######## jtframe_db9_mdpad ########
jtframe_db9_mdpad/final_congestion.png
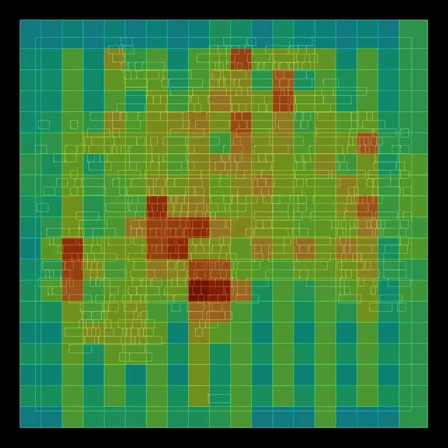

<file path="config.mk">
export PLATFORM = sky130hd
export DESIGN_NAME = jtframe_db9_mdpad
export DESIGN_NICKNAME = d
export VERILOG_FILES = /design/src/rtl/jtframe_db9_pkg.sv /design/src/rtl/jtframe_db9_port.sv /design/src/rtl/jtframe_db9_mdpad.sv
export SDC_FILE = /design/constraint.sdc
export NUM_CORES = 1
export LEC_CHECK = 0
export CORE_MARGIN = 5
export CORE_UTILIZATION = 30
export DETAILED_ROUTE_END_ITERATION = 12
export HOLD_SLACK_MARGIN = 0.08
export SYNTH_ARGS = -nofsm -noshare
export SYNTH_HDL_FRONTEND = slang
export SYNTH_SLANG_ARGS = --single-unit
</file>
<file path="constraint.sdc">
create_clock -name clk_sys -period 1.9 [get_ports clk_sys]
set_input_delay 0.38 -clock clk_sys [delete_from_list [all_inputs] [get_ports clk_sys]]
set_output_delay 0.38 -clock clk_sys [all_outputs]
set_load 0.1 [all_outputs]
</file>
<file path="src/rtl/jtframe_db9_pkg.sv">
// Shared types and index constants for the DB9 Mega Drive pad reader.
package jtframe_db9_pkg;

    typedef enum logic [1:0] {
        PAD_ATARI = 2'd0,
        PAD_MD3   = 2'd1,
        PAD_MD6   = 2'd2
    } pad_type_t;

    // Raw DB9 pin positions inside a port's 6-bit bus
    localparam int PIN_R = 0;
    localparam int PIN_L = 1;
    localparam int PIN_D = 2;
    localparam int PIN_U = 3;
    localparam int PIN_6 = 4;
    localparam int PIN_9 = 5;

    // Decoded button positions inside a port's 12-bit vector
    localparam int BTN_R     = 0;
    localparam int BTN_L     = 1;
    localparam int BTN_D     = 2;
    localparam int BTN_U     = 3;
    localparam int BTN_B     = 4;
    localparam int BTN_C     = 5;
    localparam int BTN_A     = 6;
    localparam int BTN_START = 7;
    localparam int BTN_X     = 8;
    localparam int BTN_Y     = 9;
    localparam int BTN_Z     = 10;
    localparam int BTN_MODE  = 11;

    typedef enum logic [3:0] {
        ST_IDLE   = 4'd0,
        ST_PH0    = 4'd1,
        ST_PH1    = 4'd2,
        ST_PH2    = 4'd3,
        ST_PH3    = 4'd4,
        ST_PH4    = 4'd5,
        ST_PH5    = 4'd6,
        ST_PH6    = 4'd7,
        ST_PH7    = 4'd8,
        ST_UPDATE = 4'd9
    } state_t;

    // SELECT is pulled low only in the odd phases
    function automatic logic sel_level(input state_t st);
        return !(st inside {ST_PH1, ST_PH3, ST_PH5, ST_PH7});
    endfunction

endpackage

</file>
<file path="src/rtl/jtframe_db9_port.sv">
// One DB9 port: phase samples, pad-type detection, decode and output register.
// JTFRAME_DB9_DEBOUNCE_EN adds a previous-scan register that gates the output load.
module jtframe_db9_port
    import jtframe_db9_pkg::*;
(
    input  logic        clk,
    input  logic        srst,
    input  logic [5:0]  pins,
    input  logic [3:0]  sample,
    input  logic        update,
    output logic [11:0] buttons,
    output logic [1:0]  pad_type
);

    // Sample slots: 0 = PH0, 1 = PH1, 2 = PH5, 3 = PH6 (pins still active-low)
    logic [5:0]  smp_reg [4];
    logic        md;
    logic        md6;
    logic [11:0] dec_next;
    pad_type_t   type_next;
    logic [11:0] buttons_reg;
    logic [1:0]  pad_type_reg;

    always_ff @(posedge clk) begin
        for (int i = 0; i < 4; i++) begin
            if (srst) begin
                smp_reg[i] <= '1;
            end else if (sample[i]) begin
                smp_reg[i] <= pins;
            end
        end
    end

    always_comb begin
        md  = !smp_reg[1][PIN_L] && !smp_reg[1][PIN_R];
        md6 = md && (smp_reg[2][3:0] == 4'd0);

        dec_next            = '0;
        dec_next[3:0]       = ~smp_reg[0][3:0];
        dec_next[BTN_B]     = ~smp_reg[0][PIN_6];
        dec_next[BTN_C]     = ~smp_reg[0][PIN_9];
        if (md) begin
            dec_next[BTN_A]     = ~smp_reg[1][PIN_6];
            dec_next[BTN_START] = ~smp_reg[1][PIN_9];
        end
        if (md6) begin
            dec_next[BTN_Z]    = ~smp_reg[3][PIN_U];
            dec_next[BTN_Y]    = ~smp_reg[3][PIN_D];
            dec_next[BTN_X]    = ~smp_reg[3][PIN_L];
            dec_next[BTN_MODE] = ~smp_reg[3][PIN_R];
        end

        type_next = md6 ? PAD_MD6 : (md ? PAD_MD3 : PAD_ATARI);
    end

`ifdef JTFRAME_DB9_DEBOUNCE_EN
    logic [13:0] prev_reg;

    // Publish only a decode that survived two consecutive scans unchanged
    always_ff @(posedge clk) begin
        if (srst) begin
            prev_reg     <= '0;
            buttons_reg  <= '0;
            pad_type_reg <= PAD_ATARI;
        end else if (update) begin
            prev_reg <= {type_next, dec_next};
            if ({type_next, dec_next} == prev_reg) begin
                buttons_reg  <= dec_next;
                pad_type_reg <= type_next;
            end
        end
    end
`else
    always_ff @(posedge clk) begin
        if (srst) begin
            buttons_reg  <= '0;
            pad_type_reg <= PAD_ATARI;
        end else if (update) begin
            buttons_reg  <= dec_next;
            pad_type_reg <= type_next;
        end
    end
`endif

    assign buttons  = buttons_reg;
    assign pad_type = pad_type_reg;

endmodule

</file>
<file path="src/rtl/jtframe_db9_mdpad.sv">
// Multi-port DB9 reader running the Mega Drive 6-button SELECT sequence.
// Optional macro JTFRAME_DB9_DEBOUNCE_EN enables two-scan output debouncing.
module jtframe_db9_mdpad
    import jtframe_db9_pkg::*;
#(
    parameter int PORTS     = 2,
    parameter int PHASE_DIV = 480,
    parameter int SCAN_DIV  = 96000
) (
    input  logic                  clk_sys,
    input  logic                  rst,
    input  logic [PORTS*6-1:0]    joy_pins,
    output logic                  joy_sel,
    output logic [PORTS*12-1:0]   joy_out,
    output logic [PORTS*2-1:0]    pad_type,
    output logic                  joy_valid
);

    localparam int SW = (SCAN_DIV  > 1) ? $clog2(SCAN_DIV)  : 1;
    localparam int PW = (PHASE_DIV > 1) ? $clog2(PHASE_DIV) : 1;
    localparam logic [SW-1:0] SCAN_LAST  = SW'(SCAN_DIV - 1);
    localparam logic [PW-1:0] PHASE_LAST = PW'(PHASE_DIV - 1);

    if (SCAN_DIV < 8 * PHASE_DIV + 2) begin : g_bad_scan
        $error("jtframe_db9_mdpad: SCAN_DIV must be >= 8*PHASE_DIV+2");
    end
    if (PORTS < 1 || PORTS > 4) begin : g_bad_ports
        $error("jtframe_db9_mdpad: PORTS must be 1..4");
    end

    logic [PORTS*6-1:0] pins_meta_reg;
    logic [PORTS*6-1:0] pins_sync_reg;
    logic [SW-1:0]      scan_cnt_reg;
    logic [PW-1:0]      phase_cnt_reg;
    logic [PW-1:0]      phase_cnt_next;
    state_t             state_reg;
    state_t             state_next;
    logic               joy_valid_reg;
    logic               phase_last;
    logic [3:0]         sample;
    logic               update;

    // Pins are asynchronous to clk_sys; idle level of an unplugged pin is high
    always_ff @(posedge clk_sys) begin
        if (rst) begin
            pins_meta_reg <= '1;
            pins_sync_reg <= '1;
        end else begin
            pins_meta_reg <= joy_pins;
            pins_sync_reg <= pins_meta_reg;
        end
    end

    always_ff @(posedge clk_sys) begin
        if (rst) begin
            scan_cnt_reg <= '0;
        end else if (scan_cnt_reg == SCAN_LAST) begin
            scan_cnt_reg <= '0;
        end else begin
            scan_cnt_reg <= scan_cnt_reg + 1'b1;
        end
    end

    assign phase_last = (phase_cnt_reg == PHASE_LAST);

    always_comb begin
        state_next     = state_reg;
        phase_cnt_next = phase_cnt_reg;
        case (state_reg)
            ST_IDLE: begin
                if (scan_cnt_reg == SCAN_LAST) begin
                    state_next     = ST_PH0;
                    phase_cnt_next = '0;
                end
            end
            ST_UPDATE: state_next = ST_IDLE;
            default: begin
                if (phase_last) begin
                    phase_cnt_next = '0;
                    state_next     = (state_reg == ST_PH7) ? ST_UPDATE
                                                           : state_t'(state_reg + 4'd1);
                end else begin
                    phase_cnt_next = phase_cnt_reg + 1'b1;
                end
            end
        endcase
    end

    always_ff @(posedge clk_sys) begin
        if (rst) begin
            state_reg     <= ST_IDLE;
            phase_cnt_reg <= '0;
            joy_valid_reg <= 1'b0;
        end else begin
            state_reg     <= state_next;
            phase_cnt_reg <= phase_cnt_next;
            joy_valid_reg <= (state_reg == ST_UPDATE);
        end
    end

    // Sampling happens on the last cycle of a phase, after the pad has settled
    assign sample[0] = (state_reg == ST_PH0) && phase_last;
    assign sample[1] = (state_reg == ST_PH1) && phase_last;
    assign sample[2] = (state_reg == ST_PH5) && phase_last;
    assign sample[3] = (state_reg == ST_PH6) && phase_last;
    assign update    = (state_reg == ST_UPDATE);

    assign joy_sel   = sel_level(state_reg);
    assign joy_valid = joy_valid_reg;

    for (genvar gi = 0; gi < PORTS; gi++) begin : g_port
        jtframe_db9_port u_port (
            .clk      (clk_sys),
            .srst     (rst),
            .pins     (pins_sync_reg[gi*6 +: 6]),
            .sample   (sample),
            .update   (update),
            .buttons  (joy_out[gi*12 +: 12]),
            .pad_type (pad_type[gi*2 +: 2])
        );
    end

endmodule

</file>
######## uart_frame_assembler ########
$ cat config.mk
export PLATFORM = sky130hd
export DESIGN_NAME = uart_frame_assembler
export DESIGN_NICKNAME = d
export VERILOG_FILES = /design/src/rtl/uart_pkg.sv /design/src/rtl/uart_frame_assembler.sv
export SDC_FILE = /design/constraint.sdc
export NUM_CORES = 1
export LEC_CHECK = 0
export ABC_AREA = 1
export CAP_MARGIN = 20
export CORE_UTILIZATION = 54
export DETAILED_ROUTE_END_ITERATION = 10
export HOLD_SLACK_MARGIN = 0.1
export PLACE_DENSITY = 0.89
export SLEW_MARGIN = 20
export SYNTH_ARGS = -nofsm -noshare
export SYNTH_HDL_FRONTEND = slang
export SYNTH_SLANG_ARGS = --single-unit
$ cat constraint.sdc
create_clock -name clk -period 1.7 [get_ports clk]
set_input_delay 0.17 -clock clk [delete_from_list [all_inputs] [get_ports clk]]
set_output_delay 0.17 -clock clk [all_outputs]
set_load 0.005 [all_outputs]
$ cat src/rtl/uart_pkg.sv
// Shared definitions for the UART frame path: FSM encoding and default frame marker.
package uart_pkg;

  typedef enum logic [1:0] {
    ST_IDLE  = 2'd0,
    ST_PIXEL = 2'd1,
    ST_CHECK = 2'd2,
    ST_HOLD  = 2'd3
  } frame_state_t;

  localparam logic [7:0] SYNC_BYTE_DEFAULT = 8'hA5;

endpackage

$ cat src/rtl/uart_frame_assembler.sv
// Assembles SYNC + N_PIX pixel bytes + checksum from a UART byte stream into a
// pixel RAM, then holds the frame until the consumer acknowledges it.
module uart_frame_assembler
  import uart_pkg::*;
#(
  parameter int         N_PIX     = 784,
  parameter int         AW        = 10,
  parameter logic [7:0] SYNC_BYTE = SYNC_BYTE_DEFAULT
) (
  input  logic          clk,
  input  logic          reset_b,
  input  logic          rx_done_tick,
  input  logic [7:0]    rx_byte,
  output logic          pix_we,
  output logic [AW-1:0] pix_addr,
  output logic [7:0]    pix_data,
  output logic          frame_valid,
  input  logic          frame_ack,
  output logic          chk_err,
  output logic          overrun
);

  localparam logic [AW-1:0] LAST_ADDR = AW'(N_PIX - 1);

  frame_state_t  state, state_n;
  logic [AW-1:0] cnt, cnt_n;
  logic [7:0]    sum, sum_n;
  logic          pix_we_n;
  logic [AW-1:0] pix_addr_n;
  logic [7:0]    pix_data_n;
  logic          frame_valid_n;
  logic          chk_err_n;
  logic          overrun_n;

  always_ff @(posedge clk or negedge reset_b) begin
    if (!reset_b) begin
      state       <= ST_IDLE;
      cnt         <= '0;
      sum         <= '0;
      pix_we      <= 1'b0;
      pix_addr    <= '0;
      pix_data    <= '0;
      frame_valid <= 1'b0;
      chk_err     <= 1'b0;
      overrun     <= 1'b0;
    end else begin
      state       <= state_n;
      cnt         <= cnt_n;
      sum         <= sum_n;
      pix_we      <= pix_we_n;
      pix_addr    <= pix_addr_n;
      pix_data    <= pix_data_n;
      frame_valid <= frame_valid_n;
      chk_err     <= chk_err_n;
      overrun     <= overrun_n;
    end
  end

  always_comb begin
    state_n    = state;
    cnt_n      = cnt;
    sum_n      = sum;
    pix_we_n   = 1'b0;
    pix_addr_n = pix_addr;
    pix_data_n = pix_data;
    chk_err_n  = 1'b0;
    overrun_n  = 1'b0;

    unique case (state)
      ST_IDLE: begin
        if (rx_done_tick && (rx_byte == SYNC_BYTE)) begin
          cnt_n   = '0;
          sum_n   = '0;
          state_n = ST_PIXEL;
        end
      end
      ST_PIXEL: begin
        if (rx_done_tick) begin
          pix_we_n   = 1'b1;
          pix_addr_n = cnt;
          pix_data_n = rx_byte;
          sum_n      = sum + rx_byte;
          // Wrap the counter on the last pixel so it never reaches N_PIX.
          if (cnt == LAST_ADDR) begin
            cnt_n   = '0;
            state_n = ST_CHECK;
          end else begin
            cnt_n = cnt + AW'(1);
          end
        end
      end
      ST_CHECK: begin
        if (rx_done_tick) begin
          if (rx_byte == sum) begin
            state_n = ST_HOLD;
          end else begin
            chk_err_n = 1'b1;
            state_n   = ST_IDLE;
          end
        end
      end
      ST_HOLD: begin
        // The RAM still belongs to the consumer, so incoming bytes are lost.
        if (rx_done_tick) overrun_n = 1'b1;
        if (frame_ack)    state_n   = ST_IDLE;
      end
      default: state_n = ST_IDLE;
    endcase

    frame_valid_n = (state_n == ST_HOLD);
  end

endmodule
######## pipeline_ctrl_flat ########
--- config.mk ---
export PLATFORM = sky130hd
export DESIGN_NAME = pipeline_ctrl_flat
export DESIGN_NICKNAME = d
export VERILOG_FILES = /design/src/rtl/pipeline_ctrl_if.sv /design/src/rtl/pipeline_ctrl.sv /design/src/flat_wrapper.sv
export SDC_FILE = /design/constraint.sdc
export NUM_CORES = 1
export LEC_CHECK = 0
export CAP_MARGIN = 30
export CORE_UTILIZATION = 30
export CTS_CLUSTER_DIAMETER = 40
export DETAILED_ROUTE_END_ITERATION = 7
export GPL_TIMING_DRIVEN = 0
export PLACE_DENSITY = 0.7
export SYNTH_ARGS = -nofsm -noshare
export SYNTH_HDL_FRONTEND = slang
export SYNTH_SLANG_ARGS = --single-unit
--- constraint.sdc ---
create_clock -name clk -period 5.6 [get_ports clk]
set_clock_uncertainty 0.15 [all_clocks]
set_input_delay 1.68 -clock clk [delete_from_list [all_inputs] [get_ports clk]]
set_output_delay 1.68 -clock clk [all_outputs]
set_load 0.03 [all_outputs]
--- src/rtl/pipeline_ctrl_if.sv ---
// Pipeline-control bundle: hazard inputs from the datapath and the stage-control outputs.
// master = datapath side, slave = controller side.
interface pipeline_ctrl_if;
    logic [4:0] id_rs1;
    logic [4:0] id_rs2;
    logic       id_use_rs1;
    logic       id_use_rs2;
    logic [4:0] ex_rs1;
    logic [4:0] ex_rs2;
    logic [4:0] ex_RegDest;
    logic       ex_RegWrite;
    logic       ex_MemRead;
    logic [4:0] mem_RegDest;
    logic       mem_RegWrite;
    logic [4:0] wb_RegDest;
    logic       wb_RegWrite;
    logic       ex_PCSrc;
    logic       mem_busy;
    logic       pc_en;
    logic       ifid_en;
    logic       idex_en;
    logic       exmem_en;
    logic       ifid_flush;
    logic       idex_flush;
    logic [1:0] fwd_a;
    logic [1:0] fwd_b;

    modport master (
        output id_rs1, id_rs2, id_use_rs1, id_use_rs2, ex_rs1, ex_rs2,
               ex_RegDest, ex_RegWrite, ex_MemRead, mem_RegDest, mem_RegWrite,
               wb_RegDest, wb_RegWrite, ex_PCSrc, mem_busy,
        input  pc_en, ifid_en, idex_en, exmem_en, ifid_flush, idex_flush, fwd_a, fwd_b
    );

    modport slave (
        input  id_rs1, id_rs2, id_use_rs1, id_use_rs2, ex_rs1, ex_rs2,
               ex_RegDest, ex_RegWrite, ex_MemRead, mem_RegDest, mem_RegWrite,
               wb_RegDest, wb_RegWrite, ex_PCSrc, mem_busy,
        output pc_en, ifid_en, idex_en, exmem_en, ifid_flush, idex_flush, fwd_a, fwd_b
    );
endinterface

--- src/rtl/pipeline_ctrl.sv ---
// Hazard/sequencing controller for a 5-stage RISC-V pipeline (stalls, flushes, forwarding).
// Optional macro PIPELINE_CTRL_FORWARDING_EN: with it, EX operand forwarding + load-use stalls only;
// without it, no forwarding and any RAW dependency on EX/MEM/WB stalls ID.
module pipeline_ctrl #(
    parameter int FLUSH_CYCLES = 2,
    parameter int CNT_W        = 16
) (
    input  logic             clk,
    input  logic             rst_n,
    pipeline_ctrl_if.slave   bus,
    output logic [CNT_W-1:0] stall_count
);
    typedef enum logic [1:0] {RUN, FLUSH, MEM_WAIT} state_t;

    localparam int FCW = (FLUSH_CYCLES > 1) ? $clog2(FLUSH_CYCLES) : 1;
    localparam logic [FCW-1:0] FLUSH_LOAD = FCW'(FLUSH_CYCLES - 1);

    state_t           stateReg, stateNext, effState;
    logic [FCW-1:0]   flushCntReg, flushCntNext;
    logic [CNT_W-1:0] stallCntReg;

    logic       pcEn, ifidEn, idexEn, exmemEn, ifidFlush, idexFlush;
    logic       hazard;
    logic [4:0] idRs  [2];
    logic       idUse [2];
    logic       exHit [2];
    logic [1:0] fwdSel [2];

    assign idRs[0]  = bus.id_rs1;
    assign idRs[1]  = bus.id_rs2;
    assign idUse[0] = bus.id_use_rs1;
    assign idUse[1] = bus.id_use_rs2;

`ifdef PIPELINE_CTRL_FORWARDING_EN
    logic [4:0] exRs [2];
    assign exRs[0] = bus.ex_rs1;
    assign exRs[1] = bus.ex_rs2;
`else
    logic memHit [2];
    logic wbHit  [2];
    logic unusedSigs;
    assign unusedSigs = ^{bus.ex_MemRead, bus.ex_rs1, bus.ex_rs2};
`endif

    generate
        for (genvar gi = 0; gi < 2; gi++) begin : g_src
            assign exHit[gi] = idUse[gi] && bus.ex_RegWrite && (bus.ex_RegDest != 5'd0)
                               && (idRs[gi] == bus.ex_RegDest);
`ifdef PIPELINE_CTRL_FORWARDING_EN
            // MEM result is younger than WB, so it wins when both match.
            assign fwdSel[gi] =
                (bus.mem_RegWrite && (bus.mem_RegDest != 5'd0) && (bus.mem_RegDest == exRs[gi])) ? 2'b01 :
                (bus.wb_RegWrite  && (bus.wb_RegDest  != 5'd0) && (bus.wb_RegDest  == exRs[gi])) ? 2'b10 :
                2'b00;
`else
            assign memHit[gi] = idUse[gi] && bus.mem_RegWrite && (bus.mem_RegDest != 5'd0)
                                && (idRs[gi] == bus.mem_RegDest);
            assign wbHit[gi]  = idUse[gi] && bus.wb_RegWrite && (bus.wb_RegDest != 5'd0)
                                && (idRs[gi] == bus.wb_RegDest);
            assign fwdSel[gi] = 2'b00;
`endif
        end
    endgenerate

`ifdef PIPELINE_CTRL_FORWARDING_EN
    assign hazard = bus.ex_MemRead && (exHit[0] || exHit[1]);
`else
    assign hazard = exHit[0] || exHit[1] || memHit[0] || memHit[1] || wbHit[0] || wbHit[1];
`endif

    always_ff @(posedge clk or negedge rst_n) begin
        if (!rst_n) begin
            stateReg    <= RUN;
            flushCntReg <= '0;
        end else begin
            stateReg    <= stateNext;
            flushCntReg <= flushCntNext;
        end
    end

    // Leaving MEM_WAIT resumes whatever was interrupted: a pending flush, or normal running.
    always_comb begin
        effState = stateReg;
        if (stateReg == MEM_WAIT)
            effState = (flushCntReg != '0) ? FLUSH : RUN;
    end

    always_comb begin
        stateNext    = stateReg;
        flushCntNext = flushCntReg;
        if (bus.mem_busy) begin
            stateNext = MEM_WAIT;
        end else if (effState == FLUSH) begin
            flushCntNext = (flushCntReg != '0) ? flushCntReg - FCW'(1) : '0;
            stateNext    = (flushCntReg <= FCW'(1)) ? RUN : FLUSH;
        end else begin
            stateNext = RUN;
            if (bus.ex_PCSrc && (FLUSH_CYCLES > 1)) begin
                flushCntNext = FLUSH_LOAD;
                stateNext    = FLUSH;
            end
        end
    end

    always_comb begin
        pcEn      = 1'b1;
        ifidEn    = 1'b1;
        idexEn    = 1'b1;
        exmemEn   = 1'b1;
        ifidFlush = 1'b0;
        idexFlush = 1'b0;
        if (!rst_n) begin
            {pcEn, ifidEn, idexEn, exmemEn} = 4'b0000;
            ifidFlush = 1'b1;
            idexFlush = 1'b1;
        end else if (bus.mem_busy) begin
            {pcEn, ifidEn, idexEn, exmemEn} = 4'b0000;
        end else if (effState == FLUSH || bus.ex_PCSrc) begin
            ifidFlush = 1'b1;
            idexFlush = 1'b1;
        end else if (hazard) begin
            pcEn      = 1'b0;
            ifidEn    = 1'b0;
            idexFlush = 1'b1;
        end
    end

    assign bus.pc_en      = pcEn;
    assign bus.ifid_en    = ifidEn;
    assign bus.idex_en    = idexEn;
    assign bus.exmem_en   = exmemEn;
    assign bus.ifid_flush = ifidFlush;
    assign bus.idex_flush = idexFlush;
    assign bus.fwd_a      = rst_n ? fwdSel[0] : 2'b00;
    assign bus.fwd_b      = rst_n ? fwdSel[1] : 2'b00;

    always_ff @(posedge clk or negedge rst_n) begin
        if (!rst_n)
            stallCntReg <= '0;
        else if (!pcEn && (stallCntReg != '1))
            stallCntReg <= stallCntReg + CNT_W'(1);
    end

    assign stall_count = stallCntReg;
endmodule

--- src/flat_wrapper.sv ---
// flat-port wrapper written by rule: the top's interface ports become plain ports
module pipeline_ctrl_flat 
#(
    parameter int FLUSH_CYCLES = 2,
    parameter int CNT_W        = 16
)
  (clk, rst_n, stall_count, bus_id_rs1, bus_id_rs2, bus_id_use_rs1, bus_id_use_rs2, bus_ex_rs1, bus_ex_rs2, bus_ex_RegDest, bus_ex_RegWrite, bus_ex_MemRead, bus_mem_RegDest, bus_mem_RegWrite, bus_wb_RegDest, bus_wb_RegWrite, bus_ex_PCSrc, bus_mem_busy, bus_pc_en, bus_ifid_en, bus_idex_en, bus_exmem_en, bus_ifid_flush, bus_idex_flush, bus_fwd_a, bus_fwd_b);
  pipeline_ctrl_if bus_i ();
  input  logic clk;
  input  logic rst_n;
  output logic [CNT_W-1:0] stall_count;
  input wire logic [$bits(bus_i.id_rs1)-1:0] bus_id_rs1;
  input wire logic [$bits(bus_i.id_rs2)-1:0] bus_id_rs2;
  input wire logic [$bits(bus_i.id_use_rs1)-1:0] bus_id_use_rs1;
  input wire logic [$bits(bus_i.id_use_rs2)-1:0] bus_id_use_rs2;
  input wire logic [$bits(bus_i.ex_rs1)-1:0] bus_ex_rs1;
  input wire logic [$bits(bus_i.ex_rs2)-1:0] bus_ex_rs2;
  input wire logic [$bits(bus_i.ex_RegDest)-1:0] bus_ex_RegDest;
  input wire logic [$bits(bus_i.ex_RegWrite)-1:0] bus_ex_RegWrite;
  input wire logic [$bits(bus_i.ex_MemRead)-1:0] bus_ex_MemRead;
  input wire logic [$bits(bus_i.mem_RegDest)-1:0] bus_mem_RegDest;
  input wire logic [$bits(bus_i.mem_RegWrite)-1:0] bus_mem_RegWrite;
  input wire logic [$bits(bus_i.wb_RegDest)-1:0] bus_wb_RegDest;
  input wire logic [$bits(bus_i.wb_RegWrite)-1:0] bus_wb_RegWrite;
  input wire logic [$bits(bus_i.ex_PCSrc)-1:0] bus_ex_PCSrc;
  input wire logic [$bits(bus_i.mem_busy)-1:0] bus_mem_busy;
  output wire logic [$bits(bus_i.pc_en)-1:0] bus_pc_en;
  output wire logic [$bits(bus_i.ifid_en)-1:0] bus_ifid_en;
  output wire logic [$bits(bus_i.idex_en)-1:0] bus_idex_en;
  output wire logic [$bits(bus_i.exmem_en)-1:0] bus_exmem_en;
  output wire logic [$bits(bus_i.ifid_flush)-1:0] bus_ifid_flush;
  output wire logic [$bits(bus_i.idex_flush)-1:0] bus_idex_flush;
  output wire logic [$bits(bus_i.fwd_a)-1:0] bus_fwd_a;
  output wire logic [$bits(bus_i.fwd_b)-1:0] bus_fwd_b;
  assign bus_i.id_rs1 = bus_id_rs1;
  assign bus_i.id_rs2 = bus_id_rs2;
  assign bus_i.id_use_rs1 = bus_id_use_rs1;
  assign bus_i.id_use_rs2 = bus_id_use_rs2;
  assign bus_i.ex_rs1 = bus_ex_rs1;
  assign bus_i.ex_rs2 = bus_ex_rs2;
  assign bus_i.ex_RegDest = bus_ex_RegDest;
  assign bus_i.ex_RegWrite = bus_ex_RegWrite;
  assign bus_i.ex_MemRead = bus_ex_MemRead;
  assign bus_i.mem_RegDest = bus_mem_RegDest;
  assign bus_i.mem_RegWrite = bus_mem_RegWrite;
  assign bus_i.wb_RegDest = bus_wb_RegDest;
  assign bus_i.wb_RegWrite = bus_wb_RegWrite;
  assign bus_i.ex_PCSrc = bus_ex_PCSrc;
  assign bus_i.mem_busy = bus_mem_busy;
  assign bus_pc_en = bus_i.pc_en;
  assign bus_ifid_en = bus_i.ifid_en;
  assign bus_idex_en = bus_i.idex_en;
  assign bus_exmem_en = bus_i.exmem_en;
  assign bus_ifid_flush = bus_i.ifid_flush;
  assign bus_idex_flush = bus_i.idex_flush;
  assign bus_fwd_a = bus_i.fwd_a;
  assign bus_fwd_b = bus_i.fwd_b;
  pipeline_ctrl #(.FLUSH_CYCLES(FLUSH_CYCLES), .CNT_W(CNT_W)) u_core (.clk(clk), .rst_n(rst_n), .bus(bus_i), .stall_count(stall_count));
endmodule
pipeline_ctrl_flat/wire_density.png
Scale bar: 20 um. 14 x 14 tiles, from black (low) to pale yellow (high), scaled to the fullest tile. Values are wire area over tile area, all layers added.
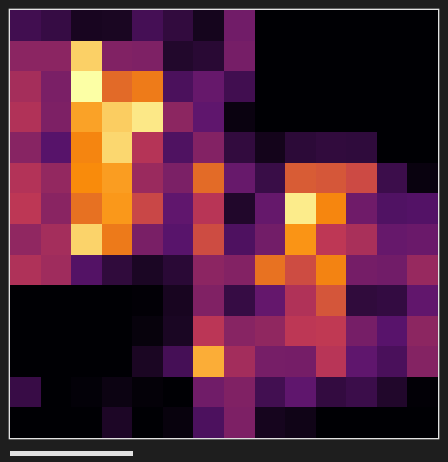
- emptiest ninth of the die: top right
- nearly empty tiles: 27%
- fullest tile: 0.38
- tiles over half the peak: 16%
Final Routed Wirelength: 3040 um
vias: 1187
GRT Overall Usage: 13.0%
DR WL/cell: 11.9 um

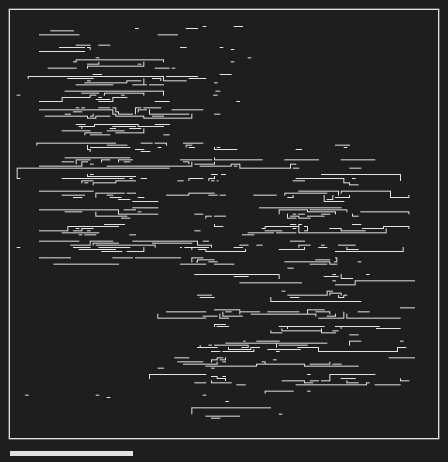
pipeline_ctrl_flat/met1.png
Scale bar: 20 um.
- share of all routed wire: 45%
- main direction: horizontal
- longest straight run: 24.8 um
- nets with wire on the layer: 179
- wire length on this layer: 1380 um
grt met1 use: 16.7%

==> flow_metrics.py, pipeline_ctrl_flat <==
# Metrics from the implementation run
metrics = {
    "worst_setup_path": {
        "slowest_stage": "or4_1",
        "critical_path.top_delay_family": "buffers and inverters",
        "cp-end-kind": "output port",
        "reg2reg_to": "u_core.stall_count[1]",
    },
    "detailed_routing": {
        "vias_per_cell": 4.64,
        "first_iter_violations": 58,
        "dr.pass1.iters": 4,
        "ant_nets": 0,
    },
    "global_routing": {
        "grt_max_degree": 22,
        "antenna_found_initial": 0,
    },
    "power": {
        "p_leak_uw": 0.000956,
        "ir_worst_vdd_mv": 0.147,
        "top_power_group": "combinational cells",
    },
    "floorplan": {
        "die_x_um": 69.9,
    },
    "cts": {
        "cts_hold_repair.buffers": 0,
        "path_clk_slew_ps": 70,
        "clk_latency_ps": 260,
        "cts-root-buf": "clkbuf_8",
    },
    "sta": {
        "hold_violations": 0,
    },
    "synthesis": {
        "yosysUniqueCellTypes": 26,
        "netlist_top_cells_count": "34 x xor2_1, 19 x dfrtp_1, 11 x xnor2_1",
        "ys_sh_mux_pct": 1.54,
        "flop_cell": "dfrtp_1",
        "yosysWarnings": 0,
    },
    "layout": {
        "final_cell_mix": "46 x clkdlybuf4s50_1, 34 x xor2_1, 19 x dfrtp_1",
        "comb_area_sq_um": 837,
        "clk_share_pct": 2.19,
        "largestClassByArea": "logic gates",
        "flops": 19,
        "inverters": 8,
    },
    "hold_path": {
        "min_from": "u_core.stall_count[9]",
        "min_path_cells": 1,
    },
    "placement": {
        "gp_congestion": 0.815,
        "dp_hpwl_um": 2550,
        "port_buffers": 55,
        "postPlaceCellArea_sq_um": 2010,
    },
    "job": {
        "warning_count": 38,
    },
    "run_status": {
        "outcome": "finished clean",
    },
}
## pipeline_ctrl_flat: registers in the layout, summed over array words and instances (netlist names)
register / cells
u_core.stall_count: 16
u_core.flushCntReg: 1
u_core.stateReg: 2
## pipeline_ctrl_flat: layer usage
metal | up-vias | part of all wire, % | track usage [%]
li1 | 602 | - | -
met1 | 530 | 45 | 16.7
met2 | 51 | 46 | 21.3
met3 | 4 | 7.8 | 3.61
met4 | 0 | 1.0 | 4.00
met5 | - | 0 | 0
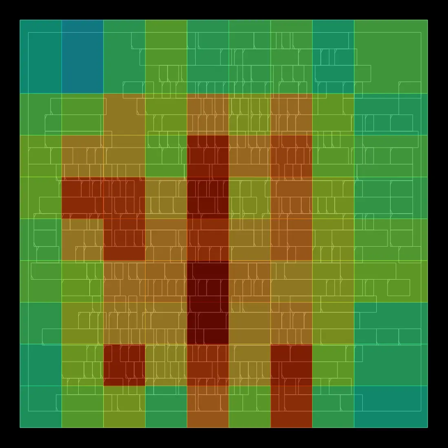
uart_frame_assembler/final_congestion.png
met3 Resource Use GR: 5.74%
DR WL/cell: 12.4 um
GRT Overall Usage: 26.4%
grt met1 use: 33.6%

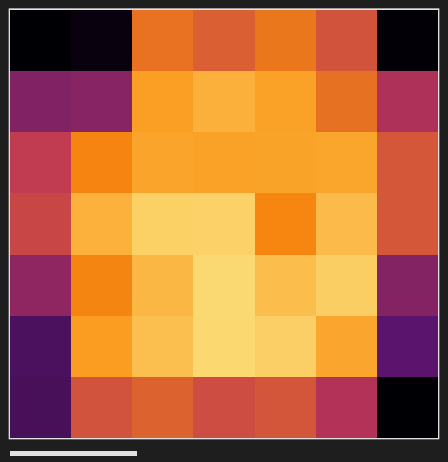
uart_frame_assembler/density.png
Scale bar: 20 um. 7 x 7 tiles, from black (low) to pale yellow (high), 0 to 100% covered.
- nearly empty tiles: 6.1%
- emptiest ninth of the die: top left
- densest ninth of the die: middle
- tiles over 75% full: 41%
- mean over tiles: 61%

==> flow_metrics.py, uart_frame_assembler <==
# Metrics from the implementation run
metrics = {
    "run_status": {
        "outcome": "finished clean",
    },
    "synthesis": {
        "ys_sh_mux_pct": 0,
        "synth_seq_share_pct": 45.6,
        "logic_family": "simple AND/OR/NAND/NOR gates",
        "largest_area_cell": "dfrtp_1",
        "avgSynthCellArea_sq_um": 7.56,
        "top_area_share_pct": 45.6,
    },
    "global_routing": {
        "grt_max_degree": 43,
    },
    "cts": {
        "ctsResizeCount": 0,
        "cts_max_level": 2,
        "path_clk_slew_ps": 80,
    },
    "placement": {
        "dpl_worst_slack_ps": -112,
    },
    "sta": {
        "final_max_slew_viol_count": 0,
        "worst_pin_slew_ps": 528,
    },
    "layout": {
        "num-nets-final": 370,
        "final-seq-area_sq_um": 1050,
        "buffers": 43,
        "comb_area_sq_um": 1050,
    },
    "power": {
        "pg_comb_uw": 1360,
        "top_power_group": "registers",
    },
    "floorplan": {
        "dieArea_sq_um": 4530,
    },
    "detailed_routing": {
        "vias_per_cell": 5.14,
    },
}
==> uart_frame_assembler: critical path, delay by kind of cell (launching register included) <==
family,cells,cell delay (ps)
adder cells (fa/ha/maj),2,650
flip-flops,1,390
AND-OR/OR-AND,2,290
AND/OR/NAND/NOR,1,150
==> uart_frame_assembler: registers in the layout (all words and copies together), names as in the netlist <==
| register | flops |
|---|---|
| pix_we | 1 |
| cnt | 10 |
| sum | 8 |
| pix_addr | 10 |
| chk_err | 1 |
| overrun | 1 |
| state | 2 |
| pix_data | 8 |
| frame_valid | 1 |
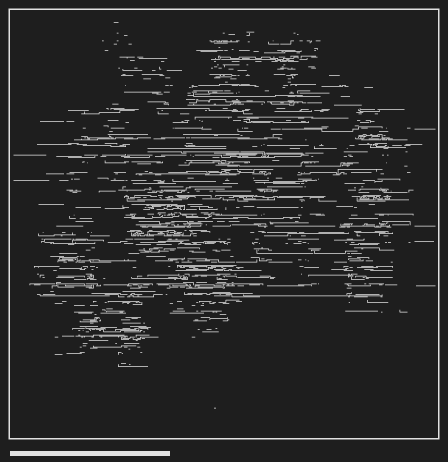
jtframe_db9_mdpad/met1.png
Scale bar: 50 um.
- share of all routed wire: 45%
- nets with wire on the layer: 491
- wire length on this layer: 4360 um
- main direction: horizontal
vias: 3275
grt met1 use: 13.6%
Final Routed Wirelength: 9640 um

Notes on jtframe_db9_mdpad/final_congestion.png above:
GR peak layer: met2
global routing usage on met2: 18.1%
DR WL/cell: 13.6 um

==> flow_metrics.py, jtframe_db9_mdpad <==
# Metrics from the implementation run
metrics = {
    "sta": {
        "setup_viol": 1,
        "rsz0062_at_grt": "yes",
        "worst_hold_slack_ps": 407,
        "setup_ws_ps": -72.1,
    },
    "cts": {
        "clock_sinks": 119,
        "ctsResizeCount": 12,
        "cts-root-buf": "clkbuf_16",
    },
    "detailed_routing": {
        "wl_met1_um": 4360,
        "wl_met3_um": 428,
    },
    "layout": {
        "clk_share_pct": 10.1,
        "n_antenna_cell": 0,
        "largest_reg_flops": 36,
        "comb_area_sq_um": 1850,
    },
    "global_routing": {
        "first_global_vias": 3228,
    },
    "synthesis": {
        "synthCells": 428,
        "avgSynthCellArea_sq_um": 10.7,
        "yosysWarnings": 0,
        "ys_sh_xor_pct": 2.68,
        "yosys.area_share.simple_pct": 24.5,
        "yosysUniqueCellTypes": 52,
        "synth_top_cell_by_count": "dfxtp_1",
    },
    "placement": {
        "port_buffers": 43,
        "place_inst": 668,
    },
    "power": {
        "top_power_group": "clock",
    },
    "run_status": {
        "violations": "setup timing",
        "outcome": "finished with violations",
    },
    "floorplan": {
        "die_y_um": 134,
        "fp_util_pct": 30.3,
        "core_area_sq_um": 15100,
        "die_x_um": 134,
    },
    "worst_setup_path": {
        "arrival_ps": 1590,
    },
}
[jtframe_db9_mdpad: final timing paths]
path / start / endpoint / slack, ps / cells after the start
worst max-delay path: state_reg[0] / joy_sel / -70 / 7
worst max register to register: state_reg[0] / state_reg[0] / 50 / 7
worst min-delay path: pins_meta_reg[7] / pins_sync_reg[7] / 410 / 1
worst min register to register: pins_meta_reg[7] / pins_sync_reg[7] / 410 / 1
[jtframe_db9_mdpad: worst max-delay path, cell delays in order (launching register included)]
cell	delay, ps
dfxtp_2	360
inv_4	50
ha_4	150
buf_6	110
a21oi_2	120
nor2_2	60
a21oi_4	140
buf_12	190

######## booth_mul_seq_flat ########
==> src/rtl/booth_mul_seq_pkg.sv <==
`default_nettype none
// +------------------------------------------------------------------+
// | Module      : booth_mul_seq_pkg                                  |
// | Description : Shared constants for the sequential Booth          |
// |               multiplier (FSM encoding, Booth recoding codes).   |
// | Revision    : 1.0 - initial release                              |
// +------------------------------------------------------------------+
package booth_mul_seq_pkg;

  // FSM state encoding
  localparam logic [0:0] ST_IDLE = 1'b0;
  localparam logic [0:0] ST_RUN  = 1'b1;

  // Booth codes on {Q0, Q-1}; 00 and 11 leave A unchanged
  localparam logic [1:0] BOOTH_ADD = 2'b01;
  localparam logic [1:0] BOOTH_SUB = 2'b10;

endpackage : booth_mul_seq_pkg
`default_nettype wire

==> src/rtl/booth_mul_seq_if.sv <==
`default_nettype none
// +------------------------------------------------------------------+
// | Module      : booth_mul_seq_if                                   |
// | Description : start/busy/done handshake and operand/result bus   |
// |               between ALU control (master) and the multiplier.   |
// | Revision    : 1.0 - initial release                              |
// +------------------------------------------------------------------+
interface booth_mul_seq_if #(
  parameter int WIDTH = 8
);

  logic                   start;
  logic [WIDTH-1:0]       multiplicand;
  logic [WIDTH-1:0]       multiplier;
  logic                   busy;
  logic                   done;
  logic [2*WIDTH-1:0]     product;

  modport master (
    output start, multiplicand, multiplier,
    input  busy, done, product
  );

  modport slave (
    input  start, multiplicand, multiplier,
    output busy, done, product
  );

endinterface : booth_mul_seq_if
`default_nettype wire

==> src/rtl/booth_mul_seq_shifter.sv <==
`default_nettype none
// +------------------------------------------------------------------+
// | Module      : booth_mul_seq_shifter                              |
// | Description : Single-bit arithmetic shifter. dir_i=0 shifts      |
// |               right with sign fill, dir_i=1 shifts left.         |
// | Revision    : 1.0 - initial release                              |
// +------------------------------------------------------------------+
module booth_mul_seq_shifter #(
  parameter int WIDTH = 17
) (
  input  logic [WIDTH-1:0] data_i,
  input  logic             dir_i,
  output logic [WIDTH-1:0] data_o
);

  // One-position shift; right shifts replicate the sign bit
  always_comb begin
    if (dir_i) begin
      data_o = {data_i[WIDTH-2:0], 1'b0};
    end else begin
      data_o = {data_i[WIDTH-1], data_i[WIDTH-1:1]};
    end
  end

endmodule : booth_mul_seq_shifter
`default_nettype wire

==> src/rtl/booth_mul_seq.sv <==
`default_nettype none
// +------------------------------------------------------------------+
// | Module      : booth_mul_seq                                      |
// | Description : Sequential radix-2 Booth signed multiplier. Owns   |
// |               the {A, Q, Q-1} register, does the per-iteration   |
// |               add/subtract with a guard bit and shifts through   |
// |               the arithmetic shifter. WIDTH clocks per product.  |
// | Revision    : 1.0 - initial release                              |
// +------------------------------------------------------------------+
module booth_mul_seq
  import booth_mul_seq_pkg::*;
#(
  parameter int WIDTH = 8,
  parameter int CNT_W = 4
) (
  input  logic              clk,
  input  logic              rst_n,
  booth_mul_seq_if.slave    bus
);

  localparam int PW = 2*WIDTH + 1;

  logic [0:0]         state_q, state_d;
  logic [PW-1:0]      p_q, p_d;
  logic [WIDTH-1:0]   m_q, m_d;
  logic [CNT_W-1:0]   count_q, count_d;
  logic [2*WIDTH-1:0] product_q, product_d;
  logic               done_q, done_d;

  logic [WIDTH:0]     a_ext;
  logic [WIDTH:0]     m_ext;
  logic [WIDTH:0]     g;
  logic [PW-1:0]      shift_in;
  logic [PW-1:0]      shift_out;
  logic [PW-1:0]      p_run;
  logic               last_iter;
  logic               accept;
  logic               busy;

  // A and M are widened by one bit so -2**(W-1) subtracts without overflow
  assign a_ext     = {p_q[PW-1], p_q[PW-1:WIDTH+1]};
  assign m_ext     = {m_q[WIDTH-1], m_q};
  assign last_iter = (count_q == CNT_W'(WIDTH-1));
  assign accept    = (state_q == ST_IDLE) && bus.start;

  // Booth recoding: add, subtract or pass A based on {Q0, Q-1}
  always_comb begin
    g = a_ext;
    unique case (p_q[1:0])
      BOOTH_ADD: g = a_ext + m_ext;
      BOOTH_SUB: g = a_ext - m_ext;
      default:   g = a_ext;
    endcase
  end

  assign shift_in = {g[WIDTH-1:0], p_q[WIDTH:0]};

  booth_mul_seq_shifter #(
    .WIDTH (PW)
  ) u_shifter (
    .data_i (shift_in),
    .dir_i  (1'b0),
    .data_o (shift_out)
  );

  // Shifter fills with G[W-1]; the true sign is the guard bit G[W]
  always_comb begin
    p_run       = shift_out;
    p_run[PW-1] = g[WIDTH];
  end

  // FSM state register
  always_ff @(posedge clk or negedge rst_n) begin
    if (!rst_n) begin
      state_q <= ST_IDLE;
    end else begin
      state_q <= state_d;
    end
  end

  // FSM next-state: accept start only in IDLE, leave RUN after WIDTH steps
  always_comb begin
    state_d = state_q;
    unique case (state_q)
      ST_IDLE: if (bus.start) state_d = ST_RUN;
      ST_RUN:  if (last_iter) state_d = ST_IDLE;
      default: state_d = ST_IDLE;
    endcase
  end

  // FSM outputs
  always_comb begin
    busy = (state_q == ST_RUN);
  end

  // Datapath next values: operand capture, iteration, result latch
  always_comb begin
    p_d       = p_q;
    m_d       = m_q;
    count_d   = count_q;
    product_d = product_q;
    done_d    = 1'b0;
    if (accept) begin
      m_d     = bus.multiplicand;
      p_d     = {{WIDTH{1'b0}}, bus.multiplier, 1'b0};
      count_d = '0;
    end else if (state_q == ST_RUN) begin
      p_d     = p_run;
      count_d = count_q + 1'b1;
      if (last_iter) begin
        product_d = p_run[PW-1:1];
        done_d    = 1'b1;
      end
    end
  end

  // Datapath registers
  always_ff @(posedge clk or negedge rst_n) begin
    if (!rst_n) begin
      p_q       <= '0;
      m_q       <= '0;
      count_q   <= '0;
      product_q <= '0;
      done_q    <= 1'b0;
    end else begin
      p_q       <= p_d;
      m_q       <= m_d;
      count_q   <= count_d;
      product_q <= product_d;
      done_q    <= done_d;
    end
  end

  assign bus.busy    = busy;
  assign bus.done    = done_q;
  assign bus.product = product_q;

endmodule : booth_mul_seq
`default_nettype wire
==> src/flat_wrapper.sv <==
// flat-port wrapper written by rule: the top's interface ports become plain ports
module booth_mul_seq_flat import booth_mul_seq_pkg::*;
#(
  parameter int WIDTH = 8,
  parameter int CNT_W = 4
)
  (clk, rst_n, bus_start, bus_multiplicand, bus_multiplier, bus_busy, bus_done, bus_product);
  booth_mul_seq_if #(.WIDTH(WIDTH)) bus_i ();
  input  logic clk;
  input  logic rst_n;
  input wire logic [$bits(bus_i.start)-1:0] bus_start;
  input wire logic [$bits(bus_i.multiplicand)-1:0] bus_multiplicand;
  input wire logic [$bits(bus_i.multiplier)-1:0] bus_multiplier;
  output wire logic [$bits(bus_i.busy)-1:0] bus_busy;
  output wire logic [$bits(bus_i.done)-1:0] bus_done;
  output wire logic [$bits(bus_i.product)-1:0] bus_product;
  assign bus_i.start = bus_start;
  assign bus_i.multiplicand = bus_multiplicand;
  assign bus_i.multiplier = bus_multiplier;
  assign bus_busy = bus_i.busy;
  assign bus_done = bus_i.done;
  assign bus_product = bus_i.product;
  booth_mul_seq #(.WIDTH(WIDTH), .CNT_W(CNT_W)) u_core (.clk(clk), .rst_n(rst_n), .bus(bus_i));
endmodule
==> config.mk <==
export PLATFORM = sky130hd
export DESIGN_NAME = booth_mul_seq_flat
export DESIGN_NICKNAME = d
export VERILOG_FILES = /design/src/rtl/booth_mul_seq_pkg.sv /design/src/rtl/booth_mul_seq_if.sv /design/src/rtl/booth_mul_seq_shifter.sv /design/src/rtl/booth_mul_seq.sv /design/src/flat_wrapper.sv
export SDC_FILE = /design/constraint.sdc
export NUM_CORES = 1
export LEC_CHECK = 0
export ABC_AREA = 1
export CORE_ASPECT_RATIO = 0.8
export CORE_MARGIN = 4
export CORE_UTILIZATION = 50
export CTS_BUF_LIST = sky130_fd_sc_hd__clkbuf_8
export DETAILED_ROUTE_END_ITERATION = 10
export PLACE_DENSITY_LB_ADDON = 0.2
export SYNTH_ARGS = -nofsm -noshare
export SYNTH_HDL_FRONTEND = slang
export SYNTH_SLANG_ARGS = --single-unit
export TNS_END_PERCENT = 50
==> constraint.sdc <==
create_clock -name clk -period 2.6 [get_ports clk]
set_input_delay 0.26 -clock clk [delete_from_list [all_inputs] [get_ports clk]]
set_output_delay 0.26 -clock clk [all_outputs]
set_load 0.01 [all_outputs]
######## imm_li_expander ########
`src/rtl/imm_li_expander_pkg.sv`:
```
// Shared constants, encoders and FSM state type for the load-immediate expander.
package imm_li_expander_pkg;
  localparam logic [6:0]  OP_IMM   = 7'b0010011;
  localparam logic [6:0]  OP_LUI   = 7'b0110111;
  localparam logic [2:0]  F3_ADDI  = 3'b000;
  localparam logic [31:0] NOP_WORD = 32'h0000_0013;

  typedef enum logic [1:0] {IDLE, EMIT1, EMIT2} state_t;

  function automatic logic [31:0] enc_addi(input logic [11:0] imm, input logic [4:0] rs1,
                                           input logic [4:0] rd);
    return {imm, rs1, F3_ADDI, rd, OP_IMM};
  endfunction

  function automatic logic [31:0] enc_lui(input logic [19:0] imm, input logic [4:0] rd);
    return {imm, rd, OP_LUI};
  endfunction
endpackage

```
`src/rtl/imm_li_expander_li_split.sv`:
```
// Splits a 32-bit constant into LUI/ADDI immediates and decides the sequence length.
module li_split
  import imm_li_expander_pkg::*;
(
  input  logic [31:0] i_value,
  input  logic [4:0]  i_rd,
  output logic        o_fits,
  output logic [19:0] o_hi20,
  output logic [11:0] o_lo12,
  output logic        o_need_two
);
  assign o_lo12 = i_value[11:0];
  // Adding 0x800 only carries into bit 12 when bit 11 is set, compensating ADDI's sign extension.
  assign o_hi20 = i_value[31:12] + {19'd0, i_value[11]};
  assign o_fits = (&i_value[31:11]) | ~(|i_value[31:11]);
  assign o_need_two = (i_rd != 5'd0) && !o_fits && (o_lo12 != 12'd0);
endmodule

```
`src/rtl/imm_li_expander.sv`:
```
// Expands a load-immediate request into the shortest RV32I LUI/ADDI sequence.
// Optional LI_EXP_STATS_EN adds a saturating count of accepted output words.
module imm_li_expander
  import imm_li_expander_pkg::*;
(
  input  logic        clk,
  input  logic        rst_n,
  input  logic        in_valid,
  output logic        in_ready,
  input  logic [4:0]  in_rd,
  input  logic [31:0] in_value,
  output logic        out_valid,
  input  logic        out_ready,
  output logic [31:0] out_instr,
  output logic        out_last
`ifdef LI_EXP_STATS_EN
  , output logic [15:0] stat_count
`endif
);
  state_t      r_state, w_state_nxt;
  logic        r_rdy;
  logic [4:0]  r_rd;
  logic [31:0] r_value;
  logic        w_fits, w_need_two;
  logic [19:0] w_hi20;
  logic [11:0] w_lo12;

  li_split u_split (
    .i_value   (r_value),
    .i_rd      (r_rd),
    .o_fits    (w_fits),
    .o_hi20    (w_hi20),
    .o_lo12    (w_lo12),
    .o_need_two(w_need_two)
  );

  // r_rdy keeps in_ready low until the first edge after reset release.
  always_ff @(posedge clk or negedge rst_n) begin
    if (!rst_n) begin
      r_state <= IDLE;
      r_rdy   <= 1'b0;
      r_rd    <= 5'd0;
      r_value <= 32'd0;
    end else begin
      r_state <= w_state_nxt;
      r_rdy   <= 1'b1;
      if (in_valid && in_ready) begin
        r_rd    <= in_rd;
        r_value <= in_value;
      end
    end
  end

  always_comb begin
    w_state_nxt = r_state;
    in_ready    = 1'b0;
    out_valid   = 1'b0;
    out_last    = 1'b0;
    out_instr   = 32'd0;
    case (r_state)
      IDLE: begin
        in_ready = r_rdy;
        if (in_valid && r_rdy) w_state_nxt = EMIT1;
      end
      EMIT1: begin
        out_valid = 1'b1;
        out_last  = !w_need_two;
        if (r_rd == 5'd0)  out_instr = NOP_WORD;
        else if (w_fits)   out_instr = enc_addi(w_lo12, 5'd0, r_rd);
        else               out_instr = enc_lui(w_hi20, r_rd);
        if (out_ready) w_state_nxt = w_need_two ? EMIT2 : IDLE;
      end
      EMIT2: begin
        out_valid = 1'b1;
        out_last  = 1'b1;
        out_instr = enc_addi(w_lo12, r_rd, r_rd);
        if (out_ready) w_state_nxt = IDLE;
      end
      default: w_state_nxt = IDLE;
    endcase
  end

`ifdef LI_EXP_STATS_EN
  always_ff @(posedge clk or negedge rst_n) begin
    if (!rst_n)                                          stat_count <= 16'd0;
    else if (out_valid && out_ready && stat_count != 16'hFFFF) stat_count <= stat_count + 16'd1;
  end
`endif
endmodule

```
`config.mk`:
```
export PLATFORM = sky130hd
export DESIGN_NAME = imm_li_expander
export DESIGN_NICKNAME = d
export VERILOG_FILES = /design/src/rtl/imm_li_expander_pkg.sv /design/src/rtl/imm_li_expander_li_split.sv /design/src/rtl/imm_li_expander.sv
export SDC_FILE = /design/constraint.sdc
export NUM_CORES = 1
export LEC_CHECK = 0
export CAP_MARGIN = 20
export CORE_MARGIN = 1.5
export CORE_UTILIZATION = 35
export CTS_CLUSTER_SIZE = 8
export DETAILED_ROUTE_END_ITERATION = 12
export SETUP_SLACK_MARGIN = 0.2
export SLEW_MARGIN = 20
export SYNTH_ARGS = -nofsm -noshare
export SYNTH_HDL_FRONTEND = slang
export SYNTH_SLANG_ARGS = --single-unit
```
`constraint.sdc`:
```
create_clock -name clk -period 4.8 [get_ports clk]
set_input_delay 0.48 -clock clk [delete_from_list [all_inputs] [get_ports clk]]
set_output_delay 0.48 -clock clk [all_outputs]
set_load 0.005 [all_outputs]
```
######## prover_compute_v_early_ctrl ########
File: src/rtl/prover_ctrl_pkg.sv
// rtl/prover_ctrl_pkg.sv - shared field constants, lane count, state enum and field add for the compute_v controller
package prover_ctrl_pkg;

   // Field modulus 2^61-1; all lane values are kept strictly below F_Q.
   localparam int F_NBITS = 61;
   localparam logic [F_NBITS-1:0] F_Q = 61'h1FFF_FFFF_FFFF_FFFF;

   localparam int NLANES = 4;

   typedef enum logic [1:0] {
      ST_IDLE  = 2'd0,
      ST_ISSUE = 2'd1,
      ST_WAIT  = 2'd2,
      ST_EMIT  = 2'd3
   } ctrl_state_t;

   // Modular add of two reduced operands: one conditional subtract is enough.
   function automatic logic [F_NBITS-1:0] f_add(input logic [F_NBITS-1:0] a,
                                                input logic [F_NBITS-1:0] b);
      logic [F_NBITS:0] s;
      s = {1'b0, a} + {1'b0, b};
      if (s >= {1'b0, F_Q}) s = s - {1'b0, F_Q};
      return s[F_NBITS-1:0];
   endfunction

endpackage

File: src/rtl/prover_ctrl_lane_acc.sv
// rtl/prover_ctrl_lane_acc.sv - one accumulator lane: register plus mod-F_Q adder with clear/add enables
module prover_ctrl_lane_acc
   import prover_ctrl_pkg::*;
(
   input  logic               clk,
   input  logic               rstb,
   input  logic               clr,
   input  logic               add,
   input  logic [F_NBITS-1:0] b,
   output logic [F_NBITS-1:0] acc
);

   // Clear has priority so a round boundary never folds a stray value in.
   always_ff @(posedge clk or negedge rstb) begin
      if (!rstb)     acc <= '0;
      else if (clr)  acc <= '0;
      else if (add)  acc <= f_add(acc, b);
   end

endmodule

File: src/rtl/prover_compute_v_early_ctrl.sv
// rtl/prover_compute_v_early_ctrl.sv - round/copy sequencer for one early-gates compute_v layer (optional watchdog: PROVER_CTRL_TIMEOUT_EN)
module prover_compute_v_early_ctrl
   import prover_ctrl_pkg::*;
#(
   parameter int maxcopies  = 8,
   parameter int maxrounds  = 16,
   parameter int ncbits     = $clog2(maxcopies + 1),
   parameter int nrbits     = $clog2(maxrounds + 1),
   parameter int tmo_cycles = 1024
) (
   input  logic                            clk,
   input  logic                            rstb,
   input  logic                            start,
   input  logic [ncbits-1:0]               ncopies,
   input  logic [nrbits-1:0]               nrounds,
   output logic                            lay_en,
   output logic                            lay_mask_en,
   input  logic                            lay_in_ready,
   input  logic                            lay_out_pulse,
   input  logic [NLANES-1:0][F_NBITS-1:0]  lay_v_out,
   output logic                            res_valid,
   input  logic                            res_ready,
   output logic [NLANES-1:0][F_NBITS-1:0]  res,
   output logic [nrbits-1:0]               res_round,
   output logic                            busy,
   output logic                            done_pulse,
   output logic                            err
);

   // Derived widths are not meant to be overridden; stop elaboration if they are.
   if (ncbits != $clog2(maxcopies + 1) || nrbits != $clog2(maxrounds + 1) || tmo_cycles < 1) begin : g_bad_param
      $error("prover_compute_v_early_ctrl: ncbits/nrbits must not be overridden, tmo_cycles must be >= 1");
   end

   ctrl_state_t        state_q, state_d;
   logic [ncbits-1:0]  copy_q, ncopies_q;
   logic [nrbits-1:0]  round_q, nrounds_q;
   logic               done_q;
   logic               load, acc_clr, acc_add, hs;
   logic               copy_last, round_last;

   assign copy_last  = (copy_q == ncopies_q - ncbits'(1));
   assign round_last = (round_q == nrounds_q - nrbits'(1));

`ifdef PROVER_CTRL_TIMEOUT_EN
   localparam int TMO_W = $clog2(tmo_cycles + 1);
   logic [TMO_W-1:0] tmo_q;
   logic             tmo_hit;
   logic             err_q;
`endif

   // State register.
   always_ff @(posedge clk or negedge rstb) begin
      if (!rstb) state_q <= ST_IDLE;
      else       state_q <= state_d;
   end

   // Next state and one-cycle strobes; en only leaves ST_ISSUE, so at most one en per out pulse.
   always_comb begin
      state_d     = state_q;
      lay_en      = 1'b0;
      lay_mask_en = 1'b0;
      load        = 1'b0;
      acc_clr     = 1'b0;
      acc_add     = 1'b0;
      hs          = 1'b0;
`ifdef PROVER_CTRL_TIMEOUT_EN
      tmo_hit     = 1'b0;
`endif
      case (state_q)
         ST_IDLE: begin
            if (start && ncopies != '0 && nrounds != '0) begin
               load    = 1'b1;
               acc_clr = 1'b1;
               state_d = ST_ISSUE;
            end
         end
         ST_ISSUE: begin
            if (lay_in_ready) begin
               lay_en      = 1'b1;
               lay_mask_en = (copy_q == '0);
               state_d     = ST_WAIT;
            end
         end
         ST_WAIT: begin
            if (lay_out_pulse) begin
               acc_add = 1'b1;
               state_d = copy_last ? ST_EMIT : ST_ISSUE;
            end
`ifdef PROVER_CTRL_TIMEOUT_EN
            else if (tmo_q == TMO_W'(tmo_cycles - 1)) begin
               tmo_hit = 1'b1;
               acc_clr = 1'b1;
               state_d = ST_IDLE;
            end
`endif
         end
         ST_EMIT: begin
            if (res_ready) begin
               hs      = 1'b1;
               acc_clr = 1'b1;
               state_d = round_last ? ST_IDLE : ST_ISSUE;
            end
         end
         default: state_d = ST_IDLE;
      endcase
   end

   // Run parameters, copy/round counters and the post-run done strobe.
   always_ff @(posedge clk or negedge rstb) begin
      if (!rstb) begin
         ncopies_q <= '0;
         nrounds_q <= '0;
         copy_q    <= '0;
         round_q   <= '0;
         done_q    <= 1'b0;
      end else begin
         if (load) begin
            ncopies_q <= ncopies;
            nrounds_q <= nrounds;
            copy_q    <= '0;
            round_q   <= '0;
         end
         if (acc_add) copy_q <= copy_q + ncbits'(1);
         if (hs) begin
            copy_q <= '0;
            if (!round_last) round_q <= round_q + nrbits'(1);
         end
         done_q <= hs && round_last;
      end
   end

`ifdef PROVER_CTRL_TIMEOUT_EN
   // Watchdog: restarts on each en, counts only while waiting for the layer; err is sticky.
   always_ff @(posedge clk or negedge rstb) begin
      if (!rstb) begin
         tmo_q <= '0;
         err_q <= 1'b0;
      end else begin
         if (lay_en)                 tmo_q <= '0;
         else if (state_q == ST_WAIT) tmo_q <= tmo_q + TMO_W'(1);
         if (tmo_hit) err_q <= 1'b1;
      end
   end
   assign err = err_q;
`else
   assign err = 1'b0;
`endif

   for (genvar i = 0; i < NLANES; i++) begin : g_lane
      prover_ctrl_lane_acc u_lane (
         .clk  (clk),
         .rstb (rstb),
         .clr  (acc_clr),
         .add  (acc_add),
         .b    (lay_v_out[i]),
         .acc  (res[i])
      );
   end

   assign res_valid  = (state_q == ST_EMIT);
   assign res_round  = round_q;
   assign busy       = (state_q != ST_IDLE);
   assign done_pulse = done_q;

endmodule

File: config.mk
export PLATFORM = sky130hd
export DESIGN_NAME = prover_compute_v_early_ctrl
export DESIGN_NICKNAME = d
export VERILOG_FILES = /design/src/rtl/prover_ctrl_pkg.sv /design/src/rtl/prover_ctrl_lane_acc.sv /design/src/rtl/prover_compute_v_early_ctrl.sv
export SDC_FILE = /design/constraint.sdc
export NUM_CORES = 1
export LEC_CHECK = 0
export CORE_ASPECT_RATIO = 1.25
export CORE_UTILIZATION = 35
export DETAILED_ROUTE_END_ITERATION = 10
export MAX_ROUTING_LAYER = met4
export PLACE_DENSITY_LB_ADDON = 0.05
export SYNTH_ARGS = -nofsm -noshare
export SYNTH_HDL_FRONTEND = slang
export SYNTH_SLANG_ARGS = --single-unit
File: constraint.sdc
create_clock -name clk -period 6.36 [get_ports clk]
set_input_delay 1.272 -clock clk [delete_from_list [all_inputs] [get_ports clk]]
set_output_delay 1.272 -clock clk [all_outputs]
set_load 0.02 [all_outputs]
######## truth_table_scanner ########
### src/rtl/truth_table_scanner_pkg.sv
// Shared definitions for the truth-table scanner: FSM encoding, default
// configuration and the settle-counter width rule.
package truth_table_scanner_pkg;

  typedef enum logic [1:0] {
    ST_IDLE = 2'd0,
    ST_HOLD = 2'd1,
    ST_DONE = 2'd2
  } state_e;

  localparam int          DEF_WIDTH    = 4;
  localparam int          DEF_N        = 1 << DEF_WIDTH;
  localparam logic [15:0] DEF_EXPECTED = 16'h0AC5;

  // A zero settle time still needs a 1-bit counter register.
  function automatic int cnt_width(input int settle);
    return (settle < 1) ? 1 : $clog2(settle + 1);
  endfunction

endpackage

### src/rtl/truth_table_scanner.sv
// Walks x_out through every input code, samples z_in once per code after the
// settle time, and compares the captured truth vector against EXPECTED.
module truth_table_scanner
  import truth_table_scanner_pkg::*;
#(
  parameter int                      WIDTH    = DEF_WIDTH,
  parameter int                      SETTLE   = 1,
  parameter logic [(1<<WIDTH)-1:0]   EXPECTED = DEF_EXPECTED
) (
  input  logic                    clk,
  input  logic                    rst,
  input  logic                    start,
  output logic [WIDTH-1:0]        x_out,
  input  logic                    z_in,
  output logic                    busy,
  output logic                    done,
  output logic [(1<<WIDTH)-1:0]   truth,
  output logic                    match,
  output logic [WIDTH-1:0]        mismatch_idx
);

  localparam int               N        = 1 << WIDTH;
  localparam int               CW       = cnt_width(SETTLE);
  localparam logic [CW-1:0]    SETTLE_C = CW'(SETTLE);
  localparam logic [WIDTH-1:0] LAST     = WIDTH'(N - 1);

  state_e             state_q, state_d;
  logic [WIDTH-1:0]   idx_q, idx_d;
  logic [CW-1:0]      cnt_q, cnt_d;
  logic [N-1:0]       truth_q, truth_d, truth_smp;
  logic               match_q, match_d;
  logic [WIDTH-1:0]   midx_q, midx_d;

  // Lowest set bit of the difference vector; 0 when there is no difference.
  function automatic logic [WIDTH-1:0] first_diff(input logic [N-1:0] v);
    first_diff = '0;
    for (int i = N - 1; i >= 0; i--) begin
      if (v[i]) first_diff = i[WIDTH-1:0];
    end
  endfunction

  always_comb begin
    state_d   = state_q;
    idx_d     = idx_q;
    cnt_d     = cnt_q;
    truth_d   = truth_q;
    match_d   = match_q;
    midx_d    = midx_q;
    truth_smp = truth_q;
    truth_smp[idx_q] = z_in;
    case (state_q)
      ST_IDLE: begin
        if (start) begin
          state_d = ST_HOLD;
          idx_d   = '0;
          cnt_d   = SETTLE_C;
          truth_d = '0;
          match_d = 1'b0;
          midx_d  = '0;
        end
      end
      ST_HOLD: begin
        if (cnt_q != '0) begin
          cnt_d = cnt_q - 1'b1;
        end else begin
          truth_d = truth_smp;
          if (idx_q != LAST) begin
            idx_d = idx_q + 1'b1;
            cnt_d = SETTLE_C;
          end else begin
            // Verdict uses the vector including the bit sampled on this edge.
            state_d = ST_DONE;
            idx_d   = '0;
            match_d = (truth_smp == EXPECTED);
            midx_d  = first_diff(truth_smp ^ EXPECTED);
          end
        end
      end
      ST_DONE: state_d = ST_IDLE;
      default: state_d = ST_IDLE;
    endcase
  end

  always_ff @(posedge clk or posedge rst) begin
    if (rst) begin
      state_q <= ST_IDLE;
      idx_q   <= '0;
      cnt_q   <= '0;
      truth_q <= '0;
      match_q <= 1'b0;
      midx_q  <= '0;
    end else begin
      state_q <= state_d;
      idx_q   <= idx_d;
      cnt_q   <= cnt_d;
      truth_q <= truth_d;
      match_q <= match_d;
      midx_q  <= midx_d;
    end
  end

  assign x_out        = idx_q;
  assign busy         = (state_q == ST_HOLD);
  assign done         = (state_q == ST_DONE);
  assign truth        = truth_q;
  assign match        = match_q;
  assign mismatch_idx = midx_q;

endmodule

### config.mk
export PLATFORM = sky130hd
export DESIGN_NAME = truth_table_scanner
export DESIGN_NICKNAME = d
export VERILOG_FILES = /design/src/rtl/truth_table_scanner_pkg.sv /design/src/rtl/truth_table_scanner.sv
export SDC_FILE = /design/constraint.sdc
export NUM_CORES = 1
export LEC_CHECK = 0
export CORE_MARGIN = 10
export CORE_UTILIZATION = 56
export DETAILED_ROUTE_END_ITERATION = 10
export GPL_TIMING_DRIVEN = 0
export PLACE_DENSITY = 0.84
export SYNTH_ARGS = -nofsm -noshare
export SYNTH_HDL_FRONTEND = slang
export SYNTH_SLANG_ARGS = --single-unit
### constraint.sdc
create_clock -name clk -period 3.4 [get_ports clk]
set_input_delay 0.34 -clock clk [delete_from_list [all_inputs] [get_ports clk]]
set_output_delay 0.34 -clock clk [all_outputs]
set_load 0.01 [all_outputs]
imm_li_expander/density.png
Scale bar: 20 um. 9 x 9 tiles, from black (low) to pale yellow (high), 0 to 100% covered.
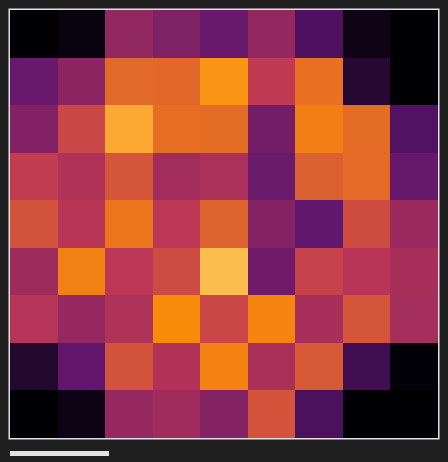
- mean over tiles: 43%
- fullest tile: 86%
- nearly empty tiles: 8.6%
- tiles over 75% full: 3.7%
final core occ: 48.8%
Initial Util: 36.1%
core area: 6790 sq um

==> flow_metrics.py, imm_li_expander <==
# Metrics from the implementation run
metrics = {
    "synthesis": {
        "synth_seq_share_pct": 40.9,
        "ys_sh_mux_pct": 17.0,
        "synthCells": 227,
        "avgSynthCellArea_sq_um": 10.8,
        "top_area_share_pct": 40.9,
        "yosys.area_share.simple_pct": 17.5,
        "synth-seq-cells": 40,
        "yosysUniqueCellTypes": 44,
    },
    "floorplan": {
        "dieArea_sq_um": 7510,
    },
    "cts": {
        "cts-root-buf": "clkbuf_8",
        "cts_tree": "done",
        "cts_max_level": 2,
        "post_cts_buffers": 0,
    },
    "run_status": {
        "outcome": "finished clean",
    },
    "layout": {
        "n_antenna_cell": 0,
        "buf_share_pct": 22.1,
        "n_clock_buffer": 6,
        "largestClassByArea": "logic gates",
        "fillers": 655,
    },
    "sta": {
        "rsz0062_at_grt": "no",
        "timing.setup.tns_ps": 0,
        "setup_ws_ps": 1440,
        "max_freq_mhz": 298,
        "final_max_slew_viol_count": 0,
        "skew_ps": 4.61,
    },
    "worst_setup_path": {
        "path_cells": "inv_1 -> ha_1 -> nor4b_1 -> and3_1 -> a22oi_2 -> nand2_1 -> o2bb2ai_1 -> clkdlybuf4s50_1",
        "cp_num_buf_inv": 2,
        "reg2reg_to": "r_state[1]",
        "cpPeakStageDelay_ps": 560,
        "r2r-start": "r_value[11]",
        "cp-end-kind": "output port",
    },
    "hold_path": {
        "holdCritPathClass": "in -> async",
    },
    "global_routing": {
        "grt_pass1_wl_um": 9710,
        "first_global_vias": 1954,
    },
    "detailed_routing": {
        "vias_per_cell": 5.07,
    },
}
imm_li_expander: worst max-delay path by stage:
stage	startpoint	to	slack, ps	cells after the start
floorplan	r_state[0]	out_instr[21]	2650	7
global placement	r_value[11]	out_instr[15]	1850	8
detailed placement	r_value[11]	out_instr[26]	1800	8
CTS	r_value[11]	out_instr[26]	1480	8
global route	r_value[11]	out_instr[26]	1280	8
finish	r_value[11]	out_instr[26]	1440	8
imm_li_expander: sequential cells by signal, summed over array words and instances, names as in the netlist:
name,cells
r_value,32
r_rdy,1
r_state,2
r_rd,5
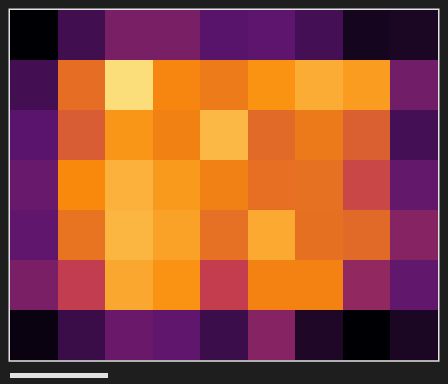
booth_mul_seq_flat/density.png
Scale bar: 20 um. 9 x 7 tiles, from black (low) to pale yellow (high), 0 to 100% covered.
- mean over tiles: 49%
- tiles over 75% full: 21%
- emptiest ninth of the die: bottom right
final core occ: 65.8%
core area: 4710 sq um
Initial Util: 53.3%

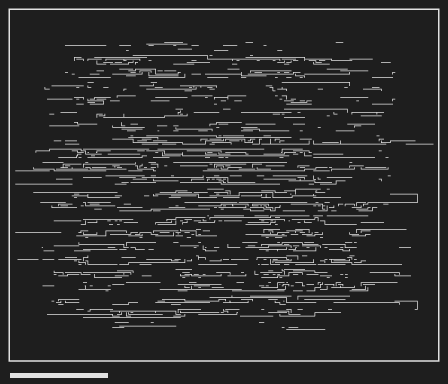
booth_mul_seq_flat/met1.png
Scale bar: 20 um.
- share of all routed wire: 49%
- wire length on this layer: 2630 um
- longest straight run: 23.0 um
Final Routed Wirelength: 5350 um
grt met1 use: 24.8%
vias: 2134

==> flow_metrics.py, booth_mul_seq_flat <==
# Metrics from the implementation run
metrics = {
    "cts": {
        "clock_path_buffers": 2,
        "clk_latency_ps": 310,
        "ctsResizeCount": 1,
        "cts-root-buf": "clkbuf_8",
        "clock_sinks": 47,
    },
    "layout": {
        "clk_share_pct": 2.83,
        "seq_share_pct": 37.9,
        "drive_gt1_share_pct": 12.0,
    },
    "synthesis": {
        "netlist_top_cells_count": "104 x nand2_1, 47 x dfrtp_1, 43 x inv_1",
        "synth-seq-cells": 47,
        "edf_count": 0,
        "fp_nets": 339,
        "ys_area_sq_um": 2510,
        "fa_ha_area_share_pct": 6.28,
        "synth.cellmix.compoundShare_pct": 13.0,
    },
    "global_routing": {
        "grtUsageTotal_pct": 17.7,
        "grt_pass1_wl_um": 8860,
        "antenna_found_initial": 0,
    },
    "job": {
        "warning_count": 26,
    },
    "sta": {
        "fin_crit_ps": 2420,
        "setup_ws_ps": 177,
        "worst_hold_slack_ps": 483,
        "hold_violations": 0,
        "setup_viol": 0,
        "slew_headroom_pct": 58.2,
    },
    "placement": {
        "dp_hpwl_um": 3930,
        "place_inst": 399,
    },
    "worst_setup_path": {
        "reg2reg_to": "u_core.p_q[15]",
        "slowest_stage": "dfrtp_1",
        "reg2reg_depth": 18,
        "crit_start": "u_core.m_q[0]",
    },
    "detailed_routing": {
        "wire_per_inst_um": 13.0,
        "wl_met3_um": 195,
        "wl_met2_um": 2420,
    },
    "run_status": {
        "outcome": "finished clean",
    },
}
[booth_mul_seq_flat: registers in the layout (all words and copies together), names as in the netlist]
name and flops:
u_core.bus.busy 1, u_core.p_q 17, u_core.bus.done 1, u_core.count_q 4, u_core.m_q 8, u_core.bus.product 16
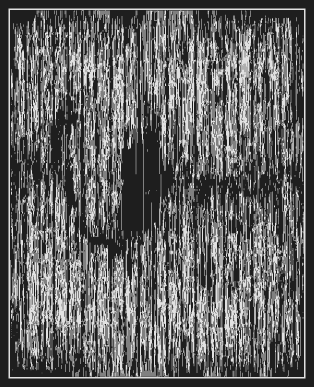
prover_compute_v_early_ctrl/met2.png
- share of all routed wire: 49%
- longest straight run: 97.9 um

==> flow_metrics.py, prover_compute_v_early_ctrl <==
# Metrics from the implementation run
metrics = {
    "run_status": {
        "outcome": "finished clean",
    },
    "synthesis": {
        "syn_area_sq_um": 34200,
        "ys_area_sq_um": 34200,
        "top_area_share_pct": 19.4,
        "synth-seq-cells": 265,
    },
    "detailed_routing": {
        "wl_met1_um": 63500,
        "drc": 0,
    },
    "layout": {
        "num-nets-final": 5999,
        "final_cell_mix": "634 x nand2_1, 511 x clkdlybuf4s50_1, 481 x buf_4",
        "final_cell_count_no_fill": 6807,
        "postLayoutCoreUtil_pct": 46.9,
    },
    "worst_setup_path": {
        "start_kind": "primary input",
        "r2r-start": "g_lane[1].u_lane.acc[0]",
        "crit_start": "lay_v_out[0]",
    },
    "sta": {
        "hold_violations": 0,
        "final_max_slew_viol_count": 0,
        "min_period_over_period_pct": 94.9,
        "timing.setup.tns_ps": 0,
    },
    "placement": {
        "postPlaceCellArea_sq_um": 43900,
        "gp_congestion": 0.996,
        "place_inst": 6728,
    },
    "hold_path": {
        "holdCritPathClass": "reg -> reg",
    },
    "cts": {
        "cts-root-buf": "clkbuf_16",
        "cts_max_level": 2,
    },
    "floorplan": {
        "core_area_sq_um": 96500,
    },
}
[prover_compute_v_early_ctrl: metal layers]
metal | vias up | global-route usage [%]
met4 | 0 | 13.9
met5 | - | -
met3 | 302 | 5.39
met1 | 18900 | 35.7
met2 | 1254 | 55.3
li1 | 19100 | -
[prover_compute_v_early_ctrl: cell type report]
cell class / count / area, sq um
diodes: 14 / 35.0
multi-input cells: 4066 / 26300
clock inverters: 10 / 164
well taps: 1290 / 1610
repair buffers: 1004 / 8960
flip-flops and latches: 265 / 6630
inverters: 103 / 387
clock buffers: 55 / 1120
fillers: 9977 / 51300
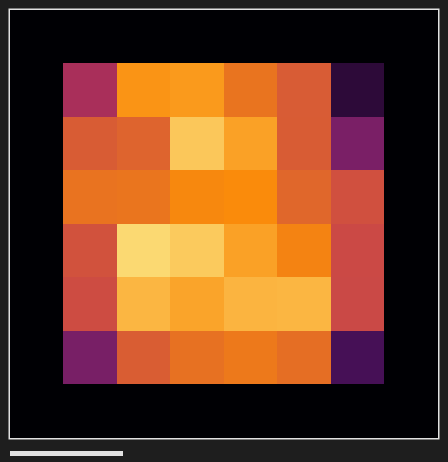
truth_table_scanner/density.png
Scale bar: 20 um. 8 x 8 tiles, from black (low) to pale yellow (high), 0 to 100% covered.
- fullest tile: 92%
- nearly empty tiles: 44%
- densest ninth of the die: middle
- emptiest ninth of the die: top right
- tiles over 75% full: 17%
final core occ: 71.6%
Initial Util: 58.1%
core area: 3030 sq um

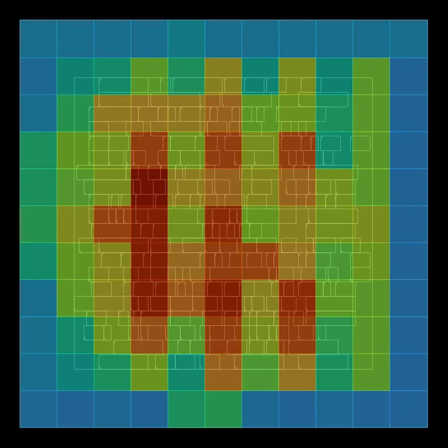
truth_table_scanner/final_congestion.png
met3 Resource Use GR: 4.83%
grt met1 use: 20.3%
GR peak layer: met2
DR WL/cell: 18.5 um
global routing usage on met2: 26.9%

==> flow_metrics.py, truth_table_scanner <==
# Metrics from the implementation run
metrics = {
    "run_status": {
        "outcome": "finished clean",
    },
    "synthesis": {
        "largest_area_cell": "dfrtp_1",
        "ys_cells": 181,
        "synth_top_cell_by_count": "dfrtp_1",
    },
    "floorplan": {
        "die_y_um": 76.1,
        "num_tap_cells": 44,
    },
    "worst_setup_path": {
        "start_kind": "flop",
        "slowest_stage": "dfrtp_1",
        "path_cells": "inv_1 -> ha_1 -> nor3b_1 -> mux2i_1 -> nor4b_2 -> and2_1 -> a32o_1",
        "r2r_slack_ps": 1010,
        "cpPeakStageDelay_ps": 470,
        "cp_num_buf_inv": 1,
    },
    "detailed_routing": {
        "vias_per_cell": 6.16,
        "drt_wl_total_um": 4780,
        "first_iter_violations": 182,
    },
    "layout": {
        "area_growth_pct": 23.2,
        "num-nets-final": 224,
        "comb.multi_input.count": 136,
        "n_antenna_cell": 0,
    },
    "cts": {
        "path_clk_slew_ps": 160,
        "cts_hold_repair.buffers": 0,
        "cts_max_level": 1,
    },
    "job": {
        "maxCapViolations": 0,
    },
    "sta": {
        "final_max_slew_viol_count": 0,
    },
    "placement": {
        "port_buffers": 30,
    },
}
## truth_table_scanner: worst reg2reg max path, stage by stage (launching register included)
cell and delay, ps:
dfrtp_1 470, inv_1 100, ha_1 290, nor3b_1 290, mux2i_1 400, nor4b_2 410
and2_1 220, a32o_1 170
## truth_table_scanner: per-stage QoR
stage	hold WS (ps)	std cells	cell area [sq um]
finish	532	259	2170
global route	565	259	2170
CTS	537	259	2170
detailed placement	495	255	2110
global placement	472	255	2110
floorplan	405	181	1760


## Gallery

Met2 routing.
Plate I
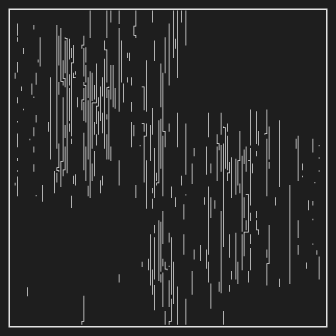
Plate II
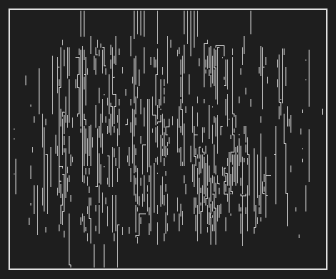
Plate III
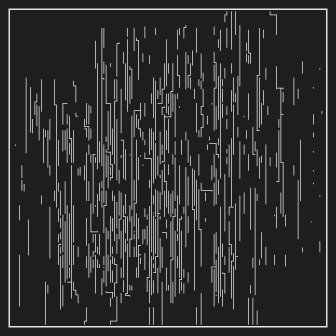
Plate IV
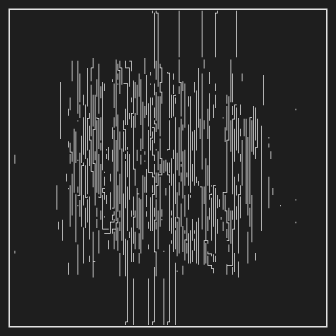
Plate V
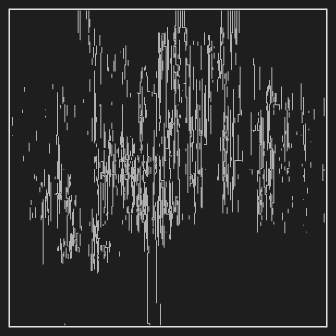
Plate VI
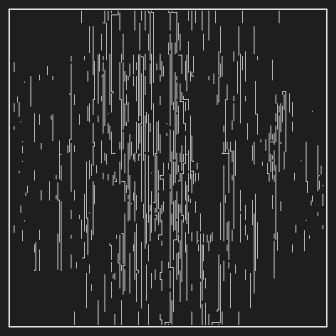
jtframe_db9_mdpad is Plate V.
imm_li_expander is Plate VI.
uart_frame_assembler is Plate III.
pipeline_ctrl_flat is Plate I.
truth_table_scanner is Plate IV.
booth_mul_seq_flat is Plate II.


==> gallery <==
Cell density map.
picture 1
Scale bar: 100 um. 28 x 35 tiles, from black (low) to pale yellow (high), 0 to 100% covered.
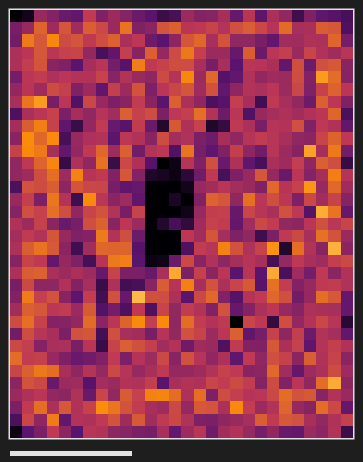
picture 2
Scale bar: 50 um. 13 x 13 tiles, from black (low) to pale yellow (high), 0 to 100% covered.
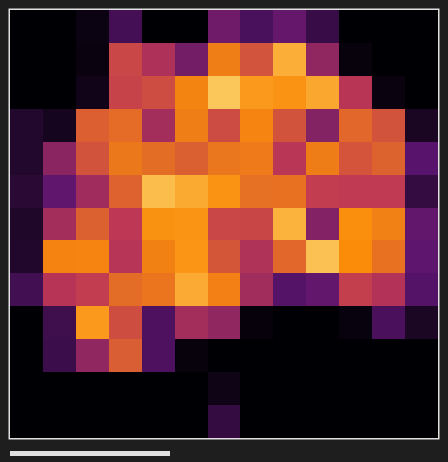
picture 3
Scale bar: 20 um. 7 x 7 tiles, from black (low) to pale yellow (high), 0 to 100% covered.
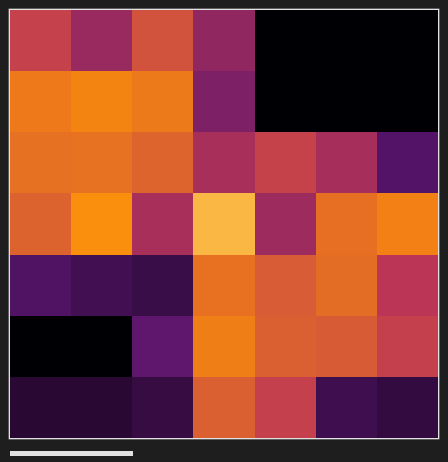
- picture 3 = pipeline_ctrl_flat
- picture 2 = jtframe_db9_mdpad
- picture 1 = prover_compute_v_early_ctrl
Of these, largest die: picture 1
Of these, smallest die: picture 3

Power and IR drop assume default switching activity.
